######## block 1 ########
--- config.mk ---
export PLATFORM = sky130hd
export DESIGN_NAME = axi_wr_arbmux3
export DESIGN_NICKNAME = d
export VERILOG_FILES = /design/src/rtl/axi_wr_arbmux3.sv
export SDC_FILE = /design/constraint.sdc
export NUM_CORES = 1
export LEC_CHECK = 0
export ABC_AREA = 1
export CORE_AREA = 2 2 135 137
export CTS_CLUSTER_SIZE = 10
export DETAILED_ROUTE_END_ITERATION = 12
export DIE_AREA = 0 0 137 139
export GPL_TIMING_DRIVEN = 0
export PLACE_DENSITY_LB_ADDON = 0.15
export SYNTH_ARGS = -nofsm -noshare
export SYNTH_HDL_FRONTEND = slang
export SYNTH_SLANG_ARGS = --single-unit
--- constraint.sdc ---
create_clock -name clk -period 3.2 [get_ports clk]
set_input_delay 0.48 -clock clk [delete_from_list [all_inputs] [get_ports clk]]
set_output_delay 0.48 -clock clk [all_outputs]
set_load 0.02 [all_outputs]
--- src/rtl/axi_wr_arbmux3.sv ---
// Round-robin arbiter and AW/W/B multiplexer granting one of three write managers the single AXI write port.
// Optional watchdog: define WR_ARB_TIMEOUT_EN to add the TIMEOUT_CYC busy-cycle limit and the err_to pulse.
module axi_wr_arbmux3 #(
   parameter int AWD = 32,
   parameter int DWD = 32,
   parameter int IDW = 4
`ifdef WR_ARB_TIMEOUT_EN
   ,
   parameter int TIMEOUT_CYC = 1024
`endif
) (
   input  logic             clk,
   input  logic             rst,
   input  logic [2:0]       req,
   output logic [2:0]       gnt,
   output logic [2:0]       sel,
   input  logic [2:0]       m_awvalid,
   output logic [2:0]       m_awready,
   input  logic [3*IDW-1:0] m_awid,
   input  logic [3*AWD-1:0] m_awaddr,
   input  logic [3*6-1:0]   m_awatop,
   input  logic [2:0]       m_wvalid,
   output logic [2:0]       m_wready,
   input  logic [3*DWD-1:0] m_wdata,
   input  logic [2:0]       m_wlast,
   output logic [2:0]       m_bvalid,
   input  logic [2:0]       m_bready,
   output logic [IDW-1:0]   m_bid,
   output logic             m_bcomp,
   output logic             awvalid,
   input  logic             awready,
   output logic [IDW-1:0]   awid,
   output logic [AWD-1:0]   awaddr,
   output logic [5:0]       awatop,
   output logic             wvalid,
   input  logic             wready,
   output logic [DWD-1:0]   wdata,
   output logic             wlast,
   input  logic             bvalid,
   output logic             bready,
   input  logic [IDW-1:0]   bid,
   input  logic             bcomp,
   output logic             finish
`ifdef WR_ARB_TIMEOUT_EN
   ,
   output logic             err_to
`endif
);

   typedef enum logic [1:0] {IDLE, BUSY, REL} state_t;

   state_t     r_state;
   state_t     w_next;
   logic [2:0] r_sel;
   logic [1:0] r_last;
   logic [1:0] w_pickIdx;
   logic [2:0] w_pick;
   logic       w_bHs;
   logic       w_release;

   // Search order starts just past the previous owner and wraps around.
   always_comb begin
      w_pickIdx = 2'd0;
      case (r_last)
         2'd0: begin
            if (req[1])      w_pickIdx = 2'd1;
            else if (req[2]) w_pickIdx = 2'd2;
            else             w_pickIdx = 2'd0;
         end
         2'd1: begin
            if (req[2])      w_pickIdx = 2'd2;
            else if (req[0]) w_pickIdx = 2'd0;
            else             w_pickIdx = 2'd1;
         end
         default: begin
            if (req[0])      w_pickIdx = 2'd0;
            else if (req[1]) w_pickIdx = 2'd1;
            else             w_pickIdx = 2'd2;
         end
      endcase
   end

   assign w_pick = (|req) ? (3'b001 << w_pickIdx) : 3'b000;
   assign w_bHs  = (r_state == BUSY) & bvalid & bready;

`ifdef WR_ARB_TIMEOUT_EN
   localparam logic [15:0] TO_LIM = 16'(TIMEOUT_CYC - 1);

   logic [15:0] r_cnt;
   logic        r_err;
   logic        w_timeout;

   assign w_timeout = (r_state == BUSY) && (r_cnt == TO_LIM);
   assign w_release = w_bHs | w_timeout;
   assign err_to    = r_err;

   always_ff @(posedge clk or posedge rst) begin
      if (rst) begin
         r_cnt <= 16'd0;
         r_err <= 1'b0;
      end else begin
         r_err <= w_timeout & ~w_bHs;
         if (r_state == BUSY) r_cnt <= r_cnt + 16'd1;
         else                 r_cnt <= 16'd0;
      end
   end
`else
   assign w_release = w_bHs;
`endif

   always_ff @(posedge clk or posedge rst) begin
      if (rst) r_state <= IDLE;
      else     r_state <= w_next;
   end

   always_comb begin
      w_next = r_state;
      case (r_state)
         IDLE:    if (|req) w_next = BUSY;
         BUSY:    if (w_release) w_next = REL;
         REL:     w_next = IDLE;
         default: w_next = IDLE;
      endcase
   end

   // Owner register; cleared on release so gnt drops during the REL cycle.
   always_ff @(posedge clk or posedge rst) begin
      if (rst) begin
         r_sel  <= 3'b000;
         r_last <= 2'd2;
      end else if (r_state == IDLE && (|req)) begin
         r_sel  <= w_pick;
         r_last <= w_pickIdx;
      end else if (r_state == BUSY && w_release) begin
         r_sel  <= 3'b000;
      end
   end

   always_comb begin
      gnt    = r_sel;
      sel    = r_sel;
      finish = (r_state == REL);
   end

   // r_sel is only non-zero in BUSY, so gating by it isolates every non-owner.
   always_comb begin
      awvalid   = |(m_awvalid & r_sel);
      wvalid    = |(m_wvalid & r_sel);
      wlast     = |(m_wlast & r_sel);
      bready    = |(m_bready & r_sel);
      m_awready = {3{awready}} & r_sel;
      m_wready  = {3{wready}} & r_sel;
      m_bvalid  = {3{bvalid}} & r_sel;
      awid      = '0;
      awaddr    = '0;
      awatop    = '0;
      wdata     = '0;
      for (int i = 0; i < 3; i++) begin
         if (r_sel[i]) begin
            awid   = m_awid[i*IDW +: IDW];
            awaddr = m_awaddr[i*AWD +: AWD];
            awatop = m_awatop[i*6 +: 6];
            wdata  = m_wdata[i*DWD +: DWD];
         end
      end
   end

   assign m_bid   = bid;
   assign m_bcomp = bcomp;

endmodule
######## block 2 ########
--- src/rtl/secventiator_retea.sv ---
// Inference sequencer for the fully-connected digit classifier.
// Clears all stages, then enables them one at a time, moving on when each
// stage raises its done flag. It latches the argmax digit at the end and
// stops with a timeout error if a stage hangs.
//
// state | meaning
// IDLE  | waiting for start
// CLEAR | one cycle, every stage held in clear
// RUN   | stage k enabled, per-stage watchdog counting
// DONE  | one cycle, gata pulse, result valid
// ERROR | a stage timed out, waiting for start
module secventiator_retea #(
  parameter int NUMAR_STRATURI = 3,
  parameter int LATIME         = 8,
  parameter int TIMEOUT_CICLI  = 4096,
  parameter int LATIME_CONTOR  = 16,
  localparam int LATIME_IDX    = (NUMAR_STRATURI > 1) ? $clog2(NUMAR_STRATURI) : 1,
  localparam int LATIME_WDOG   = (TIMEOUT_CICLI > 2) ? $clog2(TIMEOUT_CICLI) : 1
) (
  input  logic                      clock,
  input  logic                      reset,
  input  logic                      start,
  input  logic [NUMAR_STRATURI-1:0] stare_strat,
  input  logic [LATIME-1:0]         cifra_in,
  output logic [NUMAR_STRATURI-1:0] enable_strat,
  output logic [NUMAR_STRATURI-1:0] reset_strat,
  output logic                      busy,
  output logic                      gata,
  output logic [LATIME-1:0]         cifra_out,
  output logic                      cifra_valida,
  output logic                      eroare_timeout,
  output logic [LATIME_IDX-1:0]     strat_curent,
  output logic [LATIME_CONTOR-1:0]  numar_cicli
);

  typedef enum logic [2:0] {
    S_IDLE,
    S_CLEAR,
    S_RUN,
    S_DONE,
    S_ERROR
  } stare_t;

  localparam logic [LATIME_IDX-1:0]  ULTIM_IDX = LATIME_IDX'(NUMAR_STRATURI - 1);
  localparam logic [LATIME_WDOG-1:0] WDOG_MAX  = LATIME_WDOG'(TIMEOUT_CICLI - 1);

  stare_t                    stare_q, stare_d;
  logic [LATIME_IDX-1:0]     k_q, k_d;
  logic [LATIME_WDOG-1:0]    wdog_q, wdog_d;

  logic [NUMAR_STRATURI-1:0] enable_d, reset_strat_d;
  logic                      busy_d, gata_d, valida_d, eroare_d;
  logic [LATIME-1:0]         cifra_d;
  logic [LATIME_IDX-1:0]     strat_d;
  logic [LATIME_CONTOR-1:0]  cicli_d;

  // Next state, stage index, watchdog and the values every output takes next cycle.
  always_comb begin
    stare_d       = stare_q;
    k_d           = k_q;
    wdog_d        = wdog_q;
    cifra_d       = cifra_out;
    valida_d      = cifra_valida;
    eroare_d      = eroare_timeout;
    cicli_d       = numar_cicli;
    enable_d      = '0;
    reset_strat_d = '0;
    busy_d        = 1'b0;
    gata_d        = 1'b0;
    strat_d       = '0;

    case (stare_q)
      S_IDLE, S_ERROR: begin
        if (start) begin
          stare_d  = S_CLEAR;
          valida_d = 1'b0;
          eroare_d = 1'b0;
          cicli_d  = '0;
        end
      end
      S_CLEAR: begin
        stare_d = S_RUN;
        k_d     = '0;
        wdog_d  = '0;
      end
      S_RUN: begin
        if (numar_cicli != '1) cicli_d = numar_cicli + LATIME_CONTOR'(1);
        // A done flag on the watchdog's last cycle still counts as done.
        if (stare_strat[k_q]) begin
          if (k_q == ULTIM_IDX) begin
            cifra_d = cifra_in;
            stare_d = S_DONE;
          end else begin
            k_d    = k_q + LATIME_IDX'(1);
            wdog_d = '0;
          end
        end else if (wdog_q == WDOG_MAX) begin
          stare_d  = S_ERROR;
          eroare_d = 1'b1;
        end else begin
          wdog_d = wdog_q + LATIME_WDOG'(1);
        end
      end
      S_DONE: begin
        stare_d = S_IDLE;
      end
      default: begin
        stare_d = S_IDLE;
      end
    endcase

    // Outputs are registered, so they are decoded from the state being entered.
    case (stare_d)
      S_CLEAR: begin
        reset_strat_d = '1;
        busy_d        = 1'b1;
      end
      S_RUN: begin
        enable_d = NUMAR_STRATURI'(1) << k_d;
        busy_d   = 1'b1;
        strat_d  = k_d;
      end
      S_DONE: begin
        gata_d   = 1'b1;
        valida_d = 1'b1;
      end
      default: begin
      end
    endcase
  end

  // State and output registers; reset wins over everything, even mid-run.
  always_ff @(posedge clock) begin
    if (reset) begin
      stare_q        <= S_IDLE;
      k_q            <= '0;
      wdog_q         <= '0;
      enable_strat   <= '0;
      reset_strat    <= '0;
      busy           <= 1'b0;
      gata           <= 1'b0;
      cifra_out      <= '0;
      cifra_valida   <= 1'b0;
      eroare_timeout <= 1'b0;
      strat_curent   <= '0;
      numar_cicli    <= '0;
    end else begin
      stare_q        <= stare_d;
      k_q            <= k_d;
      wdog_q         <= wdog_d;
      enable_strat   <= enable_d;
      reset_strat    <= reset_strat_d;
      busy           <= busy_d;
      gata           <= gata_d;
      cifra_out      <= cifra_d;
      cifra_valida   <= valida_d;
      eroare_timeout <= eroare_d;
      strat_curent   <= strat_d;
      numar_cicli    <= cicli_d;
    end
  end

endmodule

--- config.mk ---
export PLATFORM = sky130hd
export DESIGN_NAME = secventiator_retea
export DESIGN_NICKNAME = d
export VERILOG_FILES = /design/src/rtl/secventiator_retea.sv
export SDC_FILE = /design/constraint.sdc
export NUM_CORES = 1
export LEC_CHECK = 0
export ABC_AREA = 1
export CAP_MARGIN = 40
export CORE_UTILIZATION = 40
export CTS_BUF_LIST = sky130_fd_sc_hd__clkbuf_16
export DETAILED_ROUTE_END_ITERATION = 8
export GPL_TIMING_DRIVEN = 0
export SLEW_MARGIN = 20
export SYNTH_ARGS = -nofsm -noshare
export SYNTH_HDL_FRONTEND = slang
export SYNTH_SLANG_ARGS = --single-unit
--- constraint.sdc ---
create_clock -name clock -period 2.56 [get_ports clock]
set_input_delay 0.384 -clock clock [delete_from_list [all_inputs] [get_ports clock]]
set_output_delay 0.384 -clock clock [all_outputs]
set_load 0.05 [all_outputs]
==> block_2/route_heat.png <==
The bar under the picture is 20 um long. 17 x 17 tiles, from dark purple (low) to yellow (high), scaled to the fullest tile. Values are wire area over tile area, all layers added.
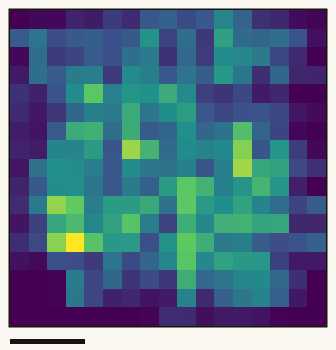
tiles over half the peak = 19%
fullest tile = 0.49
mean over tiles = 0.15
nearly empty tiles = 9.3%
final wirelength: 6930 um
DR WL/cell: 12.7 um
vias: 2,698

==> job_summary.md, block 2 <==
## Implementation flow summary

| Metric | Value |
|---|---|
| Dominant class by area | combinational gates |
| Synthesis-to-finish area growth | 27.2% |
| Slew headroom | 59.4% |
| Post-Syn Area per Cell | 6.56 sq um |
| Layout cells sized above 1 | 8.35% |
| Antenna violations before repair | 0 |
| DRC viols | 6 |
| Distinct cells, synth | 31 |
| Pre-antenna DRT Iters | 6 |
| Core Util at FP | 41.9% |
| Final clock-cell share | 4.24% |
| Status | finished, violations left |
| Met1 Routed Length | 3290 um |
| Clock network power | 0.662 mW |
| Max-slew violation count | 0 |
| Worst hold slack | 0.443 ns |
| CP Launch Type | flop |
| Period Utilization, post-route | 79.5% |
| Violated checks | DRC |
| Net switching power | 0.464 mW |
| Ys async rst share | 0% |
| Vias in the first global route | 2,429 |
| IO buf count | 49 |
-- block 2: cell usage in the layout (no fill, tap or decap), types with 2 or more instances in the layout --
| cell type | synthesis | routed |
|---|---|---|
| nor2_2 | 3 | 3 |
| buf_2 | 4 | 4 |
| inv_2 | 3 | 3 |
| a21oi_1 | 32 | 32 |
| o21ai_0 | 17 | 17 |
| nand4_1 | 12 | 12 |
| dfxtp_1 | 51 | 51 |
| or2_2 | 3 | 3 |
| ha_1 | 4 | 4 |
| clkbuf_16 | 0 | 5 |
| inv_1 | 46 | 46 |
| a31o_2 | 2 | 2 |
| nand3_1 | 29 | 29 |
| clkbuf_1 | 4 | 4 |
| a21oi_2 | 4 | 4 |
| nor2_1 | 61 | 61 |
| buf_4 | 4 | 4 |
| nand2_1 | 110 | 110 |
| clkdlybuf4s50_1 | 0 | 49 |
| nand2_4 | 2 | 2 |
| buf_6 | 2 | 2 |
| nor3_1 | 4 | 4 |
| o21bai_1 | 3 | 3 |
-- block 2: kinds of logic after synthesis --
logic type      share of synthesized area, %
simple gates                            36.8
buf+inv                                 10.1
compound gates                          13.0
flops                                   37.9
fa+ha+maj                               1.86
xor+xnor                               0.325
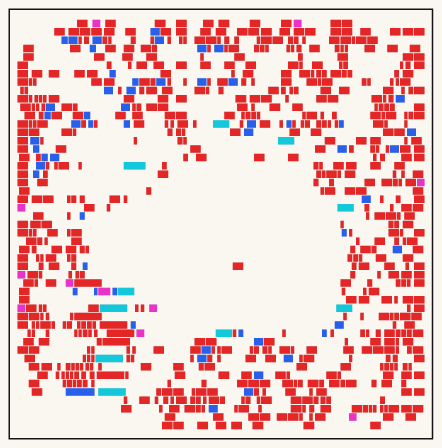
(block_1/sizing.png)
x1 and smaller -> red  # cells 692, share 90%
x6 and larger -> cyan  # cells 10, share 1.3%
x3 and x4 -> magenta  # cells 11, share 1.4%
x2 -> blue  # cells 56, share 7.3%
bufs w/o clock: 383
synthesis-to-finish area growth: 168%
post-route cell area: 0.00601 sq mm
Final WS setup: 0.289 ns

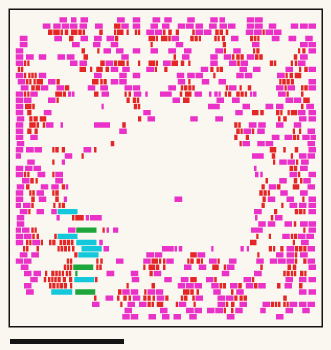
(block_1/class_map.png)
The bar under the picture is 50 um long.
remaining logic cells -> red  # cells 375, share of their area 31%
registers -> cyan  # cells 7, share of their area 3.1%
remaining buffers and delay cells -> magenta  # cells 383, share of their area 65%
clock drivers and dummy loads -> green  # cells 4, share of their area 1.4%
flop share of the area: 2.94%
# rows: 49

==> job_summary.md, block 1 <==
## Implementation flow summary

| Metric | Value |
|---|---|
| Status | finished, final reports clean |
| Net switching power | 0.107 mW |
| First-pass GRT wire length | 22,500 um |
| Arrival @ worst endpoint | 2.43 ns |
| Crit path cell chain | buf_2, clkbuf_1, a21oi_1, a21oi_1, clkdlybuf4s50_1 |
| Final #Nets | 1,017 |
| Crit end category | output port |
| Largest net degree at the start of global routing | 11 |
| Crit path depth | 5 |
| Adder Share, Synth | 0% |
| Crit path max-delay family | buffers and inverters |
| Period Utilization, post-route | 91.0% |
| Pwr top | combinational logic |
| Cts bufs inserted | 3 |
| Layout cells sized above 1 | 10.0% |
| Pleak | 2.28 nW |
| Tool Warnings | 26 |
| Sequential power share | 14.2% |
| Crit-path most repeated cell | a21oi_1 |
| Routability cong. | 0.831 |
| Fin crit period | 2.91 ns |
[block 1: state kept, by name (all words and copies together) (netlist names)]
name	flops
r_last	2
r_state	2
gnt	3
[block 1: through the flow]
step	util (%)	hold slack, ns	instances	power [mW]	worst slack, ns
after global placement	33.6	0.527	994	0.410	0.450
after floorplan	-	0.283	425	0.105	1.29
after detailed placement	33.6	0.530	994	0.413	0.438
after CTS	34.0	0.500	998	0.631	0.173
after global routing	34.0	0.519	998	0.653	0.0772
final	34.0	0.486	998	0.627	0.289
[block 1: worst max path at each step]
stage               startpoint    endpoint  slack, ns
global placement        gnt[2]    wdata[5]       0.45
floorplan               gnt[0]  awaddr[10]       1.29
detailed placement      gnt[2]    wdata[5]       0.44
CTS                     gnt[2]    wdata[5]       0.17
global route            gnt[2]    wdata[5]       0.08
finish                  gnt[2]    wdata[2]       0.29
[block 1: layout make-up]
class / count / share of cell area [%]
multi-input combinational: 353 / 28.0
sequential: 7 / 2.94
clock buffer: 4 / 1.31
inverter: 22 / 1.37
timing repair buffer: 340 / 56.6
buffer: 43 / 4.93
tap: 229 / 4.77
[block 1: kinds of logic after synthesis]
group,after synthesis
AND-OR/OR-AND,151
buffers and inverters,65
flip-flops,7
AND/OR/NAND/NOR,202

######## block 3 ########
==> block_3/congestion_map.png <==
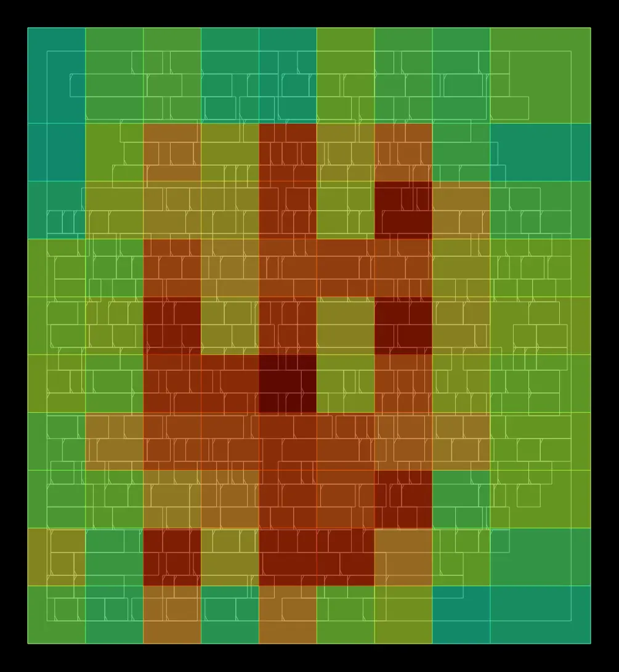

**src/rtl/r_burst_drain_ctrl.sv**
```systemverilog
// Read-domain burst drain controller for an async FIFO.
// Pops words as fixed bursts on threshold, or flushes a partial burst on idle timeout.
module r_burst_drain_ctrl #(
    parameter int ADDR_WIDTH = 4,
    parameter int DATA_WIDTH = 8,
    parameter int TO_WIDTH   = 8
) (
    input  logic                  r_clk,
    input  logic                  r_rst_n,
    input  logic                  r_empty,
    input  logic [ADDR_WIDTH:0]   r_ptr,
    input  logic [ADDR_WIDTH:0]   r_q2_w_ptr,
    input  logic [DATA_WIDTH-1:0] r_rdata,
    output logic                  r_inc,
    input  logic                  enable,
    input  logic [ADDR_WIDTH:0]   cfg_burst_len,
    input  logic [TO_WIDTH-1:0]   cfg_timeout,
    output logic                  out_valid,
    output logic [DATA_WIDTH-1:0] out_data,
    output logic                  out_last,
    input  logic                  out_ready,
    output logic                  busy
);

    localparam int PW = ADDR_WIDTH + 1;
    localparam logic [PW-1:0] DEPTH = {1'b1, {ADDR_WIDTH{1'b0}}};
    localparam logic [PW-1:0] ONE   = {{ADDR_WIDTH{1'b0}}, 1'b1};

    typedef enum logic {
        IDLE  = 1'b0,
        BURST = 1'b1
    } state_t;

    state_t                r_state;
    logic [PW-1:0]         r_beats_left;
    logic [TO_WIDTH-1:0]   r_to_cnt;
    logic                  r_out_valid;
    logic                  r_out_last;
    logic [DATA_WIDTH-1:0] r_out_data;

    logic [PW-1:0]         w_w_bin;
    logic [PW-1:0]         w_r_bin;
    logic [PW-1:0]         w_occ;
    logic [PW-1:0]         w_len_eff;
    logic                  w_start_thr;
    logic                  w_start_to;
    logic                  w_load;
    logic                  w_hs;

    function automatic logic [PW-1:0] gray2bin(input logic [PW-1:0] g);
        logic [PW-1:0] b;
        b[PW-1] = g[PW-1];
        for (int i = PW - 2; i >= 0; i--) begin
            b[i] = b[i+1] ^ g[i];
        end
        return b;
    endfunction

    assign w_w_bin = gray2bin(r_q2_w_ptr);
    assign w_r_bin = gray2bin(r_ptr);
    // Modulo subtraction keeps occupancy correct across pointer wrap.
    assign w_occ   = w_w_bin - w_r_bin;

    always_comb begin
        w_len_eff = cfg_burst_len;
        if (cfg_burst_len == '0) begin
            w_len_eff = ONE;
        end else if (cfg_burst_len > DEPTH) begin
            w_len_eff = DEPTH;
        end
    end

    assign w_start_thr = enable && (w_occ >= w_len_eff);
    assign w_start_to  = enable && (cfg_timeout != '0) && (w_occ != '0)
                         && (r_to_cnt == cfg_timeout - TO_WIDTH'(1));

    assign w_hs   = r_out_valid && out_ready;
    assign w_load = (r_state == BURST) && (r_beats_left != '0) && !r_empty
                    && (!r_out_valid || out_ready);

    assign r_inc     = w_load;
    assign out_valid = r_out_valid;
    assign out_data  = r_out_data;
    assign out_last  = r_out_last;
    assign busy      = (r_state == BURST) || r_out_valid;

    always_ff @(posedge r_clk or negedge r_rst_n) begin
        if (!r_rst_n) begin
            r_state      <= IDLE;
            r_beats_left <= '0;
            r_to_cnt     <= '0;
            r_out_valid  <= 1'b0;
            r_out_last   <= 1'b0;
            r_out_data   <= '0;
        end else begin
            if (w_load) begin
                r_out_data   <= r_rdata;
                r_out_valid  <= 1'b1;
                r_out_last   <= (r_beats_left == ONE);
                r_beats_left <= r_beats_left - ONE;
            end else if (w_hs) begin
                r_out_valid <= 1'b0;
                r_out_last  <= 1'b0;
            end

            unique case (r_state)
                IDLE: begin
                    if (w_start_thr) begin
                        r_beats_left <= w_len_eff;
                        r_to_cnt     <= '0;
                        r_state      <= BURST;
                    end else if (w_start_to) begin
                        r_beats_left <= w_occ;
                        r_to_cnt     <= '0;
                        r_state      <= BURST;
                    end else if (enable && (w_occ != '0)) begin
                        r_to_cnt <= r_to_cnt + TO_WIDTH'(1);
                    end else begin
                        r_to_cnt <= '0;
                    end
                end
                BURST: begin
                    // Stalls without popping while empty; enable is ignored here.
                    if (w_load && (r_beats_left == ONE)) begin
                        r_state <= IDLE;
                    end
                end
                default: r_state <= IDLE;
            endcase
        end
    end

endmodule

```
**config.mk**
```make
export PLATFORM = sky130hd
export DESIGN_NAME = r_burst_drain_ctrl
export DESIGN_NICKNAME = d
export VERILOG_FILES = /design/src/rtl/r_burst_drain_ctrl.sv
export SDC_FILE = /design/constraint.sdc
export NUM_CORES = 1
export LEC_CHECK = 0
export CORE_ASPECT_RATIO = 1.1
export CORE_MARGIN = 2
export CORE_UTILIZATION = 45
export DETAILED_ROUTE_END_ITERATION = 16
export PLACE_DENSITY = 0.77
export SETUP_SLACK_MARGIN = 0.2
export SYNTH_ARGS = -nofsm -noshare
export SYNTH_HDL_FRONTEND = slang
export SYNTH_SLANG_ARGS = --single-unit
```
**constraint.sdc**
```tcl
create_clock -name r_clk -period 2.06 [get_ports r_clk]
set_input_delay 0.515 -clock r_clk [delete_from_list [all_inputs] [get_ports r_clk]]
set_output_delay 0.515 -clock r_clk [all_outputs]
set_load 0.03 [all_outputs]
```
######## block 4 ########
===== config.mk =====
export PLATFORM = sky130hd
export DESIGN_NAME = seq_multiplier8
export DESIGN_NICKNAME = d
export VERILOG_FILES = /design/src/rtl/seq_multiplier8_pkg.sv /design/src/rtl/seq_multiplier8_rca_adder.sv /design/src/rtl/seq_multiplier8.sv
export SDC_FILE = /design/constraint.sdc
export NUM_CORES = 1
export LEC_CHECK = 0
export CORE_MARGIN = 8
export CORE_UTILIZATION = 51
export CTS_CLUSTER_SIZE = 24
export DETAILED_ROUTE_END_ITERATION = 10
export MAX_ROUTING_LAYER = met4
export PLACE_DENSITY = 0.76
export SLEW_MARGIN = 20
export SYNTH_ARGS = -nofsm -noshare
export SYNTH_HDL_FRONTEND = slang
export SYNTH_HIERARCHICAL = 1
export SYNTH_SLANG_ARGS = --single-unit

===== constraint.sdc =====
create_clock -name clk -period 4.5 [get_ports clk]
set_input_delay 0.9 -clock clk [delete_from_list [all_inputs] [get_ports clk]]
set_output_delay 0.9 -clock clk [all_outputs]
set_load 0.01 [all_outputs]

===== src/rtl/seq_multiplier8_pkg.sv =====
// Shared definitions for the sequential shift-and-add multiplier.
package seq_multiplier8_pkg;

    // Default operand width; the product is twice as wide.
    localparam int DEFAULT_WIDTH = 8;

    // FSM encoding.
    typedef enum logic [1:0] {
        ST_IDLE = 2'b00,
        ST_CALC = 2'b01,
        ST_DONE = 2'b10
    } state_t;

    // Product width for a given operand width.
    function automatic int prod_width(input int w);
        return 2 * w;
    endfunction

    // Default product width.
    localparam int DEFAULT_PROD_W = prod_width(DEFAULT_WIDTH);

endpackage


===== src/rtl/seq_multiplier8_rca_adder.sv =====
// WIDTH-bit ripple-carry adder built from full-adder cells; purely combinational.
module rca_adder
    import seq_multiplier8_pkg::*;
#(
    parameter int WIDTH = DEFAULT_WIDTH
) (
    input  logic [WIDTH-1:0] a,
    input  logic [WIDTH-1:0] b,
    input  logic             cin,
    output logic [WIDTH-1:0] sum,
    output logic             cout
);

    logic [WIDTH:0] w_carry;

    assign w_carry[0] = cin;

    genvar gi;
    generate
        for (gi = 0; gi < WIDTH; gi++) begin : g_fa
            // One full-adder cell; carry ripples to the next bit.
            assign sum[gi]       = a[gi] ^ b[gi] ^ w_carry[gi];
            assign w_carry[gi+1] = (a[gi] & b[gi]) | (w_carry[gi] & (a[gi] ^ b[gi]));
        end
    endgenerate

    assign cout = w_carry[WIDTH];

endmodule


===== src/rtl/seq_multiplier8.sv =====
// Multi-cycle unsigned shift-and-add multiplier with start/busy/done handshake.
// One adder pass per CALC cycle; the carry-out is shifted into the high half.
module seq_multiplier8
    import seq_multiplier8_pkg::*;
#(
    parameter int WIDTH = DEFAULT_WIDTH,
    parameter int CNT_W = 3
) (
    input  logic                          clk,
    input  logic                          rst_n,
    input  logic                          start,
    input  logic [WIDTH-1:0]              a,
    input  logic [WIDTH-1:0]              b,
    output logic                          busy,
    output logic                          done,
    output logic [prod_width(WIDTH)-1:0]  product
);

    localparam int PROD_W = prod_width(WIDTH);

    state_t             r_state;
    state_t             w_state_nxt;
    logic [WIDTH-1:0]   r_m;
    logic [WIDTH-1:0]   w_m_nxt;
    logic [WIDTH-1:0]   r_acc_hi;
    logic [WIDTH-1:0]   w_acc_hi_nxt;
    logic [WIDTH-1:0]   r_acc_lo;
    logic [WIDTH-1:0]   w_acc_lo_nxt;
    logic [CNT_W-1:0]   r_cnt;
    logic [CNT_W-1:0]   w_cnt_nxt;
    logic [PROD_W-1:0]  r_product;
    logic [PROD_W-1:0]  w_product_nxt;
    logic               r_busy;
    logic               r_done;

    logic [WIDTH-1:0]   w_addend;
    logic [WIDTH-1:0]   w_sum;
    logic               w_cout;
    logic [PROD_W-1:0]  w_shifted;

    // Add the multiplicand only when the current multiplier bit is set.
    assign w_addend = r_acc_lo[0] ? r_m : {WIDTH{1'b0}};

    rca_adder #(
        .WIDTH (WIDTH)
    ) u_adder (
        .a    (r_acc_hi),
        .b    (w_addend),
        .cin  (1'b0),
        .sum  (w_sum),
        .cout (w_cout)
    );

    // Right shift of the running product, keeping the adder carry-out as new MSB.
    assign w_shifted = {w_cout, w_sum, r_acc_lo[WIDTH-1:1]};

    // Next-state and next-datapath logic; every register holds by default.
    always_comb begin
        w_state_nxt   = r_state;
        w_m_nxt       = r_m;
        w_acc_hi_nxt  = r_acc_hi;
        w_acc_lo_nxt  = r_acc_lo;
        w_cnt_nxt     = r_cnt;
        w_product_nxt = r_product;
        case (r_state)
            ST_IDLE: begin
                if (start) begin
                    w_m_nxt      = a;
                    w_acc_hi_nxt = {WIDTH{1'b0}};
                    w_acc_lo_nxt = b;
                    w_cnt_nxt    = {CNT_W{1'b0}};
                    w_state_nxt  = ST_CALC;
                end else begin
                    w_state_nxt  = ST_IDLE;
                end
            end
            ST_CALC: begin
                w_acc_hi_nxt = w_shifted[PROD_W-1:WIDTH];
                w_acc_lo_nxt = w_shifted[WIDTH-1:0];
                w_cnt_nxt    = r_cnt + {{(CNT_W-1){1'b0}}, 1'b1};
                if (r_cnt == CNT_W'(WIDTH - 1)) begin
                    w_product_nxt = w_shifted;
                    w_state_nxt   = ST_DONE;
                end else begin
                    w_state_nxt   = ST_CALC;
                end
            end
            ST_DONE: begin
                w_state_nxt = ST_IDLE;
            end
            default: begin
                w_state_nxt = ST_IDLE;
            end
        endcase
    end

    // State, datapath and registered outputs with synchronous active-low reset.
    always_ff @(posedge clk) begin
        if (!rst_n) begin
            r_state   <= ST_IDLE;
            r_m       <= {WIDTH{1'b0}};
            r_acc_hi  <= {WIDTH{1'b0}};
            r_acc_lo  <= {WIDTH{1'b0}};
            r_cnt     <= {CNT_W{1'b0}};
            r_product <= {PROD_W{1'b0}};
            r_busy    <= 1'b0;
            r_done    <= 1'b0;
        end else begin
            r_state   <= w_state_nxt;
            r_m       <= w_m_nxt;
            r_acc_hi  <= w_acc_hi_nxt;
            r_acc_lo  <= w_acc_lo_nxt;
            r_cnt     <= w_cnt_nxt;
            r_product <= w_product_nxt;
            r_busy    <= (w_state_nxt == ST_CALC);
            r_done    <= (w_state_nxt == ST_DONE);
        end
    end

    assign busy    = r_busy;
    assign done    = r_done;
    assign product = r_product;

endmodule


==> block_3/sizing.png <==
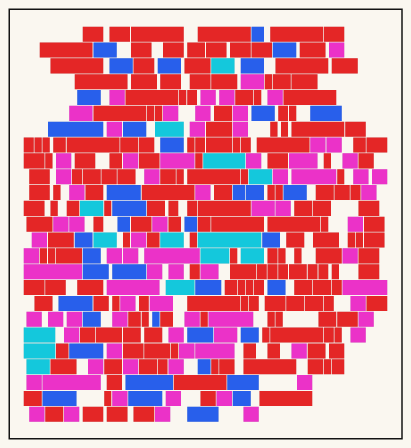
x6 and larger -> cyan  # cells 14, share 4.2%
x3 and x4 -> magenta  # cells 80, share 24%
x1 and smaller -> red  # cells 202, share 60%
x2 -> blue  # cells 39, share 12%
bufs w/o clock: 115
Final WS setup: -1.66 ns
synthesis-to-finish area growth: 70.4%
post-route cell area: 0.00337 sq mm

About block_3/congestion_map.png:
met3 global-route usage: 2.60%
GR Layer Usage met1: 26.0%
met2 usage: 43.3%

==> job_summary.md, block 3 <==
## Implementation flow summary

| Metric | Value |
|---|---|
| Max-slew violation count | 0 |
| NonClk Buf Share | 30.6% |
| Top post-synthesis cells by count | 24 x dfrtp_1, 24 x nand2_1, 19 x nor2_1, 14 x ha_1, 12 x xnor2_1 |
| Worst Hold Class | flop to flop |
| Kind of critical path | input port to flop |
| Dominant class by area | combinational gates |
| Mapped cell area | 0.00198 sq mm |
| Ys async rst share | 100% |
| Flop share of the area | 17.9% |
| Reg-to-reg slack, setup | 0.08 ns |
| Vias in the first global route | 2,031 |
| Logic Gate Count | 181 |
| Chip Area, Yosys | 0.00198 sq mm |
| Violated checks | setup timing |
| Final Setup Violations | 14 |
| DP Worst Slack | -2.25 ns |
| Final WS setup | -1.66 ns |
| Req. time, crit path | 2.26 ns |
| Most frequent cells in the layout | 63 x buf_4, 29 x clkdlybuf4s50_1, 23 x dfrtp_1 |
| Top cell area share | 30.4% |
| Status | finished, violations left |
| Distinct cells, synth | 51 |
| Crit-path most repeated cell | a21oi_2 |
| Routability cong. | 0.818 |
| Crit path max-delay family | AND-OR/OR-AND gates |
| Cts bufs inserted | 3 |
[block 3: logic make-up (layout without fill, tap and decap cells)]
logic type | Yosys count | in the layout | share of synthesized area (%)
adders and majority gates | 15 | 15 | 9.87
DFF | 24 | 24 | 30.4
AOI/OAI and AO/OA | 46 | 46 | 17.5
muxes | 12 | 12 | 6.65
and+or+nand+nor | 86 | 86 | 22.6
xor gates and xnor gates | 22 | 22 | 9.75
buffers and inverters | 15 | 130 | 3.29
[block 3: repair_timing]
item                       in CTS  in global routing
setup buffers                  11                 12
gates resized                  48                 38
setup endpoints to repair      18                 21
pin swaps                      24                 33
[block 3: through the flow]
step | hold WS (ns) | power, mW | util (%)
6_report | 0.509 | 3.77 | 79.2
3_3_place_gp | 0.488 | 2.70 | 67.9
3_5_place_dp | 0.495 | 2.77 | 67.9
2_1_floorplan | 0.219 | 2.00 | -
4_1_cts | 0.516 | 3.38 | 73.4
5_1_grt | 0.545 | 4.00 | 79.2
[block 3: routing by layer]
| metal | GRT usage (%) | part of all wire, % |
|---|---|---|
| met5 | 0 | 0 |
| met4 | 11.6 | 4.4 |
| met3 | 2.60 | 3.2 |
| met2 | 43.3 | 55 |
| met1 | 26.0 | 37 |
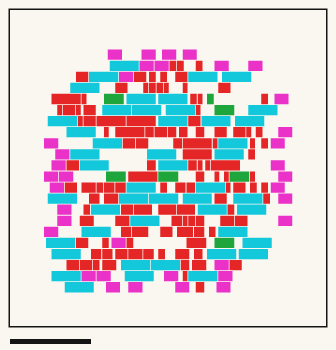
(block_4/class_map.png)
The bar under the picture is 20 um long.
remaining buffers and delay cells -> magenta  # cells 36, share of their area 16%
registers -> cyan  # cells 47, share of their area 41%
clock drivers and dummy loads -> green  # cells 7, share of their area 3.8%
remaining logic cells -> red  # cells 118, share of their area 40%
# rows: 22
post-route cell area: 0.00236 sq mm
Layout Utilization: 64.5%
flop share of the area: 39.9%

==> job_summary.md, block 4 <==
## Implementation flow summary

| Metric | Value |
|---|---|
| Critical path buffer and inverter count | 4 |
| Clock skew | 0.00704 ns |
| Detail Route Antenna Nets | 0 |
| Finished Layout Cells | 256 |
| GRT overflow | 0 |
| Die Span X | 77.6 um |
| Chip Area, Yosys | 0.00194 sq mm |
| Final HPWL DP | 2860 um |
| Floorplan Nets | 206 |
| EDFF count, synth | 0 |
| Simple share | 9.95% |
| Status | finished, final reports clean |
| IO buf count | 36 |
| Slew headroom | 36.9% |
| XOR/XNOR share of the synthesized area | 0% |
| Die area | 0.00603 sq mm |
| PostCTS Resize Cnt | 0 |
| Worst slew pin tran | 0.943 ns |
| CP Launch Type | flop |
| DRT iter0 DRCs | 67 |
| Period Utilization, post-route | 86.1% |
| Pwr/cell area | 317 mW/mm^2 |
| Adder Share, Synth | 9.56% |
| Vias | 1,418 |
| Crit path largest cell delay | 0.41 ns |
| Crit-path most repeated cell | fa_1 |
## block 4: sequential cells by signal (all words and copies together), names as in the netlist
| register | count |
|---|---|
| r_state | 2 |
| done | 1 |
| r_acc_hi | 8 |
| product | 16 |
| r_m | 8 |
| r_acc_lo | 8 |
| busy | 1 |
| r_cnt | 3 |
## block 4: path summary, 6_finish.rpt
check,end,cells after the start,slack [ns],from
worst max-delay path,product[14],14,0.62,r_acc_lo[0]
worst min-delay path,r_m[5],2,0.47,r_m[5]
worst max register to register,product[14],14,0.62,r_acc_lo[0]
worst min register to register,r_m[5],2,0.47,r_m[5]
## block 4: per-layer routing
metal | global-route usage [%] | up-vias | routed length (um)
met2 | 21.1 | 39 | 1840
met5 | - | - | 0
met1 | 17.5 | 686 | 1880
li1 | - | 686 | -
met3 | 3.92 | 7 | 243
met4 | 6.23 | 0 | 78
## block 4: cell type report
class | count | area, sq um
Multi-Input combinational cell | 107 | 871
Clock buffer | 6 | 82.6
Timing Repair Buffer | 36 | 360
Tap cell | 48 | 60.1
Fill cell | 277 | 1300
Inverter | 11 | 41.3
Sequential cell | 47 | 941
Clock inverter | 1 | 5.00

######## block 5 ########
==> block_5/route_heat.png <==
The bar under the picture is 20 um long. 16 x 16 tiles, from dark purple (low) to yellow (high), scaled to the fullest tile. Values are wire area over tile area, all layers added.
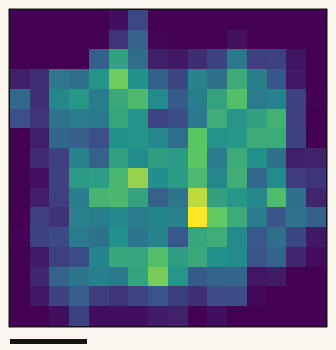

$ cat src/rtl/tilt_pkg.sv
// rtl/tilt_pkg.sv - class codes shared by the tilt classifier and the run-state selector
package tilt_pkg;

    typedef logic [4:0] cls_t;

    localparam cls_t CLS_NONE = 5'b00000;
    localparam cls_t CLS_B    = 5'b00001;
    localparam cls_t CLS_R    = 5'b00010;
    localparam cls_t CLS_S    = 5'b00100;
    localparam cls_t CLS_L    = 5'b01000;
    localparam cls_t CLS_F    = 5'b10000;

    // Class selected by one axis given the sign of its sample.
    function automatic cls_t axis_cls(input logic is_y, input logic neg);
        if (is_y) begin
            return neg ? CLS_B : CLS_F;
        end
        return neg ? CLS_L : CLS_R;
    endfunction

endpackage

$ cat src/rtl/tilt_debounce.sv
// rtl/tilt_debounce.sv - commits a candidate class after DEB_COUNT consecutive repeats
module tilt_debounce
    import tilt_pkg::*;
#(
    parameter int DEB_COUNT = 4
) (
    input  logic       clk,
    input  logic       I_rst,
    input  logic       enable,
    input  logic [4:0] cand,
    input  logic       cand_valid,
    output logic [4:0] set,
    output logic       set_change
);

    localparam int CW = $clog2(DEB_COUNT + 1);
    localparam logic [CW-1:0] DEB_W = CW'(DEB_COUNT);

    cls_t          set_q, set_d;
    cls_t          last_q, last_d;
    logic          chg_q, chg_d;
    logic [CW-1:0] count_q, count_d;
    logic [CW-1:0] n_cnt;

    always_ff @(posedge clk or posedge I_rst) begin
        if (I_rst) begin
            set_q   <= CLS_NONE;
            last_q  <= CLS_NONE;
            chg_q   <= 1'b0;
            count_q <= '0;
        end else begin
            set_q   <= set_d;
            last_q  <= last_d;
            chg_q   <= chg_d;
            count_q <= count_d;
        end
    end

    always_comb begin
        set_d   = set_q;
        last_d  = last_q;
        chg_d   = 1'b0;
        count_d = count_q;
        n_cnt   = '0;
        if (!enable) begin
            set_d   = CLS_NONE;
            last_d  = CLS_NONE;
            count_d = '0;
            chg_d   = (set_q != CLS_NONE);
        end else if (cand_valid) begin
            last_d = cand;
            if (cand == set_q) begin
                count_d = '0;
            end else begin
                // count stays below DEB_COUNT between samples, so +1 cannot overflow CW
                n_cnt = (cand == last_q) ? count_q + 1'b1 : CW'(1);
                if (n_cnt == DEB_W) begin
                    set_d   = cand;
                    chg_d   = 1'b1;
                    count_d = '0;
                end else begin
                    count_d = n_cnt;
                end
            end
        end
    end

    assign set        = set_q;
    assign set_change = chg_q;

endmodule

$ cat src/rtl/tilt_classifier.sv
// rtl/tilt_classifier.sv - X/Y tilt to F/L/S/R/B classifier with hysteresis and debounce
module tilt_classifier
    import tilt_pkg::*;
#(
    parameter int DATA_W    = 12,
    parameter int TH_HI     = 400,
    parameter int TH_LO     = 300,
    parameter int DEB_COUNT = 4
) (
    input  logic                     clk,
    input  logic                     I_rst,
    input  logic                     enable,
    input  logic                     sample_valid,
    input  logic signed [DATA_W-1:0] ax,
    input  logic signed [DATA_W-1:0] ay,
    output logic [4:0]               set,
    output logic                     set_change
);

    localparam int MW = DATA_W - 1;
    localparam logic [DATA_W-1:0] TH_HI_W = DATA_W'(TH_HI);
    localparam logic [DATA_W-1:0] TH_LO_W = DATA_W'(TH_LO);

    // The most negative sample clamps to the largest positive magnitude.
    function automatic logic [MW-1:0] sat_abs(input logic signed [DATA_W-1:0] v);
        logic [DATA_W-1:0] neg;
        neg = -v;
        if (!v[DATA_W-1]) begin
            return v[MW-1:0];
        end
        if (v == {1'b1, {MW{1'b0}}}) begin
            return {MW{1'b1}};
        end
        return neg[MW-1:0];
    endfunction

    logic [MW-1:0] mag_x_q, mag_x_d;
    logic [MW-1:0] mag_y_q, mag_y_d;
    logic          neg_x_q, neg_x_d;
    logic          neg_y_q, neg_y_d;
    logic          v1_q, v1_d;

    always_ff @(posedge clk or posedge I_rst) begin
        if (I_rst) begin
            mag_x_q <= '0;
            mag_y_q <= '0;
            neg_x_q <= 1'b0;
            neg_y_q <= 1'b0;
            v1_q    <= 1'b0;
        end else begin
            mag_x_q <= mag_x_d;
            mag_y_q <= mag_y_d;
            neg_x_q <= neg_x_d;
            neg_y_q <= neg_y_d;
            v1_q    <= v1_d;
        end
    end

    always_comb begin
        mag_x_d = mag_x_q;
        mag_y_d = mag_y_q;
        neg_x_d = neg_x_q;
        neg_y_d = neg_y_q;
        v1_d    = 1'b0;
        if (enable && sample_valid) begin
            mag_x_d = sat_abs(ax);
            mag_y_d = sat_abs(ay);
            neg_x_d = ax[DATA_W-1];
            neg_y_d = ay[DATA_W-1];
            v1_d    = 1'b1;
        end
    end

    cls_t              cls_x, cls_y, cand;
    cls_t              set_w;
    logic [DATA_W-1:0] th_x, th_y;
    logic              qx, qy;

    // Hysteresis: an axis already holding its class only needs the lower threshold.
    always_comb begin
        cls_x = axis_cls(1'b0, neg_x_q);
        cls_y = axis_cls(1'b1, neg_y_q);
        th_x  = (set_w == cls_x) ? TH_LO_W : TH_HI_W;
        th_y  = (set_w == cls_y) ? TH_LO_W : TH_HI_W;
        qx    = {1'b0, mag_x_q} >= th_x;
        qy    = {1'b0, mag_y_q} >= th_y;
        cand  = CLS_S;
        if (qy && (!qx || mag_y_q >= mag_x_q)) begin
            cand = cls_y;
        end else if (qx) begin
            cand = cls_x;
        end
    end

    tilt_debounce #(
        .DEB_COUNT(DEB_COUNT)
    ) u_debounce (
        .clk       (clk),
        .I_rst     (I_rst),
        .enable    (enable),
        .cand      (cand),
        .cand_valid(v1_q),
        .set       (set_w),
        .set_change(set_change)
    );

    assign set = set_w;

endmodule

$ cat config.mk
export PLATFORM = sky130hd
export DESIGN_NAME = tilt_classifier
export DESIGN_NICKNAME = d
export VERILOG_FILES = /design/src/rtl/tilt_pkg.sv /design/src/rtl/tilt_debounce.sv /design/src/rtl/tilt_classifier.sv
export SDC_FILE = /design/constraint.sdc
export NUM_CORES = 1
export LEC_CHECK = 0
export CAP_MARGIN = 10
export CORE_MARGIN = 4
export CORE_UTILIZATION = 51
export CTS_BUF_LIST = sky130_fd_sc_hd__clkbuf_16
export CTS_CLUSTER_SIZE = 24
export DETAILED_ROUTE_END_ITERATION = 8
export GPL_ROUTABILITY_DRIVEN = 0
export MAX_ROUTING_LAYER = met4
export PLACE_DENSITY = 0.82
export REMOVE_ABC_BUFFERS = 1
export SLEW_MARGIN = 20
export SYNTH_ARGS = -nofsm -noshare
export SYNTH_HDL_FRONTEND = slang
export SYNTH_HIERARCHICAL = 1
export SYNTH_SLANG_ARGS = --single-unit
export TNS_END_PERCENT = 1
$ cat constraint.sdc
create_clock -name clk -period 3.3 [get_ports clk]
set_input_delay 0.66 -clock clk [delete_from_list [all_inputs] [get_ports clk]]
set_output_delay 0.66 -clock clk [all_outputs]
set_load 0.02 [all_outputs]
######## block 6 ########
==> src/rtl/ps2_pkg.sv <==
// rtl/ps2_pkg.sv - PS/2 scan-code constants, event type and decode helpers.
package ps2_pkg;

    localparam logic [7:0] PS2_EXT   = 8'hE0;
    localparam logic [7:0] PS2_BRK   = 8'hF0;
    localparam logic [7:0] PS2_PAUSE = 8'hE1;

    localparam logic [7:0] PS2_BAT_OK = 8'hAA;
    localparam logic [7:0] PS2_ACK    = 8'hFA;
    localparam logic [7:0] PS2_ECHO   = 8'hEE;
    localparam logic [7:0] PS2_RESEND = 8'hFE;
    localparam logic [7:0] PS2_ERR0   = 8'h00;
    localparam logic [7:0] PS2_ERR1   = 8'hFF;

    localparam logic [7:0] KEY_W = 8'h1D;
    localparam logic [7:0] KEY_S = 8'h1B;
    localparam logic [7:0] KEY_A = 8'h1C;
    localparam logic [7:0] KEY_D = 8'h23;

    // Bytes that follow E1 in the 8-byte pause sequence.
    localparam logic [2:0] PAUSE_SKIP = 3'd7;

    typedef struct packed {
        logic [7:0] code;
        logic       ext;
        logic       brk;
    } ps2_evt_t;

    typedef enum logic [1:0] {
        ST_IDLE,
        ST_ACK,
        ST_WAIT_CLR
    } ps2_state_t;

    function automatic logic is_ignored(input logic [7:0] b);
        case (b)
            PS2_BAT_OK, PS2_ACK, PS2_ECHO, PS2_RESEND, PS2_ERR0, PS2_ERR1: return 1'b1;
            default: return 1'b0;
        endcase
    endfunction

    function automatic logic [3:0] key_mask(input logic [7:0] b);
        case (b)
            KEY_W:   return 4'b0001;
            KEY_S:   return 4'b0010;
            KEY_A:   return 4'b0100;
            KEY_D:   return 4'b1000;
            default: return 4'b0000;
        endcase
    endfunction

endpackage

==> src/rtl/ps2_evt_fifo.sv <==
// rtl/ps2_evt_fifo.sv - Synchronous event FIFO; head shown combinationally, zero when empty.
module ps2_evt_fifo #(
    parameter int DEPTH = 4,
    parameter int WIDTH = 10
) (
    input  logic             clk,
    input  logic             rst,
    input  logic             push,
    input  logic [WIDTH-1:0] wdata,
    input  logic             pop,
    output logic [WIDTH-1:0] rdata,
    output logic             full,
    output logic             empty
);

    localparam int AW = $clog2(DEPTH);
    localparam logic [AW:0] PTR_ONE = (AW+1)'(1);

    logic [AW:0]      wr_ptr_q, wr_ptr_d;
    logic [AW:0]      rd_ptr_q, rd_ptr_d;
    logic [WIDTH-1:0] mem_q [DEPTH];
    logic [WIDTH-1:0] mem_d [DEPTH];
    logic             do_pop;
    logic             do_push;

    assign empty   = (wr_ptr_q == rd_ptr_q);
    assign full    = (wr_ptr_q[AW] != rd_ptr_q[AW]) && (wr_ptr_q[AW-1:0] == rd_ptr_q[AW-1:0]);
    assign do_pop  = pop && !empty;
    // A same-cycle pop frees the slot, so a push into a full FIFO still lands.
    assign do_push = push && (!full || do_pop);
    assign rdata   = empty ? '0 : mem_q[rd_ptr_q[AW-1:0]];

    always_comb begin
        mem_d    = mem_q;
        wr_ptr_d = wr_ptr_q;
        rd_ptr_d = rd_ptr_q;
        if (do_push) begin
            mem_d[wr_ptr_q[AW-1:0]] = wdata;
            wr_ptr_d                = wr_ptr_q + PTR_ONE;
        end
        if (do_pop) begin
            rd_ptr_d = rd_ptr_q + PTR_ONE;
        end
    end

    always_ff @(posedge clk or posedge rst) begin
        if (rst) begin
            wr_ptr_q <= '0;
            rd_ptr_q <= '0;
            mem_q    <= '{default: '0};
        end else begin
            wr_ptr_q <= wr_ptr_d;
            rd_ptr_q <= rd_ptr_d;
            mem_q    <= mem_d;
        end
    end

endmodule

==> src/rtl/ps2_scan_sequencer.sv <==
// rtl/ps2_scan_sequencer.sv - PS/2 receiver handshake, multi-byte scan-code assembly,
// event queue and held-key bitmap for the movement keys.
module ps2_scan_sequencer
    import ps2_pkg::*;
#(
    parameter int FIFO_DEPTH = 4
) (
    input  logic       clock50,
    input  logic       reset,
    input  logic       scan_ready,
    input  logic [7:0] scan_code,
    output logic       read,
    output logic       evt_valid,
    input  logic       evt_ready,
    output logic [7:0] evt_code,
    output logic       evt_ext,
    output logic       evt_break,
    output logic [3:0] key_down,
    output logic       overflow
);

    ps2_state_t state_q, state_d;
    logic [7:0] byte_q, byte_d;
    logic       read_q, read_d;
    logic       ext_q, ext_d;
    logic       brk_q, brk_d;
    logic [2:0] skip_q, skip_d;
    logic [3:0] key_down_q, key_down_d;
    logic       overflow_q, overflow_d;

    logic       push;
    ps2_evt_t   push_evt;
    ps2_evt_t   head_evt;
    logic       fifo_full;
    logic       fifo_empty;

    assign push_evt = '{code: byte_q, ext: ext_q, brk: brk_q};

    always_comb begin
        state_d    = state_q;
        byte_d     = byte_q;
        read_d     = 1'b0;
        ext_d      = ext_q;
        brk_d      = brk_q;
        skip_d     = skip_q;
        key_down_d = key_down_q;
        push       = 1'b0;
        case (state_q)
            ST_IDLE: begin
                if (scan_ready) begin
                    byte_d  = scan_code;
                    read_d  = 1'b1;
                    state_d = ST_ACK;
                end
            end
            ST_ACK: begin
                state_d = ST_WAIT_CLR;
                if (skip_q != 3'd0) begin
                    skip_d = skip_q - 3'd1;
                end else if (byte_q == PS2_PAUSE) begin
                    skip_d = PAUSE_SKIP;
                    ext_d  = 1'b0;
                    brk_d  = 1'b0;
                end else if (byte_q == PS2_EXT) begin
                    ext_d = 1'b1;
                end else if (byte_q == PS2_BRK) begin
                    brk_d = 1'b1;
                end else if (!is_ignored(byte_q)) begin
                    push = 1'b1;
                    if (!ext_q) begin
                        key_down_d = brk_q ? (key_down_q & ~key_mask(byte_q))
                                           : (key_down_q | key_mask(byte_q));
                    end
                    ext_d = 1'b0;
                    brk_d = 1'b0;
                end
            end
            ST_WAIT_CLR: begin
                if (!scan_ready) begin
                    state_d = ST_IDLE;
                end
            end
            default: state_d = ST_IDLE;
        endcase
        overflow_d = overflow_q | (push & fifo_full & ~evt_ready);
    end

    always_ff @(posedge clock50 or posedge reset) begin
        if (reset) begin
            state_q    <= ST_IDLE;
            byte_q     <= '0;
            read_q     <= 1'b0;
            ext_q      <= 1'b0;
            brk_q      <= 1'b0;
            skip_q     <= '0;
            key_down_q <= '0;
            overflow_q <= 1'b0;
        end else begin
            state_q    <= state_d;
            byte_q     <= byte_d;
            read_q     <= read_d;
            ext_q      <= ext_d;
            brk_q      <= brk_d;
            skip_q     <= skip_d;
            key_down_q <= key_down_d;
            overflow_q <= overflow_d;
        end
    end

    ps2_evt_fifo #(
        .DEPTH(FIFO_DEPTH),
        .WIDTH($bits(ps2_evt_t))
    ) u_fifo (
        .clk   (clock50),
        .rst   (reset),
        .push  (push),
        .wdata (push_evt),
        .pop   (evt_ready),
        .rdata (head_evt),
        .full  (fifo_full),
        .empty (fifo_empty)
    );

    assign read      = read_q;
    assign evt_valid = ~fifo_empty;
    assign evt_code  = head_evt.code;
    assign evt_ext   = head_evt.ext;
    assign evt_break = head_evt.brk;
    assign key_down  = key_down_q;
    assign overflow  = overflow_q;

endmodule

==> config.mk <==
export PLATFORM = sky130hd
export DESIGN_NAME = ps2_scan_sequencer
export DESIGN_NICKNAME = d
export VERILOG_FILES = /design/src/rtl/ps2_pkg.sv /design/src/rtl/ps2_evt_fifo.sv /design/src/rtl/ps2_scan_sequencer.sv
export SDC_FILE = /design/constraint.sdc
export NUM_CORES = 1
export LEC_CHECK = 0
export CAP_MARGIN = 20
export CORE_UTILIZATION = 57
export CTS_CLUSTER_DIAMETER = 80
export DETAILED_ROUTE_END_ITERATION = 8
export MAX_ROUTING_LAYER = met4
export PLACE_DENSITY_LB_ADDON = 0.15
export SLEW_MARGIN = 10
export SYNTH_ARGS = -nofsm -noshare
export SYNTH_HDL_FRONTEND = slang
export SYNTH_SLANG_ARGS = --single-unit
export TNS_END_PERCENT = 30
==> constraint.sdc <==
create_clock -name clock50 -period 3 [get_ports clock50]
set_clock_uncertainty 0.2 [all_clocks]
set_input_delay 0.3 -clock clock50 [delete_from_list [all_inputs] [get_ports clock50]]
set_output_delay 0.3 -clock clock50 [all_outputs]
set_load 0.02 [all_outputs]
######## block 7 ########
--- src/rtl/cpu_mem_pkg.sv ---
// Shared types and default widths for the CPU-to-unified-memory path.
// Used by the memory arbiter and the CPU top that instantiates it.
package cpu_mem_pkg;

    localparam int CPU_ADDR_W = 32;
    localparam int CPU_DATA_W = 32;

    typedef enum logic [1:0] {
        IDLE  = 2'd0,
        ISSUE = 2'd1,
        WAIT  = 2'd2
    } arb_state_t;

    typedef enum logic {
        OWN_IF = 1'b0,
        OWN_D  = 1'b1
    } owner_t;

endpackage

--- src/rtl/arb_watchdog.sv ---
// Purpose: counts cycles spent waiting for a memory response; sticky err at TIMEOUT.
// Latency: err registers on the edge that completes the TIMEOUT-th counted cycle.
// Backpressure: none; observes only, never stalls or aborts the transaction.
module arb_watchdog #(
    parameter int TIMEOUT = 64
) (
    input  logic clk,
    input  logic reset,
    input  logic clear,
    input  logic enable,
    output logic err
);

    localparam int CW = $clog2(TIMEOUT + 1);
    localparam logic [CW-1:0] CNT_MAX  = CW'(TIMEOUT);
    localparam logic [CW-1:0] CNT_LAST = CW'(TIMEOUT - 1);

    logic [CW-1:0] cnt_q;

    always_ff @(posedge clk or negedge reset) begin
        if (!reset) begin
            cnt_q <= '0;
            err   <= 1'b0;
        end else begin
            if (clear) begin
                cnt_q <= '0;
            end else if (enable && cnt_q != CNT_MAX) begin
                cnt_q <= cnt_q + 1'b1;
            end
            // err is set on the same edge the counter reaches TIMEOUT
            if (enable && cnt_q >= CNT_LAST) begin
                err <= 1'b1;
            end
        end
    end

endmodule

--- src/rtl/shared_mem_arbiter.sv ---
// Purpose: serialises IF fetches and MEM loads/stores onto one single-port memory.
// Latency: request seen in IDLE -> done pulse 3 cycles later with immediate ready/response.
// Backpressure: holds mem_req and fields until mem_ready; stalls requesters until their done.
module shared_mem_arbiter
    import cpu_mem_pkg::*;
#(
    parameter int ADDR_W  = CPU_ADDR_W,
    parameter int DATA_W  = CPU_DATA_W,
    parameter int TIMEOUT = 64
) (
    input  logic              clk,
    input  logic              reset,
    input  logic              if_req,
    input  logic [ADDR_W-1:0] if_addr,
    input  logic              if_flush,
    output logic              if_done,
    output logic [DATA_W-1:0] if_rdata,
    output logic              if_stall,
    input  logic              d_req,
    input  logic              d_we,
    input  logic [ADDR_W-1:0] d_addr,
    input  logic [DATA_W-1:0] d_wdata,
    output logic              d_done,
    output logic [DATA_W-1:0] d_rdata,
    output logic              d_stall,
    output logic              mem_req,
    output logic              mem_we,
    output logic [ADDR_W-1:0] mem_addr,
    output logic [DATA_W-1:0] mem_wdata,
    input  logic              mem_ready,
    input  logic              mem_resp_valid,
    input  logic [DATA_W-1:0] mem_rdata,
    output logic              err
);

    arb_state_t        state_q, state_d;
    owner_t            owner_q, owner_d;
    logic              grant;
    logic              we_q;
    logic [ADDR_W-1:0] addr_q;
    logic [DATA_W-1:0] wdata_q;
    logic              kill_q;
    logic              resp_fire;

    // A requester whose done is pulsing is not re-granted: that IDLE cycle is the bubble.
    always_comb begin
        state_d = state_q;
        owner_d = owner_q;
        grant   = 1'b0;
        unique case (state_q)
            IDLE: begin
                if (d_req && !d_done) begin
                    grant   = 1'b1;
                    owner_d = OWN_D;
                end else if (if_req && !if_done && !if_flush) begin
                    grant   = 1'b1;
                    owner_d = OWN_IF;
                end
                if (grant) begin
                    state_d = ISSUE;
                end
            end
            ISSUE: if (mem_ready) state_d = WAIT;
            WAIT:  if (mem_resp_valid) state_d = IDLE;
            default: state_d = IDLE;
        endcase
    end

    always_ff @(posedge clk or negedge reset) begin
        if (!reset) begin
            state_q <= IDLE;
        end else begin
            state_q <= state_d;
        end
    end

    always_ff @(posedge clk or negedge reset) begin
        if (!reset) begin
            owner_q <= OWN_IF;
            we_q    <= 1'b0;
            addr_q  <= '0;
            wdata_q <= '0;
        end else if (grant) begin
            owner_q <= owner_d;
            we_q    <= (owner_d == OWN_D) && d_we;
            addr_q  <= (owner_d == OWN_D) ? d_addr : if_addr;
            wdata_q <= (owner_d == OWN_D) ? d_wdata : '0;
        end
    end

    always_ff @(posedge clk or negedge reset) begin
        if (!reset) begin
            kill_q <= 1'b0;
        end else if (state_q == IDLE) begin
            kill_q <= 1'b0;
        end else if (if_flush && owner_q == OWN_IF) begin
            kill_q <= 1'b1;
        end
    end

    assign resp_fire = (state_q == WAIT) && mem_resp_valid;

    // A flush landing on the response cycle itself also kills the fetch.
    always_ff @(posedge clk or negedge reset) begin
        if (!reset) begin
            if_done  <= 1'b0;
            if_rdata <= '0;
            d_done   <= 1'b0;
            d_rdata  <= '0;
        end else begin
            if_done <= resp_fire && owner_q == OWN_IF && !kill_q && !if_flush;
            d_done  <= resp_fire && owner_q == OWN_D;
            if (resp_fire && owner_q == OWN_IF && !kill_q && !if_flush) begin
                if_rdata <= mem_rdata;
            end
            if (resp_fire && owner_q == OWN_D && !we_q) begin
                d_rdata <= mem_rdata;
            end
        end
    end

    assign mem_req   = (state_q == ISSUE);
    assign mem_we    = we_q;
    assign mem_addr  = addr_q;
    assign mem_wdata = wdata_q;

    assign if_stall = if_req && !if_done;
    assign d_stall  = d_req && !d_done;

    arb_watchdog #(
        .TIMEOUT(TIMEOUT)
    ) u_watchdog (
        .clk   (clk),
        .reset (reset),
        .clear ((state_q == ISSUE) && mem_ready),
        .enable(state_q == WAIT),
        .err   (err)
    );

endmodule

--- config.mk ---
export PLATFORM = sky130hd
export DESIGN_NAME = shared_mem_arbiter
export DESIGN_NICKNAME = d
export VERILOG_FILES = /design/src/rtl/cpu_mem_pkg.sv /design/src/rtl/arb_watchdog.sv /design/src/rtl/shared_mem_arbiter.sv
export SDC_FILE = /design/constraint.sdc
export NUM_CORES = 1
export LEC_CHECK = 0
export ABC_AREA = 0
export CORE_UTILIZATION = 42
export DETAILED_ROUTE_END_ITERATION = 12
export PLACE_DENSITY = 0.81
export SLEW_MARGIN = 10
export SYNTH_ARGS = -nofsm -noshare
export SYNTH_HDL_FRONTEND = slang
export SYNTH_SLANG_ARGS = --single-unit
--- constraint.sdc ---
create_clock -name clk -period 2.19 [get_ports clk]
set_input_delay 0.3285 -clock clk [delete_from_list [all_inputs] [get_ports clk]]
set_output_delay 0.3285 -clock clk [all_outputs]
set_load 0.02 [all_outputs]
######## block 8 ########
<file path="src/rtl/gcd_result_display.sv">
`default_nettype none
// ============================================================================
//  Module      : gcd_result_display
//  Description : Captures the 8-bit GCD result on a rising gcd_ready and
//                converts it to three BCD digits using a sequential
//                double-dabble engine (one shift per cycle, 8 cycles).
//                The BCD value is exported and drives a 4-digit multiplexed
//                active-low seven-segment display with leading-zero
//                suppression. Dashes are shown until a conversion completes.
//  Ports       :
//    clock       in   system clock, rising edge
//    reset       in   asynchronous active-high reset
//    gcd_ready   in   result-valid strobe (pulse or level)
//    gcd_result  in   [7:0]  unsigned GCD result
//    busy        out  conversion in progress
//    bcd_valid   out  bcd_value holds a completed conversion
//    bcd_value   out  [11:0] {hundreds, tens, ones}
//    anode       out  [3:0]  digit enables, active-low, bit 0 = ones
//    segments    out  [6:0]  {g,f,e,d,c,b,a}, active-low
//    dp          out  decimal point, active-low, always off
//  Revision    : 1.0  initial release
// ============================================================================
module gcd_result_display #(
    parameter int REFRESH_BITS = 18
) (
    input  logic        clock,
    input  logic        reset,
    input  logic        gcd_ready,
    input  logic [7:0]  gcd_result,
    output logic        busy,
    output logic        bcd_valid,
    output logic [11:0] bcd_value,
    output logic [3:0]  anode,
    output logic [6:0]  segments,
    output logic        dp
);

    localparam logic [0:0] c_idle    = 1'b0;
    localparam logic [0:0] c_convert = 1'b1;

    localparam logic [6:0] c_seg_blank = 7'b1111111;
    localparam logic [6:0] c_seg_dash  = 7'b0111111;

    logic [0:0]              r_state;
    logic [0:0]              w_next_state;
    logic                    r_ready_q;
    logic [REFRESH_BITS-1:0] r_refresh;
    logic [19:0]             r_shift;
    logic [2:0]              r_iter;
    logic                    w_rise;
    logic                    w_last;
    logic [19:0]             w_adj;

    assign w_rise = gcd_ready & ~r_ready_q;
    assign w_last = (r_iter == 3'd7);

    // Double-dabble correction: any BCD nibble >= 5 gets +3 before the shift
    // so that it carries correctly into the next decade.
    always_comb begin
        w_adj = r_shift;
        if (r_shift[11:8]  >= 4'd5) w_adj[11:8]  = r_shift[11:8]  + 4'd3;
        if (r_shift[15:12] >= 4'd5) w_adj[15:12] = r_shift[15:12] + 4'd3;
        if (r_shift[19:16] >= 4'd5) w_adj[19:16] = r_shift[19:16] + 4'd3;
    end

    // ---------------- FSM: state register ----------------
    always_ff @(posedge clock or posedge reset) begin
        if (reset) begin
            r_state <= c_idle;
        end else begin
            r_state <= w_next_state;
        end
    end

    // ---------------- FSM: next-state logic ----------------
    always_comb begin
        w_next_state = r_state;
        case (r_state)
            c_idle:    if (w_rise) w_next_state = c_convert;
            c_convert: if (w_last) w_next_state = c_idle;
            default:   w_next_state = c_idle;
        endcase
    end

    // ---------------- FSM: outputs ----------------
    always_comb begin
        busy = (r_state == c_convert);
    end

    // ---------------- Datapath ----------------
    always_ff @(posedge clock or posedge reset) begin
        if (reset) begin
            r_ready_q <= 1'b0;
            r_refresh <= '0;
            r_shift   <= '0;
            r_iter    <= '0;
            bcd_valid <= 1'b0;
            bcd_value <= '0;
        end else begin
            r_ready_q <= gcd_ready;
            r_refresh <= r_refresh + 1'b1;
            case (r_state)
                c_idle: begin
                    if (w_rise) begin
                        r_shift   <= {12'b0, gcd_result};
                        r_iter    <= '0;
                        bcd_valid <= 1'b0;
                    end
                end
                c_convert: begin
                    r_shift <= {w_adj[18:0], 1'b0};
                    r_iter  <= r_iter + 3'd1;
                    if (w_last) begin
                        // Post-shift BCD field [19:8] equals w_adj[18:7].
                        bcd_value <= w_adj[18:7];
                        bcd_valid <= 1'b1;
                    end
                end
                default: ;
            endcase
        end
    end

    // ---------------- Display ----------------
    function automatic logic [6:0] seg_encode(input logic [3:0] digit);
        case (digit)
            4'd0:    seg_encode = 7'b1000000;
            4'd1:    seg_encode = 7'b1111001;
            4'd2:    seg_encode = 7'b0100100;
            4'd3:    seg_encode = 7'b0110000;
            4'd4:    seg_encode = 7'b0011001;
            4'd5:    seg_encode = 7'b0010010;
            4'd6:    seg_encode = 7'b0000010;
            4'd7:    seg_encode = 7'b1111000;
            4'd8:    seg_encode = 7'b0000000;
            4'd9:    seg_encode = 7'b0010000;
            default: seg_encode = 7'b1111111;
        endcase
    endfunction

    logic [1:0] w_idx;
    logic [3:0] w_hund;
    logic [3:0] w_tens;
    logic [3:0] w_ones;
    logic       w_show;
    logic [6:0] w_seg;

    assign w_idx  = r_refresh[REFRESH_BITS-1 -: 2];
    assign w_hund = bcd_value[11:8];
    assign w_tens = bcd_value[7:4];
    assign w_ones = bcd_value[3:0];
    assign dp     = 1'b1;

    always_comb begin
        w_show = 1'b0;
        w_seg  = c_seg_blank;
        if (w_idx == 2'd3) begin
            w_show = 1'b0;
        end else if (!bcd_valid) begin
            w_show = 1'b1;
            w_seg  = c_seg_dash;
        end else begin
            case (w_idx)
                2'd0: begin
                    w_show = 1'b1;
                    w_seg  = seg_encode(w_ones);
                end
                2'd1: begin
                    // Tens is suppressed only when it is a leading zero.
                    w_show = (w_hund != 4'd0) || (w_tens != 4'd0);
                    w_seg  = seg_encode(w_tens);
                end
                2'd2: begin
                    w_show = (w_hund != 4'd0);
                    w_seg  = seg_encode(w_hund);
                end
                default: w_show = 1'b0;
            endcase
        end
        if (w_show) begin
            anode    = ~(4'b0001 << w_idx);
            segments = w_seg;
        end else begin
            anode    = 4'b1111;
            segments = c_seg_blank;
        end
    end

endmodule
`default_nettype wire

</file>
<file path="config.mk">
export PLATFORM = sky130hd
export DESIGN_NAME = gcd_result_display
export DESIGN_NICKNAME = d
export VERILOG_FILES = /design/src/rtl/gcd_result_display.sv
export SDC_FILE = /design/constraint.sdc
export NUM_CORES = 1
export LEC_CHECK = 0
export CAP_MARGIN = 20
export CORE_MARGIN = 5
export CORE_UTILIZATION = 30
export CTS_CLUSTER_DIAMETER = 150
export DETAILED_ROUTE_END_ITERATION = 8
export DONT_BUFFER_PORTS = 1
export HOLD_SLACK_MARGIN = 0.08
export MAX_ROUTING_LAYER = met4
export SLEW_MARGIN = 25
export SYNTH_ARGS = -nofsm -noshare
export SYNTH_HDL_FRONTEND = slang
export SYNTH_SLANG_ARGS = --single-unit
</file>
<file path="constraint.sdc">
create_clock -name clock -period 3.9 [get_ports clock]
set_input_delay 0.39 -clock clock [delete_from_list [all_inputs] [get_ports clock]]
set_output_delay 0.39 -clock clock [all_outputs]
set_load 0.1 [all_outputs]
</file>
==> block_5/port_trees.png <==
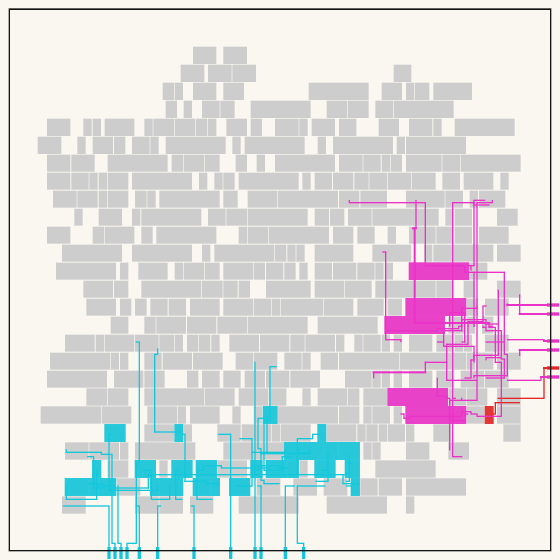
set -> magenta  # bits 5, direction output, end cells 5, buffers 10, wire 409 um
ax -> cyan  # bits 12, direction input, end cells 26, buffers 12, wire 428 um
sample_valid -> red  # bits 1, direction input, end cells 1, buffers 1, wire 18.0 um
number of I/O pins: 34
IO buf count: 33

About block_5/route_heat.png:
nearly empty tiles = 23%
mean over tiles = 0.17
tiles over half the peak = 22%
DR WL/cell: 16.6 um
vias: 2,411
gr usage total: 23.1%

==> job_summary.md, block 5 <==
## Implementation flow summary

| Metric | Value |
|---|---|
| Simple share | 17.4% |
| Violated checks | setup timing |
| Synthesis-to-finish area growth | 32.7% |
| Multi-input gate area | 0.00180 sq mm |
| Max-slew violation count | 0 |
| Endpoint, Worst Hold | mag_x_q[10] |
| Post CTS Setup Buffer Count | 3 |
| Logic Gate Count | 225 |
| Adder Share, Synth | 10.9% |
| Req. time, crit path | 3.50 ns |
| Status | finished, violations left |
| Vias in the first global route | 2,429 |
| Met1 Routed Length | 2940 um |
| Clock skew | 0.00596 ns |
| Final WS setup | -0.360 ns |
| First-pass GRT wire length | 11,300 um |
| Non-CTS inverters | 25 |
| Crit path largest cell delay | 0.48 ns |
| Worst slew pin tran | 0.924 ns |
| Core Util at FP | 53.5% |
| Top Registers | mag_x_q: 11 flops, mag_y_q: 11 flops |
| Die height | 81.7 um |
| Distinct cells, synth | 45 |
| Final Setup Violations | 9 |
| Origin of the critical flop-to-flop path | u_debounce/set[0] |
| Pre-antenna DRT Iters | 4 |
| Yosys stat cell total | 298 |
| Final #Nets | 412 |
## block 5: per-stage QoR
| step | std cells | setup TNS [ns] |
|---|---|---|
| 2_1_floorplan | 289 | -3.70 |
| 3_3_place_gp | 419 | -3.26 |
| 3_5_place_dp | 419 | -4.42 |
| 4_1_cts | 429 | -2.24 |
| 5_1_grt | 431 | -4.29 |
| 6_report | 431 | -2.61 |
## block 5: cell usage in the layout, fill, tap and decap left out, types with 2 or more instances in the layout
cell              n
a21o_1            2
clkbuf_16         5
o21ai_0           7
a31o_2            2
xor2_1           13
a21oi_2           2
or3_1             4
xor2_2            2
a21oi_1          13
xnor2_1          11
nor2_1           25
mux2i_1          12
nand3b_1          5
dfrtp_1          39
and3_1            4
nor3_1            4
nand4_1           4
nor2_4            2
nand2_1          31
inv_1            24
buf_4            28
a211o_1           3
clkdlybuf4s50_1  33
o211ai_1          2
o31a_1            2
ha_1             23
nor3_2            5
buf_6             3
nand3_1           3
o31ai_1           6
a22oi_2          11
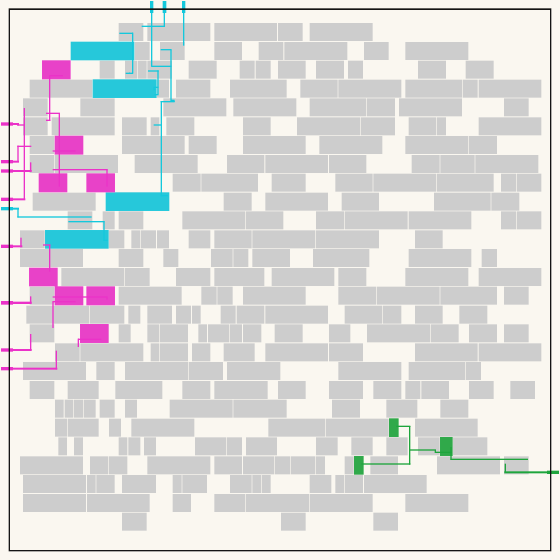
(block_6/port_trees.png)
key_down -> cyan  # bits 4, direction output, end cells 4, buffers 4, wire 83.0 um
scan_code -> magenta  # bits 8, direction input, end cells 8, buffers 8, wire 103 um
evt_ready -> green  # bits 1, direction input, end cells 3, buffers 1, wire 40.6 um
IO buf count: 28
number of I/O pins: 29

==> job_summary.md, block 6 <==
## Implementation flow summary

| Metric | Value |
|---|---|
| AO/OA Area Share | 3.91% |
| Die height | 78.0 um |
| Cts hold-fix bufs | 0 |
| Req. time, crit path | 2.50 ns |
| XOR/XNOR share of the synthesized area | 2.13% |
| Largest net degree at the start of global routing | 68 |
| Max-slew violation count | 0 |
| Arrival @ worst endpoint | 2.32 ns |
| Ys async rst share | 100% |
| Yosys reg bits | 67 |
| Via density per instance | 5.76 |
| Hold_sp | state_q[1] |
| Antenna violations before repair | 0 |
| Yosys warnings | 0 |
| Top post-synthesis cells by count | 67 x dfrtp_1, 41 x mux2_2, 11 x and2_1, 10 x mux4_2, 9 x mux2_4 |
| First-pass GRT wire length | 10,200 um |
| Status | finished, final reports clean |
| Cts bufs inserted | 9 |
| Most frequent cells in the layout | 67 x dfrtp_1, 41 x mux2_2, 28 x clkdlybuf4s50_1 |
| DRC viols | 0 |
| Placed insts | 327 |
| Most common cell in the synthesized netlist | dfrtp_1 |
| EDFF count, synth | 0 |
| Core Util at FP | 59.4% |
[block 6: stage by stage]
step | area [sq um] | setup WS, ns | utilization [%]
2_1_floorplan | 3290 | 0.738 | -
3_3_place_gp | 3630 | 0.509 | 65.5
3_5_place_dp | 3630 | 0.504 | 65.5
4_1_cts | 3780 | 0.116 | 68.3
5_1_grt | 3780 | 0.0379 | 68.3
6_report | 3780 | 0.176 | 68.3
[block 6: cell type report]
cell class	count	area, sq um
tap	72	90.1
timing repair buffer	34	325
multi-input combinational	146	1510
clock buffer	12	155
fill	417	1760
inverter	8	30.0
sequential	67	1680
[block 6: metal layers]
layer | part of all wire [%] | global-route usage, % | vias to the layer above
li1 | - | - | 909
met1 | 48 | 32.2 | 991
met2 | 47 | 33.6 | 45
met3 | 3.9 | 7.41 | 7
met4 | 0.93 | 6.85 | 0
met5 | 0 | - | -
[block 6: flip-flops by register name (all words and copies together) (netlist names), named ones only]
register / count
overflow: 1
brk_q: 1
u_fifo.wr_ptr_q: 3
state_q: 2
skip_q: 3
u_fifo.rd_ptr_q: 3
u_fifo.mem_q: 40
byte_q: 8
read: 1
ext_q: 1
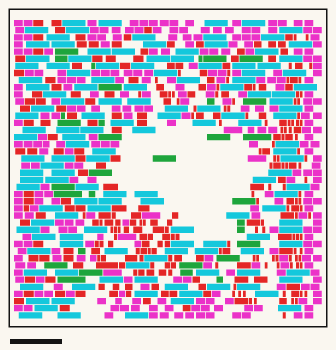
(block_7/class_map.png)
The bar under the picture is 20 um long.
remaining buffers and delay cells -> magenta  # cells 284, share of their area 31%
remaining logic cells -> red  # cells 287, share of their area 24%
clock drivers and dummy loads -> green  # cells 32, share of their area 6.7%
registers -> cyan  # cells 143, share of their area 39%
# rows: 42
post-route cell area: 0.00946 sq mm
flop share of the area: 37.8%
core box area: 0.0135 sq mm

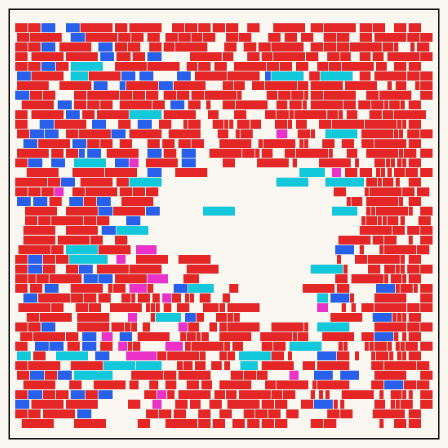
(block_7/sizing.png)
x2 -> blue  # cells 79, share 11%
x1 and smaller -> red  # cells 619, share 83%
x3 and x4 -> magenta  # cells 19, share 2.5%
x6 and larger -> cyan  # cells 29, share 3.9%
bufs w/o clock: 284
synthesis-to-finish area growth: 60.2%
Final WS setup: 0.100 ns

==> job_summary.md, block 7 <==
## Implementation flow summary

| Metric | Value |
|---|---|
| Top cell area share | 60.6% |
| Mapped cell area | 0.00591 sq mm |
| Vias in the first global route | 5,164 |
| Arrival @ worst endpoint | 1.76 ns |
| Origin of the critical flop-to-flop path | state_q[0] |
| Status | finished, final reports clean |
| WL met3 | 1590 um |
| Ys async rst share | 100% |
| Clock buffer count | 19 |
| Top cell excl fill/tap | clkdlybuf4s50_1 |
| Yosys warnings | 0 |
| Vias | 4,788 |
| Non-CTS inverters | 70 |
| DR WL/cell | 18.5 um |
| Cell type with the largest total area | dfrtp_1 |
| Clk latency late pin | 0.42 ns |
[block 7: flip-flops by register name, indices dropped and copies added, names as in the netlist, named ones only]
signal,count
mem_addr,32
d_done,1
if_done,1
mem_wdata,32
u_watchdog.cnt_q,7
d_rdata,32
u_watchdog.err,1
mem_we,1
kill_q,1
state_q,2
if_rdata,32
[block 7: logic make-up (layout without fill, tap and decap cells)]
kind of cell             after synthesis  in the layout  share of synthesized area, %
buffers and inverters                 96            386                          7.27
flip-flops                           143            143                          60.6
multiplexers                          64             64                          12.2
AND-OR/OR-AND                         91             91                          13.7
adder cells (fa/ha/maj)                2              2                         0.424
AND/OR/NAND/NOR                       60             60                          5.85
[block 7: synthesized netlist by cell type (2+ instances only)]
library cell  instances
nor3b_1               2
a311oi_1              2
a31oi_1               3
dfrtp_1             143
a21o_1                2
a221oi_1             22
nor2_1               34
nor3_1                2
ha_1                  2
buf_2                10
a21oi_1               9
a22o_1               33
mux2_2               63
a221oi_2             10
buf_6                 7
and4_1                2
inv_1                70
nor2b_1               3
and3_1                3
and2b_1               2
clkbuf_1              8
nand2_1               2
[block 7: critical path: stages, from the launching register on]
cell	delay, ns
dfrtp_1	0.56
nor2b_1	0.18
clkdlybuf4s50_1	0.61
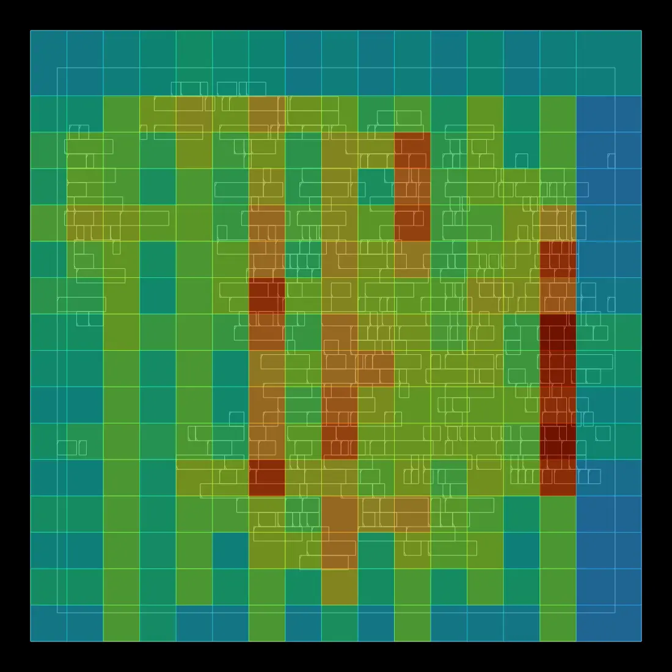
(block_8/congestion_map.png)
DR WL/cell: 13.4 um
Layout Utilization: 34.9%
met2 usage: 17.5%
met3 global-route usage: 1.72%

==> job_summary.md, block 8 <==
## Implementation flow summary

| Metric | Value |
|---|---|
| # rows | 38 |
| Fill cells | 1,106 |
| Reg2Reg Depth | 4 |
| Hold_sp | gcd_ready |
| Status | finished, final reports clean |
| Largest net degree at the start of global routing | 43 |
| Gr usage total | 10.7% |
| RSZ-0062 raised after global routing | no |
| Crit-path most repeated cell | buf_4 |
| Slowest CP cell | dfrtp_1 |
| Cell type with the largest total area | dfrtp_1 |
| Mapped cell area | 0.00336 sq mm |
| Post CTS Setup Buffer Count | 0 |
| First-pass GRT wire length | 11,400 um |
| Die Span X | 116 um |
| Final hold vios | 0 |
| Clock buffer count | 6 |
| Final Setup Violations | 0 |
| Core box area | 0.0109 sq mm |
| Setup crit end | segments[4] |
| Crit path depth | 8 |
| Simple share | 16.6% |
| Top cell excl fill/tap | dfrtp_1 |
| DRT iter0 DRCs | 151 |
| Clock Tree Root | clkbuf_16 |
| Chip Area, Yosys | 0.00336 sq mm |
## block 8: what timing repair did
item / CTS / global route
endpoints found under the hold margin: 14 / 0
hold buffers: 1 / 0
resized: 0 / 0
## block 8: sequential cells by signal, summed over array words and instances, names as in the netlist
register and cells:
bcd_valid 1, bcd_value 12, busy 1, r_iter 3, r_ready_q 1, r_refresh 18, r_shift 20
## block 8: synthesized netlist by cell type, types with 3 or more instances
cell       n
nand4_1    3
a21o_1     5
clkbuf_1   4
buf_4      3
buf_2     12
inv_1     19
o21ai_0   34
nand2_1   50
mux2_2     4
o211ai_1   3
xor2_1     9
a21oi_1   23
dfrtp_1   56
mux2i_1   21
ha_1      27
nor3b_1    8
nand3_1    5
xnor2_1   11
nand2b_1   8
nor2_1    12
## block 8: metrics by stage
stage                     hold WS [ns]  setup WS (ns)  utilization [%]  instances  area (sq um)
after detailed placement         0.263           1.39             33.5        498          3660
after global routing             0.111          0.953             34.9        507          3810
after CTS                        0.118           1.05             34.9        507          3810
after floorplan                  0.421          0.324                -        354          3370
final                            0.125           1.07             34.9        507          3810
after global placement           0.262           1.42             33.5        498          3660

######## block 9 ########
==> block_9/route_heat.png <==
The bar under the picture is 20 um long. 17 x 17 tiles, from dark purple (low) to yellow (high), scaled to the fullest tile. Values are wire area over tile area, all layers added.
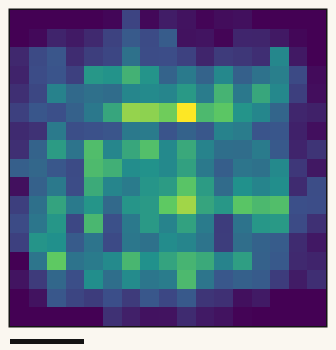

**config.mk**
```make
export PLATFORM = sky130hd
export DESIGN_NAME = stream_upsizer
export DESIGN_NICKNAME = d
export VERILOG_FILES = /design/src/rtl/stream_upsizer_pkg.sv /design/src/rtl/upsizer_flush_timer.sv /design/src/rtl/stream_upsizer.sv
export SDC_FILE = /design/constraint.sdc
export NUM_CORES = 1
export LEC_CHECK = 0
export CAP_MARGIN = 20
export CORE_MARGIN = 2
export CORE_UTILIZATION = 55
export DETAILED_ROUTE_END_ITERATION = 16
export GPL_ROUTABILITY_DRIVEN = 0
export PLACE_DENSITY = 0.8
export RECOVER_POWER = 50
export SYNTH_ARGS = -nofsm -noshare
export SYNTH_HDL_FRONTEND = slang
export SYNTH_HIERARCHICAL = 1
export SYNTH_SLANG_ARGS = --single-unit
```
**constraint.sdc**
```tcl
create_clock -name clk -period 6.4 [get_ports clk]
set_input_delay 1.6 -clock clk [delete_from_list [all_inputs] [get_ports clk]]
set_output_delay 1.6 -clock clk [all_outputs]
set_load 0.01 [all_outputs]
```
**src/rtl/stream_upsizer_pkg.sv**
```systemverilog
// Shared definitions for the stream upsizer: accumulator fill states and the
// lane-mask helper used to build keep masks.
package stream_upsizer_pkg;

   typedef enum logic {
      ST_EMPTY   = 1'b0,
      ST_FILLING = 1'b1
   } fill_state_e;

   // Upper bound on Ratio supported by lane_mask.
   localparam int unsigned MaxLanes = 32;

   // Thermometer mask with lanes 0..last_lane set.
   function automatic logic [MaxLanes-1:0] lane_mask(input int unsigned last_lane);
      logic [MaxLanes-1:0] m;
      m = '0;
      for (int unsigned k = 0; k < MaxLanes; k++) begin
         if (k <= last_lane) m[k] = 1'b1;
      end
      return m;
   endfunction

endpackage

```
**src/rtl/upsizer_flush_timer.sv**
```systemverilog
// Idle timer for the upsizer: counts cycles a partial word sits untouched and
// raises expired once the count saturates at FlushCycles.
module upsizer_flush_timer #(
   parameter int unsigned FlushCycles = 16
) (
   input  logic clk,
   input  logic reset,
   input  logic active,
   input  logic kick,
   input  logic clear,
   output logic expired
);

   if (FlushCycles == 0) begin : g_off
      assign expired = 1'b0;
   end else begin : g_on
      localparam int unsigned IdleW = $clog2(FlushCycles + 1);
      localparam logic [IdleW-1:0] IdleMax = IdleW'(FlushCycles);

      logic [IdleW-1:0] idle_q;

      // Saturate rather than wrap so a blocked flush stays pending.
      always_ff @(posedge clk) begin
         if (reset) begin
            idle_q <= '0;
         end else if (clear || kick || !active) begin
            idle_q <= '0;
         end else if (idle_q != IdleMax) begin
            idle_q <= idle_q + IdleW'(1);
         end
      end

      assign expired = (idle_q == IdleMax);
   end

endmodule

```
**src/rtl/stream_upsizer.sv**
```systemverilog
// Packs Ratio narrow valid/ready beats into one wide word with a lane-keep mask;
// frames may close early on last_i and an idle timeout flushes stalled partials.
module stream_upsizer
   import stream_upsizer_pkg::*;
#(
   parameter int unsigned DataWidth   = 8,
   parameter int unsigned Ratio       = 4,
   parameter int unsigned FlushCycles = 16
) (
   input  logic                       clk,
   input  logic                       reset,
   input  logic [DataWidth-1:0]       data_i,
   input  logic                       last_i,
   input  logic                       valid_i,
   output logic                       ready_o,
   output logic [DataWidth*Ratio-1:0] data_o,
   output logic [Ratio-1:0]           keep_o,
   output logic                       last_o,
   output logic                       valid_o,
   input  logic                       ready_i
);

   localparam int unsigned CntW  = $clog2(Ratio);
   localparam int unsigned WordW = DataWidth * Ratio;
   localparam logic [CntW-1:0] CntMax = CntW'(Ratio - 1);

   if (Ratio < 2 || Ratio > MaxLanes) begin : g_bad_ratio
      $error("stream_upsizer: Ratio must be in 2..%0d", MaxLanes);
   end

   typedef struct packed {
      logic [WordW-1:0] data;
      logic [Ratio-1:0] keep;
      logic             last;
   } word_t;

   fill_state_e         state_q, state_d;
   logic [CntW-1:0]     cnt_q;
   logic [WordW-1:0]    acc_q;
   logic [WordW-1:0]    acc_beat;
   word_t               out_q, out_d;
   logic                valid_q;
   logic                slot_free, in_acc, complete, flush, expired;
   logic [MaxLanes-1:0] mask_full, mask_part;

   // ready_o depends only on the output slot and ready_i, never on valid_i.
   assign slot_free = !valid_q || ready_i;
   assign in_acc    = valid_i && slot_free;
   assign complete  = in_acc && ((cnt_q == CntMax) || last_i);
   assign flush     = expired && slot_free && !in_acc && (state_q == ST_FILLING);

   assign mask_full = lane_mask(32'(cnt_q));
   assign mask_part = lane_mask(32'(cnt_q) - 32'd1);

   always_comb begin
      acc_beat = acc_q;
      acc_beat[cnt_q*DataWidth +: DataWidth] = data_i;
   end

   always_comb begin
      out_d = out_q;
      if (complete) begin
         out_d.data = acc_beat;
         out_d.keep = mask_full[Ratio-1:0];
         out_d.last = last_i;
      end else if (flush) begin
         out_d.data = acc_q;
         out_d.keep = mask_part[Ratio-1:0];
         out_d.last = 1'b0;
      end
   end

   always_comb begin
      state_d = state_q;
      case (state_q)
         ST_EMPTY:   if (in_acc && !complete) state_d = ST_FILLING;
         ST_FILLING: if (complete || flush)   state_d = ST_EMPTY;
         default:    state_d = ST_EMPTY;
      endcase
   end

   always_ff @(posedge clk) begin
      if (reset) begin
         state_q <= ST_EMPTY;
         cnt_q   <= '0;
         acc_q   <= '0;
         valid_q <= 1'b0;
         out_q   <= '0;
      end else begin
         state_q <= state_d;
         if (complete || flush) begin
            cnt_q <= '0;
            acc_q <= '0;
         end else if (in_acc) begin
            cnt_q <= cnt_q + CntW'(1);
            acc_q <= acc_beat;
         end
         // A new word reloads the slot even while the old one drains.
         if (complete || flush) begin
            valid_q <= 1'b1;
         end else if (ready_i) begin
            valid_q <= 1'b0;
         end
         out_q <= out_d;
      end
   end

   upsizer_flush_timer #(
      .FlushCycles(FlushCycles)
   ) u_flush_timer (
      .clk    (clk),
      .reset  (reset),
      .active (state_q == ST_FILLING),
      .kick   (in_acc),
      .clear  (flush),
      .expired(expired)
   );

   assign ready_o = slot_free;
   assign data_o  = out_q.data;
   assign keep_o  = out_q.keep;
   assign last_o  = out_q.last;
   assign valid_o = valid_q;

endmodule

```
######## block 10 ########
**config.mk**
```make
export PLATFORM = sky130hd
export DESIGN_NAME = fuec_cw_serializer_48_16
export DESIGN_NICKNAME = d
export VERILOG_FILES = /design/src/rtl/fuec_cw_serializer_48_16.sv
export SDC_FILE = /design/constraint.sdc
export NUM_CORES = 1
export LEC_CHECK = 0
export CORE_MARGIN = 2
export CORE_UTILIZATION = 44
export DETAILED_ROUTE_END_ITERATION = 8
export PLACE_DENSITY = 0.75
export SLEW_MARGIN = 20
export SYNTH_ARGS = -nofsm -noshare
export SYNTH_HDL_FRONTEND = slang
export SYNTH_SLANG_ARGS = --single-unit
```
**constraint.sdc**
```tcl
create_clock -name clk -period 6 [get_ports clk]
set_input_delay 0.9 -clock clk [delete_from_list [all_inputs] [get_ports clk]]
set_output_delay 0.9 -clock clk [all_outputs]
set_load 0.03 [all_outputs]
```
**src/rtl/fuec_cw_serializer_48_16.sv**
```systemverilog
// Serializes one CW_W-bit FUEC codeword per handshake into BEATS beats of BEAT_W bits, LSB beat first.
// Supports back-to-back codewords with no bubble and counts completed codewords.
module fuec_cw_serializer_48_16 #(
  parameter int CW_W   = 48,
  parameter int BEAT_W = 16,
  parameter int CNT_W  = 16
) (
  input  logic                          clk,
  input  logic                          rst,
  input  logic [CW_W-1:0]               in_cw,
  input  logic                          in_valid,
  output logic                          in_ready,
  output logic [BEAT_W-1:0]             out_data,
  output logic                          out_valid,
  input  logic                          out_ready,
  output logic                          out_first,
  output logic                          out_last,
  output logic [$clog2(CW_W/BEAT_W)-1:0] out_idx,
  output logic [CNT_W-1:0]              cw_count
);

  localparam int BEATS = CW_W / BEAT_W;
  localparam int IDX_W = $clog2(BEATS);

  if ((CW_W % BEAT_W) != 0 || BEATS < 2) begin : g_bad_params
    $error("fuec_cw_serializer_48_16: CW_W must be a multiple of BEAT_W with at least 2 beats");
  end

  typedef enum logic {
    IDLE = 1'b0,
    SEND = 1'b1
  } state_t;

  state_t            state;
  logic [CW_W-1:0]   hold;
  logic [IDX_W-1:0]  idx;
  logic [BEAT_W-1:0] beat_slices [BEATS];
  logic              is_last;
  logic              beat_xfer;

  for (genvar g = 0; g < BEATS; g++) begin : g_slice
    assign beat_slices[g] = hold[g*BEAT_W +: BEAT_W];
  end

  assign is_last   = (idx == IDX_W'(BEATS-1));
  assign out_valid = (state == SEND);
  assign beat_xfer = out_valid & out_ready;
  assign in_ready  = (state == IDLE) | ((state == SEND) & is_last & out_ready);

  // Outputs decode directly from registered state so reset clears them asynchronously.
  assign out_data  = (state == SEND) ? beat_slices[idx] : '0;
  assign out_first = (state == SEND) & (idx == '0);
  assign out_last  = (state == SEND) & is_last;
  assign out_idx   = (state == SEND) ? idx : '0;

  always_ff @(posedge clk or posedge rst) begin
    if (rst) begin
      state    <= IDLE;
      hold     <= '0;
      idx      <= '0;
      cw_count <= '0;
    end else begin
      case (state)
        IDLE: begin
          if (in_valid) begin
            hold  <= in_cw;
            idx   <= '0;
            state <= SEND;
          end
        end
        SEND: begin
          if (beat_xfer) begin
            if (is_last) begin
              cw_count <= cw_count + CNT_W'(1);
              if (in_valid) begin
                hold <= in_cw;
                idx  <= '0;
              end else begin
                state <= IDLE;
              end
            end else begin
              idx <= idx + IDX_W'(1);
            end
          end
        end
        default: state <= IDLE;
      endcase
    end
  end

endmodule

```
######## block 11 ########
`config.mk`:
```
export PLATFORM = sky130hd
export DESIGN_NAME = reflet_int_ctrl
export DESIGN_NICKNAME = d
export VERILOG_FILES = /design/src/rtl/reflet_int_ctrl.sv
export SDC_FILE = /design/constraint.sdc
export NUM_CORES = 1
export LEC_CHECK = 0
export CORE_MARGIN = 10
export CORE_UTILIZATION = 50
export CTS_BUF_LIST = sky130_fd_sc_hd__clkbuf_4 sky130_fd_sc_hd__clkbuf_8 sky130_fd_sc_hd__clkbuf_16
export DETAILED_ROUTE_END_ITERATION = 10
export GPL_TIMING_DRIVEN = 0
export PLACE_DENSITY_LB_ADDON = 0.25
export SLEW_MARGIN = 15
export SYNTH_ARGS = -nofsm -noshare
export SYNTH_HDL_FRONTEND = slang
export SYNTH_SLANG_ARGS = --single-unit
```
`constraint.sdc`:
```
create_clock -name clk -period 2.8 [get_ports clk]
set_input_delay 0.56 -clock clk [delete_from_list [all_inputs] [get_ports clk]]
set_output_delay 0.56 -clock clk [all_outputs]
set_load 0.03 [all_outputs]
```
`src/rtl/reflet_int_ctrl.sv`:
```
// ---------------------------------------------------------------------------
// reflet_int_ctrl
//   Four-source interrupt controller for the Reflet CPU. It has four
//   memory-mapped 4-bit registers starting at base_addr:
//     +0 PENDING  read, write-1-to-clear
//     +1 MASK     read/write
//     +2 MODE     read/write (1 = rising-edge capture, 0 = level capture)
//     +3 OVERRUN  read, write-1-to-clear
//   Raw sources pass through a two-flop synchroniser. A third flop holds the
//   previous synchronised value, which edge detection compares against.
//
// Ports
//   clk       in   single clock; all state changes on its rising edge
//   reset     in   asynchronous, active-high reset
//   enable    in   bus access enable; gates register reads and writes only
//   addr      in   CPU address            [wordsize-1:0]
//   data_in   in   CPU write data         [wordsize-1:0], only [3:0] used
//   write_en  in   CPU write strobe
//   data_out  out  registered read data   [wordsize-1:0]
//   src_in    in   raw interrupt sources  [3:0], asynchronous to clk
//   ext_int   out  registered PENDING & MASK, to the CPU ext_int input
//
// Bus handshake: there is no valid/ready pair. An access occurs on a rising
// edge where enable=1 and addr hits a register. A write also needs
// write_en=1. Read data shows up on data_out one cycle after the access.
// While enable=0, data_out holds its last value.
// ---------------------------------------------------------------------------
module reflet_int_ctrl #(
    parameter int                  wordsize  = 8,
    parameter logic [wordsize-1:0] base_addr = 8'hF0
) (
    input  logic                clk,
    input  logic                reset,
    input  logic                enable,
    input  logic [wordsize-1:0] addr,
    input  logic [wordsize-1:0] data_in,
    input  logic                write_en,
    output logic [wordsize-1:0] data_out,
    input  logic [3:0]          src_in,
    output logic [3:0]          ext_int
);

    logic [3:0]          r_sync1;
    logic [3:0]          r_sync2;
    logic [3:0]          r_prev;
    logic [3:0]          r_pending;
    logic [3:0]          r_mask;
    logic [3:0]          r_mode;
    logic [3:0]          r_overrun;
    logic [3:0]          r_ext_int;
    logic [wordsize-1:0] r_data_out;

    logic [wordsize-1:0] w_off;
    logic                w_hit;
    logic                w_wr;
    logic [3:0]          w_clr_pend;
    logic [3:0]          w_clr_ovr;
    logic [3:0]          w_edge;
    logic [3:0]          w_level;
    logic [3:0]          w_set;
    logic [3:0]          w_ovr_set;
    logic [3:0]          w_rd;

    // Wrapping subtraction. An address hits when it lies in base_addr..+3.
    assign w_off = addr - base_addr;
    assign w_hit = (w_off[wordsize-1:2] == '0);
    assign w_wr  = enable & write_en & w_hit;

    assign w_clr_pend = (w_wr && (w_off[1:0] == 2'd0)) ? data_in[3:0] : 4'h0;
    assign w_clr_ovr  = (w_wr && (w_off[1:0] == 2'd3)) ? data_in[3:0] : 4'h0;

    assign w_edge  = r_sync2 & ~r_prev & r_mode;
    assign w_level = r_sync2 & ~r_mode;
    assign w_set   = w_edge | w_level;

    // An edge that lands on a pending bit is an overrun, unless that same
    // cycle clears the bit. In that case the new event simply re-arms it.
    assign w_ovr_set = w_edge & r_pending & ~w_clr_pend;

    always_comb begin
        w_rd = 4'h0;
        case (w_off[1:0])
            2'd0:    w_rd = r_pending;
            2'd1:    w_rd = r_mask;
            2'd2:    w_rd = r_mode;
            default: w_rd = r_overrun;
        endcase
    end

    always_ff @(posedge clk or posedge reset) begin
        if (reset) begin
            r_sync1    <= 4'h0;
            r_sync2    <= 4'h0;
            r_prev     <= 4'h0;
            r_pending  <= 4'h0;
            r_mask     <= 4'h0;
            r_mode     <= 4'h0;
            r_overrun  <= 4'h0;
            r_ext_int  <= 4'h0;
            r_data_out <= '0;
        end else begin
            r_sync1 <= src_in;
            r_sync2 <= r_sync1;
            // prev follows sync2 every cycle, in both modes. A MODE write
            // therefore always finds prev == the last sync2, so switching a
            // high source to edge mode cannot produce a false edge.
            r_prev  <= r_sync2;

            // A new set takes priority over a W1C of the same bit.
            r_pending <= (r_pending & ~w_clr_pend) | w_set;
            r_overrun <= (r_overrun & ~w_clr_ovr) | w_ovr_set;

            if (w_wr && (w_off[1:0] == 2'd1)) begin
                r_mask <= data_in[3:0];
            end
            if (w_wr && (w_off[1:0] == 2'd2)) begin
                r_mode <= data_in[3:0];
            end

            r_ext_int <= r_pending & r_mask;

            if (enable) begin
                r_data_out <= w_hit ? {{(wordsize-4){1'b0}}, w_rd} : '0;
            end
        end
    end

    assign data_out = r_data_out;
    assign ext_int  = r_ext_int;

endmodule

```
######## block 12 ########
`src/rtl/operand_entry_stack.sv`:
```
// Signed BCD operand entry register feeding a small LIFO of committed operands.
// Optional build macro OPERAND_BCD_CHECK_EN rejects non-decimal digit nibbles.
module operand_entry_stack #(
  parameter int unsigned DIGITS = 3,
  parameter int unsigned DEPTH  = 2
) (
  input  logic                  Clock,
  input  logic                  reset,
  input  logic [1:0]            stateEncoder,
  input  logic                  digit_valid,
  input  logic [3:0]            digit_in,
  input  logic                  sign_toggle,
  input  logic                  clear_entry,
  input  logic                  push,
  input  logic                  pop,
  output logic [4*DIGITS:0]     entry,
  output logic [3:0]            entry_count,
  output logic [4*DIGITS:0]     top,
  output logic [4*DIGITS:0]     second,
  output logic [3:0]            stack_count,
  output logic                  full,
  output logic                  empty,
  output logic                  error
);

  localparam int unsigned W  = 4 * DIGITS + 1;
  localparam int unsigned AW = $clog2(DEPTH);

  logic [W-1:0]  r_stack [DEPTH];
  logic [3:0]    r_count;
  logic [W-1:0]  r_entry;
  logic [3:0]    r_entry_count;
  logic          r_error;

  logic          w_full, w_empty;
  logic          w_do_push, w_replace, w_do_pop, w_edit, w_fault;
  logic          w_bcd_ok, w_digit_ok;
  logic [AW-1:0] w_top_idx, w_second_idx, w_wr_idx;
  logic [W-1:0]  w_entry_d;
  logic [3:0]    w_entry_count_d;
  logic [W-2:0]  w_mag;

  assign w_full       = (r_count == 4'(DEPTH));
  assign w_empty      = (r_count == 4'd0);
  assign w_top_idx    = AW'(r_count - 4'd1);
  assign w_second_idx = AW'(r_count - 4'd2);

  // push+pop on a non-empty stack overwrites the top instead of growing it
  assign w_replace = push && pop && !w_empty;
  assign w_do_push = w_replace || (push && !w_full);
  assign w_do_pop  = pop && !push && !w_empty;
  assign w_wr_idx  = w_replace ? w_top_idx : AW'(r_count);

  // A successful commit clears the entry, so edits that cycle are moot
  assign w_edit = (stateEncoder == 2'b01) && !w_do_push;

`ifdef OPERAND_BCD_CHECK_EN
  assign w_bcd_ok = (digit_in <= 4'd9);
`else
  assign w_bcd_ok = 1'b1;
`endif

  assign w_digit_ok = digit_valid && w_bcd_ok && (r_entry_count < 4'(DIGITS));

  always_comb begin
    w_fault = 1'b0;
    if (push && !pop && w_full) w_fault = 1'b1;
    if (pop && !push && w_empty) w_fault = 1'b1;
    if (w_edit && !clear_entry && digit_valid && !w_digit_ok) w_fault = 1'b1;
  end

  always_comb begin
    w_entry_d       = r_entry;
    w_entry_count_d = r_entry_count;
    w_mag           = r_entry[W-2:0];
    if (clear_entry) begin
      w_entry_d       = '0;
      w_entry_count_d = 4'd0;
    end else begin
      if (w_digit_ok) begin
        w_mag                = w_mag << 4;
        w_mag[3:0]           = digit_in;
        w_entry_d[W-2:0]     = w_mag;
        w_entry_count_d      = r_entry_count + 4'd1;
      end
      if (sign_toggle) w_entry_d[W-1] = ~r_entry[W-1];
    end
  end

  // Storage is left uninitialised on reset; reads are masked by r_count
  always_ff @(posedge Clock) begin
    if (!reset && w_do_push) r_stack[w_wr_idx] <= r_entry;
  end

  always_ff @(posedge Clock) begin
    if (reset) begin
      r_count       <= 4'd0;
      r_entry       <= '0;
      r_entry_count <= 4'd0;
      r_error       <= 1'b0;
    end else begin
      if (w_do_push) begin
        r_entry       <= '0;
        r_entry_count <= 4'd0;
        if (!w_replace) r_count <= r_count + 4'd1;
      end else begin
        if (w_do_pop) r_count <= r_count - 4'd1;
        if (w_edit) begin
          r_entry       <= w_entry_d;
          r_entry_count <= w_entry_count_d;
        end
      end
      if (w_fault) begin
        r_error <= 1'b1;
      end else if (w_edit && clear_entry) begin
        r_error <= 1'b0;
      end
    end
  end

  assign entry       = r_entry;
  assign entry_count = r_entry_count;
  assign stack_count = r_count;
  assign full        = w_full;
  assign empty       = w_empty;
  assign error       = r_error;
  assign top         = w_empty ? '0 : r_stack[w_top_idx];
  assign second      = (r_count < 4'd2) ? '0 : r_stack[w_second_idx];

endmodule
```
`config.mk`:
```
export PLATFORM = sky130hd
export DESIGN_NAME = operand_entry_stack
export DESIGN_NICKNAME = d
export VERILOG_FILES = /design/src/rtl/operand_entry_stack.sv
export SDC_FILE = /design/constraint.sdc
export NUM_CORES = 1
export LEC_CHECK = 0
export CAP_MARGIN = 20
export CORE_MARGIN = 5
export CORE_UTILIZATION = 36
export CTS_CLUSTER_DIAMETER = 120
export DETAILED_ROUTE_END_ITERATION = 8
export GPL_ROUTABILITY_DRIVEN = 0
export PLACE_DENSITY = 0.63
export RECOVER_POWER = 50
export SYNTH_ARGS = -nofsm -noshare
export SYNTH_HDL_FRONTEND = slang
export SYNTH_SLANG_ARGS = --single-unit
```
`constraint.sdc`:
```
create_clock -name Clock -period 2.9 [get_ports Clock]
set_clock_uncertainty 0.15 [all_clocks]
set_input_delay 0.87 -clock Clock [delete_from_list [all_inputs] [get_ports Clock]]
set_output_delay 0.87 -clock Clock [all_outputs]
set_load 0.03 [all_outputs]
```
==> block_12/sizing.png <==
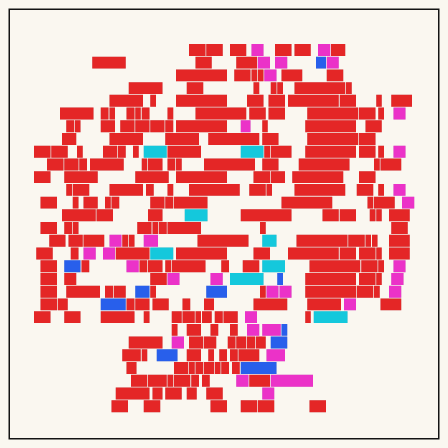
x6 and larger -> cyan  # cells 8, share 2.7%
x1 and smaller -> red  # cells 247, share 83%
x3 and x4 -> magenta  # cells 32, share 11%
x2 -> blue  # cells 10, share 3.4%
post-route cell area: 0.00326 sq mm
Final WS setup: 0.0841 ns
synthesis-to-finish area growth: 36.5%
bufs w/o clock: 77

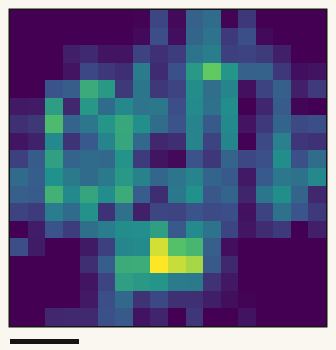
(block_12/route_heat.png)
The bar under the picture is 20 um long. 18 x 18 tiles, from dark purple (low) to yellow (high), scaled to the fullest tile. Values are wire area over tile area, all layers added.
mean over tiles = 0.11
fullest tile = 0.48
emptiest ninth of the die = south-east
densest ninth of the die = south
vias: 1,921
gr usage total: 14.2%
final wirelength: 5620 um
DR WL/cell: 15.0 um

==> job_summary.md, block 12 <==
## Implementation flow summary

| Metric | Value |
|---|---|
| Status | finished, final reports clean |
| Cts bufs inserted | 5 |
| Fmax | 0.355 GHz |
| Flop count | 49 |
| Gr busiest metal | met2 |
| Flop share of the area | 38.1% |
| Core Util at FP | 37.2% |
| Logic Gate Count | 157 |
| Top cell excl fill/tap | nor2_1 |
| Hold_sp | entry[9] |
| Adder Share, Synth | 2.09% |
| Floorplan Nets | 247 |
| MaxCap Viol Count | 0 |
| Cell type with the largest total area | edfxtp_1 |
| NonClk Buf Share | 22.8% |
| Worst-case clock buffer depth | 2 |
| Placed insts | 366 |
| Setup crit end | top[0] |
| RSZ-0062 raised after global routing | no |
| Req. time, crit path | 1.88 ns |
| Die Span X | 91.5 um |
| Tool Warnings | 29 |
| DRC viols | 0 |
block 12: state kept, by name (all words and copies together), names as in the netlist, named ones only:
| signal | cells |
|---|---|
| error | 1 |
| stack_count | 4 |
| entry_count | 4 |
| entry | 13 |
| r_stack | 26 |
block 12: cell usage after synthesis:
library cell  number
o21ai_0            4
o22ai_1            2
nor3_1             4
clkbuf_1          10
a22oi_2            1
o21ai_2            1
nand4_1            1
o21ba_2            1
edfxtp_1          26
dfxtp_1           23
ha_1               4
nor2b_1            4
nand3_1            6
nand3b_1           1
a31o_2             1
buf_2              4
a2bb2oi_1          1
a32oi_1            3
a211o_1            1
buf_6              1
a21oi_1           17
mux2_1             2
xnor2_1            2
nor2_1            34
buf_1              2
inv_1              6
nand2b_1           2
nor4b_2            1
a211oi_1           2
nor3b_1            2
and3_1             1
nand2_1           16
nand4b_1          13
o21ai_1            1
buf_4              1
or3b_4             2
mux2i_1           27
block 12: report_power, final:
part | switching (mW) | leakage, nW | internal [mW]
sequential | 0.0639 | 0.433 | 0.837
combinational | 1.24 | 0.858 | 0.845
clock | 0.230 | 0.0491 | 0.175
total | 1.54 | 1.34 | 1.86
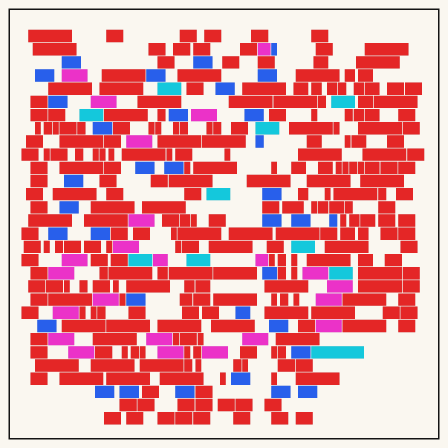
(block_10/sizing.png)
x1 and smaller -> red  # cells 277, share 81%
x3 and x4 -> magenta  # cells 23, share 6.7%
x6 and larger -> cyan  # cells 10, share 2.9%
x2 -> blue  # cells 34, share 9.9%
Final WS setup: 2.16 ns
post-route cell area: 0.00425 sq mm

==> job_summary.md, block 10 <==
## Implementation flow summary

| Metric | Value |
|---|---|
| Status | finished, final reports clean |
| Finished Layout Cells | 440 |
| Cts hold-fix bufs | 0 |
| Final hold vios | 0 |
| Yosys reg bits | 67 |
| DP Worst Slack | 2.19 ns |
| Layout Utilization | 62.2% |
| Ys async rst share | 100% |
| Max-slew violation count | 0 |
| Non-CTS inverters | 4 |
| Mapped cell area | 0.00313 sq mm |
| Critical Path Fanout Max | 25 |
| Die Span X | 88.3 um |
| Vias | 2,183 |
| Logic Gate Count | 167 |
| Clock buffer count | 12 |
| First-pass GRT wire length | 10,800 um |
| Kind of critical path | flop to output port |
| Fin crit period | 3.84 ns |
| Multi-input gate area | 0.00136 sq mm |
| Fmax | 0.260 GHz |
| RSZ-0062 raised after global routing | no |
| Tap Count | 96 |
| Origin of the critical flop-to-flop path | idx[0] |
| Sw frac | 38.3% |
| Most frequent cells in the layout | 89 x clkdlybuf4s50_1, 67 x dfrtp_1, 37 x nor2_1 |
| Worst Hold Class | flop to flop |
| Final wirelength | 6600 um |
| Routability cong. | 0.774 |
| Reg-to-reg slack, setup | 3.61 ns |
## block 10: power groups by stage
| stage | clock, mW | combinational (mW) | sequential [mW] |
|---|---|---|---|
| 2_1_floorplan | 0 | 0.775 | 0.755 |
| 3_3_place_gp | 0 | 1.11 | 0.774 |
| 3_5_place_dp | 0 | 1.13 | 0.784 |
| 4_1_cts | 0.355 | 1.13 | 0.778 |
| 5_1_grt | 0.376 | 1.21 | 0.804 |
| 6_report | 0.350 | 1.12 | 0.777 |
## block 10: routing by layer
metal	GRT usage (%)	up-vias	wire, um
li1	-	1040	-
met5	0	-	0
met2	28.2	78	3020
met4	3.72	0	29
met3	7.46	4	532
met1	23.9	1061	3020
## block 10: critical path: stages (launching register included)
cell,delay [ns]
dfrtp_1,0.90
nor2b_2,0.70
a21oi_1,0.15
nor2_1,0.16
clkdlybuf4s50_1,0.70
## block 10: registers in the layout, summed over array words and instances (netlist names)
name / flops
out_valid: 1
cw_count: 16
hold: 48
idx: 2
## block 10: logic make-up after synthesis
family,share of synthesized area [%]
AND-OR/OR-AND,3.28
XOR/XNOR,4.20
adder cells (fa/ha/maj),0.400
buffers and inverters,3.16
flip-flops,53.6
multiplexers,25.8
AND/OR/NAND/NOR,9.60
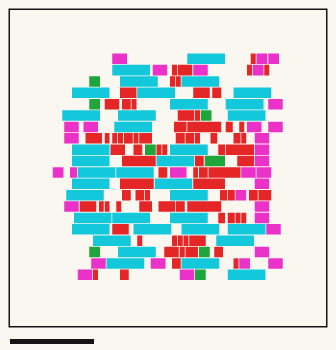
(block_11/class_map.png)
The bar under the picture is 20 um long.
registers -> cyan  # cells 36, share of their area 48%
clock drivers and dummy loads -> green  # cells 8, share of their area 3.5%
remaining buffers and delay cells -> magenta  # cells 33, share of their area 17%
remaining logic cells -> red  # cells 80, share of their area 32%
core box area: 0.00300 sq mm
flop share of the area: 47.1%
# rows: 20
Layout Utilization: 63.7%
post-route cell area: 0.00191 sq mm

==> job_summary.md, block 11 <==
## Implementation flow summary

| Metric | Value |
|---|---|
| Comb/total area | 29.2% |
| Setup crit end | data_out[0] |
| DR WL met2 | 1610 um |
| Crit end category | output port |
| Crit path depth | 1 |
| Detail Route Antenna Nets | 0 |
| Met1 Routed Length | 1220 um |
| Top Metal Used | met4 |
| Cells after synthesis | 121 |
| Routability cong. | 0.755 |
| Synth Seq Share | 58.3% |
| NonClk Buf Share | 16.3% |
| Status | finished, final reports clean |
| Worst-case clock buffer depth | 2 |
| Final hold vios | 0 |
block 11: state kept, by name, indices dropped and copies added, names as in the netlist:
signal	count
data_out	4
ext_int	4
r_mask	4
r_mode	4
r_overrun	4
r_pending	4
r_prev	4
r_sync1	4
r_sync2	4
block 11: power by group:
part / switching, mW / internal, mW / leakage, nW
clock: 0.157 / 0.143 / 0.0394
combinational: 0.0513 / 0.0506 / 0.384
sequential: 0.00945 / 0.535 / 0.433
block 11: Yosys cell counts (2+ instances only):
master	n
nand3_1	4
nor2_1	5
nand4_4	2
o22ai_1	4
dfrtp_1	36
nand2_1	13
a31oi_1	4
mux2_1	8
o21ai_0	4
nor2b_1	2
buf_4	6
o41ai_1	4
mux4_2	4
and2_1	4
and4b_1	4
inv_1	9
block 11: routing by layer:
layer  track usage, %  vias up
li1                 -      495
met1             13.0      514
met2             20.9       42
met3             6.12        4
met4             4.95        0
met5                0        -
block 11: kinds of logic (layout without fill, tap and decap cells):
logic type             after synthesis  in the layout  share of synthesized area [%]
multiplexers                        12             12                           11.7
AND-OR/OR-AND                       16             16                           6.81
buffers and inverters               17             50                           6.16
AND/OR/NAND/NOR                     39             39                           16.8
flip-flops                          36             36                           58.3
other                                1              4                          0.243
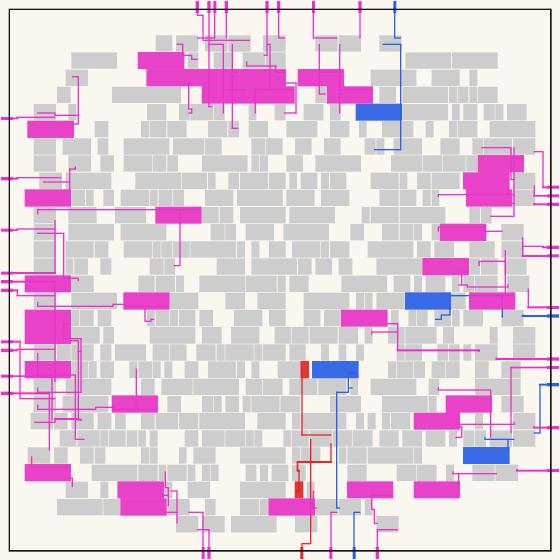
(block_9/port_trees.png)
data_o -> magenta  # bits 32, direction output, end cells 32, buffers 32, wire 743 um
last_i -> red  # bits 1, direction input, end cells 2, buffers 1, wire 47.3 um
keep_o -> blue  # bits 4, direction output, end cells 4, buffers 4, wire 97.5 um
number of I/O pins: 52
IO buf count: 51

## Picture notes: block_9/route_heat.png
fullest tile = 0.67
densest ninth of the die = center
mean over tiles = 0.21
vias: 3,200
DR WL/cell: 17.6 um
final wirelength: 9180 um

==> job_summary.md, block 9 <==
## Implementation flow summary

| Metric | Value |
|---|---|
| Max-slew violation count | 40 |
| Most frequent cells in the layout | 78 x dfxtp_1, 48 x nor2_1, 39 x dlygate4sd3_1 |
| Violated checks | capacitance limit, slew limit |
| Cts bufs inserted | 9 |
| Pleak | 1.69 nW |
| Status | finished, violations left |
| Fmax | 0.226 GHz |
| Net switching power | 0.312 mW |
| Arrival @ worst endpoint | 2.82 ns |
| MaxCap Viol Count | 1 |
| Reg2Reg Depth | 9 |
| Final WS setup | 1.98 ns |
| DR WL met2 | 4500 um |
| Via density per instance | 6.14 |
| Clock Tree Root | clkbuf_8 |
| Reg-to-reg slack, setup | 2.91 ns |
| Pwr top | sequential cells |
| Met2 usage | 42.8% |
[block 9: state kept, by name, summed over array words and instances, names as in the netlist]
register                   cells
valid_o                        1
acc_q                         32
state_q                        1
last_o                         1
keep_o                         4
cnt_q                          2
u_flush_timer/g_on.idle_q      5
data_o                        32
[block 9: Yosys cell counts (all sizes together) (4+ instances only)]
| library cell | instances |
|---|---|
| nor2 | 48 |
| dfxtp | 78 |
| a22oi | 13 |
| nor2b | 18 |
| o22ai | 8 |
| a311oi | 11 |
| o221ai | 8 |
| clkbuf | 16 |
| nand3b | 9 |
| mux2i | 8 |
| nor3 | 6 |
| and2 | 6 |
| ha | 9 |
| nand2 | 32 |
| a21oi | 18 |
| buf | 14 |
| a211oi | 27 |
| a31oi | 4 |
| inv | 13 |
| nand3 | 17 |
[block 9: critical path, cell delays in order]
cell and delay, ns:
clkdlybuf4s50_1 0.42, nor2b_2 0.21, inv_2 0.11, clkdlybuf4s50_1 0.49
[block 9: area by class of cell]
type                    count  area [sq um]
fillers                   536          2020
inverters                  13          48.8
clock inverters             7          81.3
well taps                  77          96.3
multi-input cells         280          1900
repair buffers             57           552
clock buffers               9           124
flip-flops and latches     78          1560

==> layout pictures side by side <==
Track usage over the die.
image #1
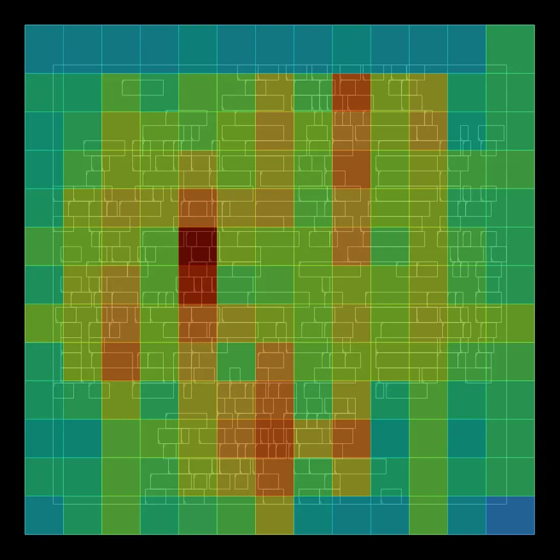
image #2
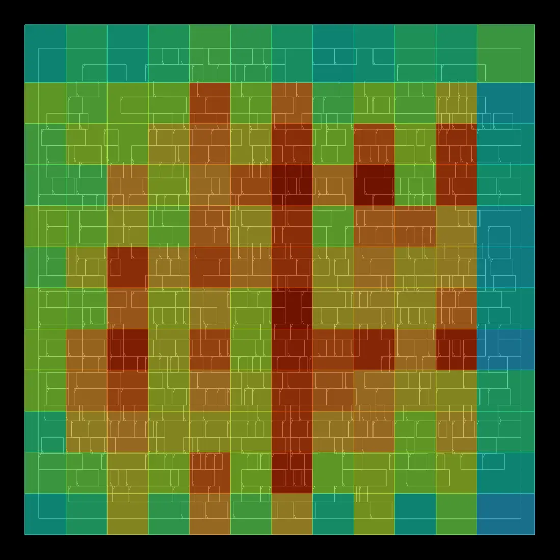
image #3
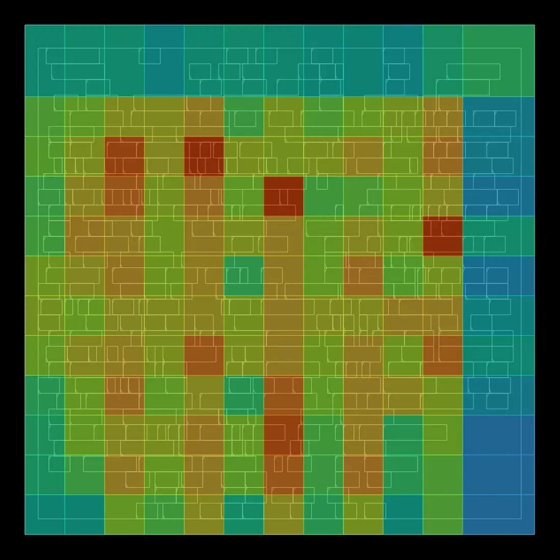
image #4
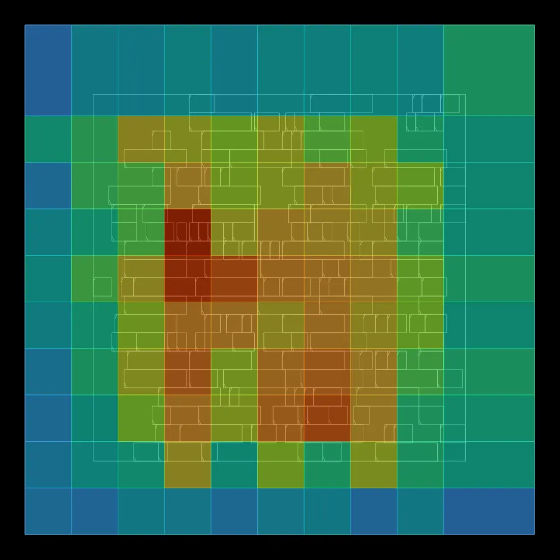
Image #1 is block 12.
Image #2 is block 9.
Image #4 is block 11.
Image #3 is block 10.
The one with the highest track usage is image #2.



## Gallery

I/O nets highlighted.
Plate I
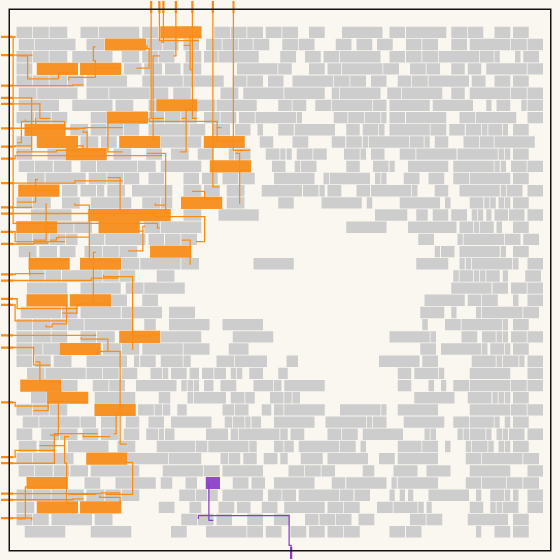
Plate II
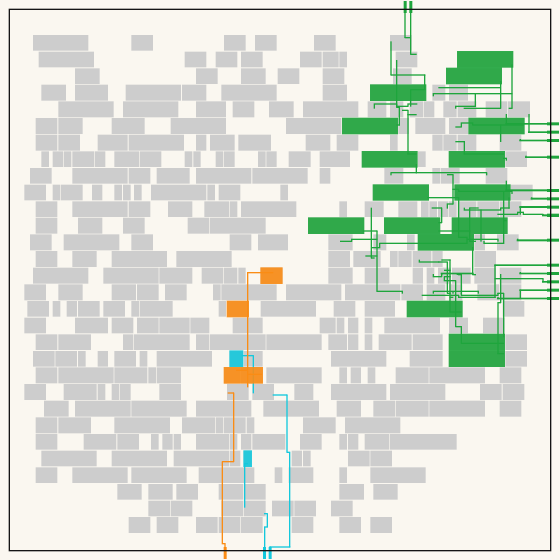
Plate III
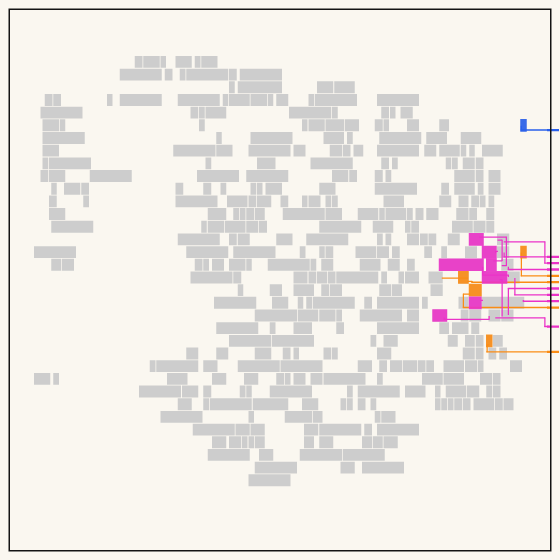
Plate IV
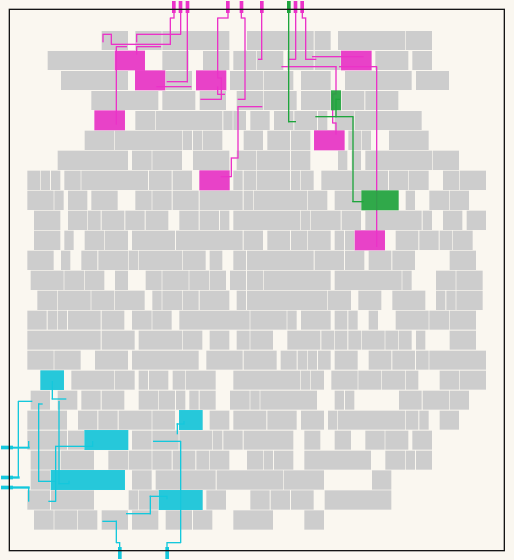
Plate V
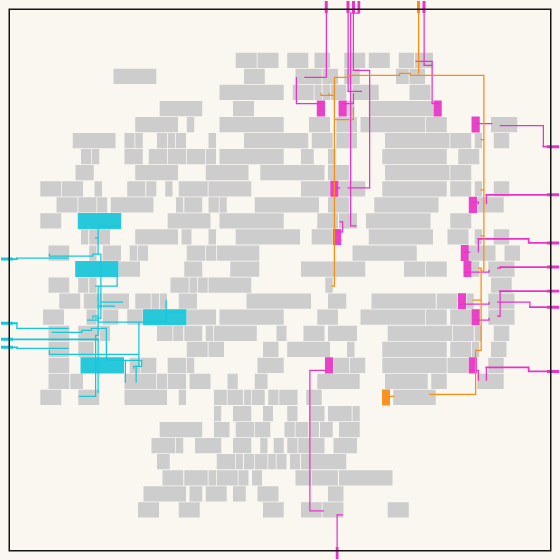
Plate VI
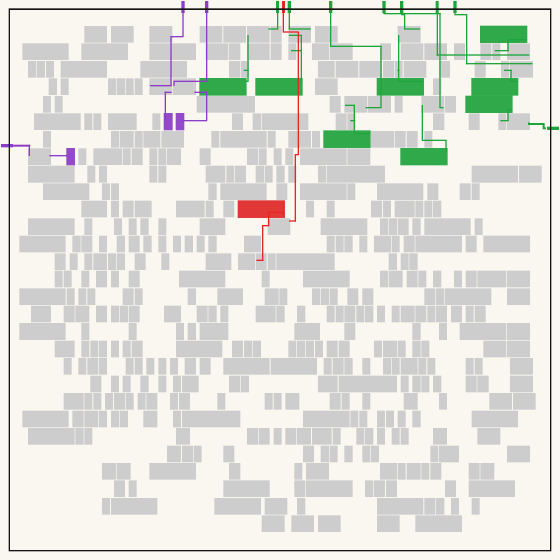
Plate VI is block 2.
Plate V is block 12.
Plate I is block 7.
Plate IV is block 3.
Plate II is block 10.
Plate III is block 8.
Of these, most cells: Plate I


==> layout pictures side by side <==
I/O nets highlighted.
(a)
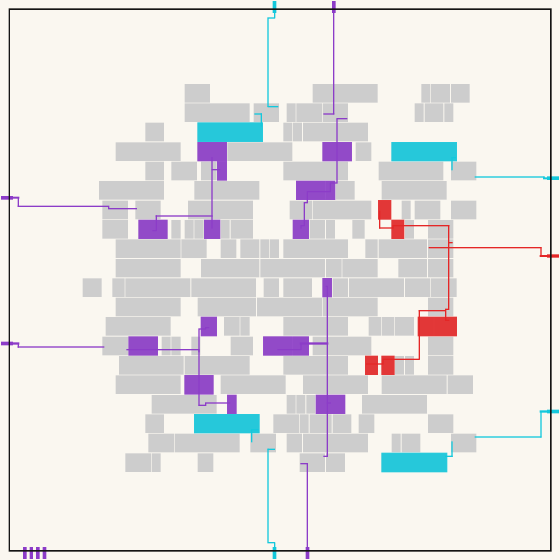
(b)
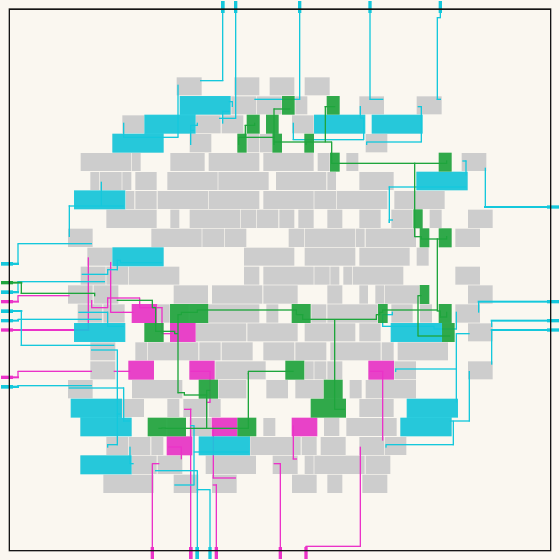
(c)
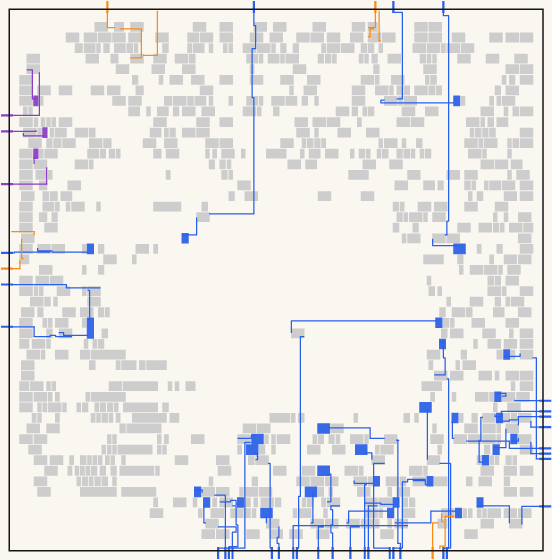
| from | picture |
|---|---|
| block 1 | (c) |
| block 4 | (b) |
| block 11 | (a) |
- fewest cells: (a)
- most cells: (c)

No activity file was given, so power comes from the tool's default toggle rates.
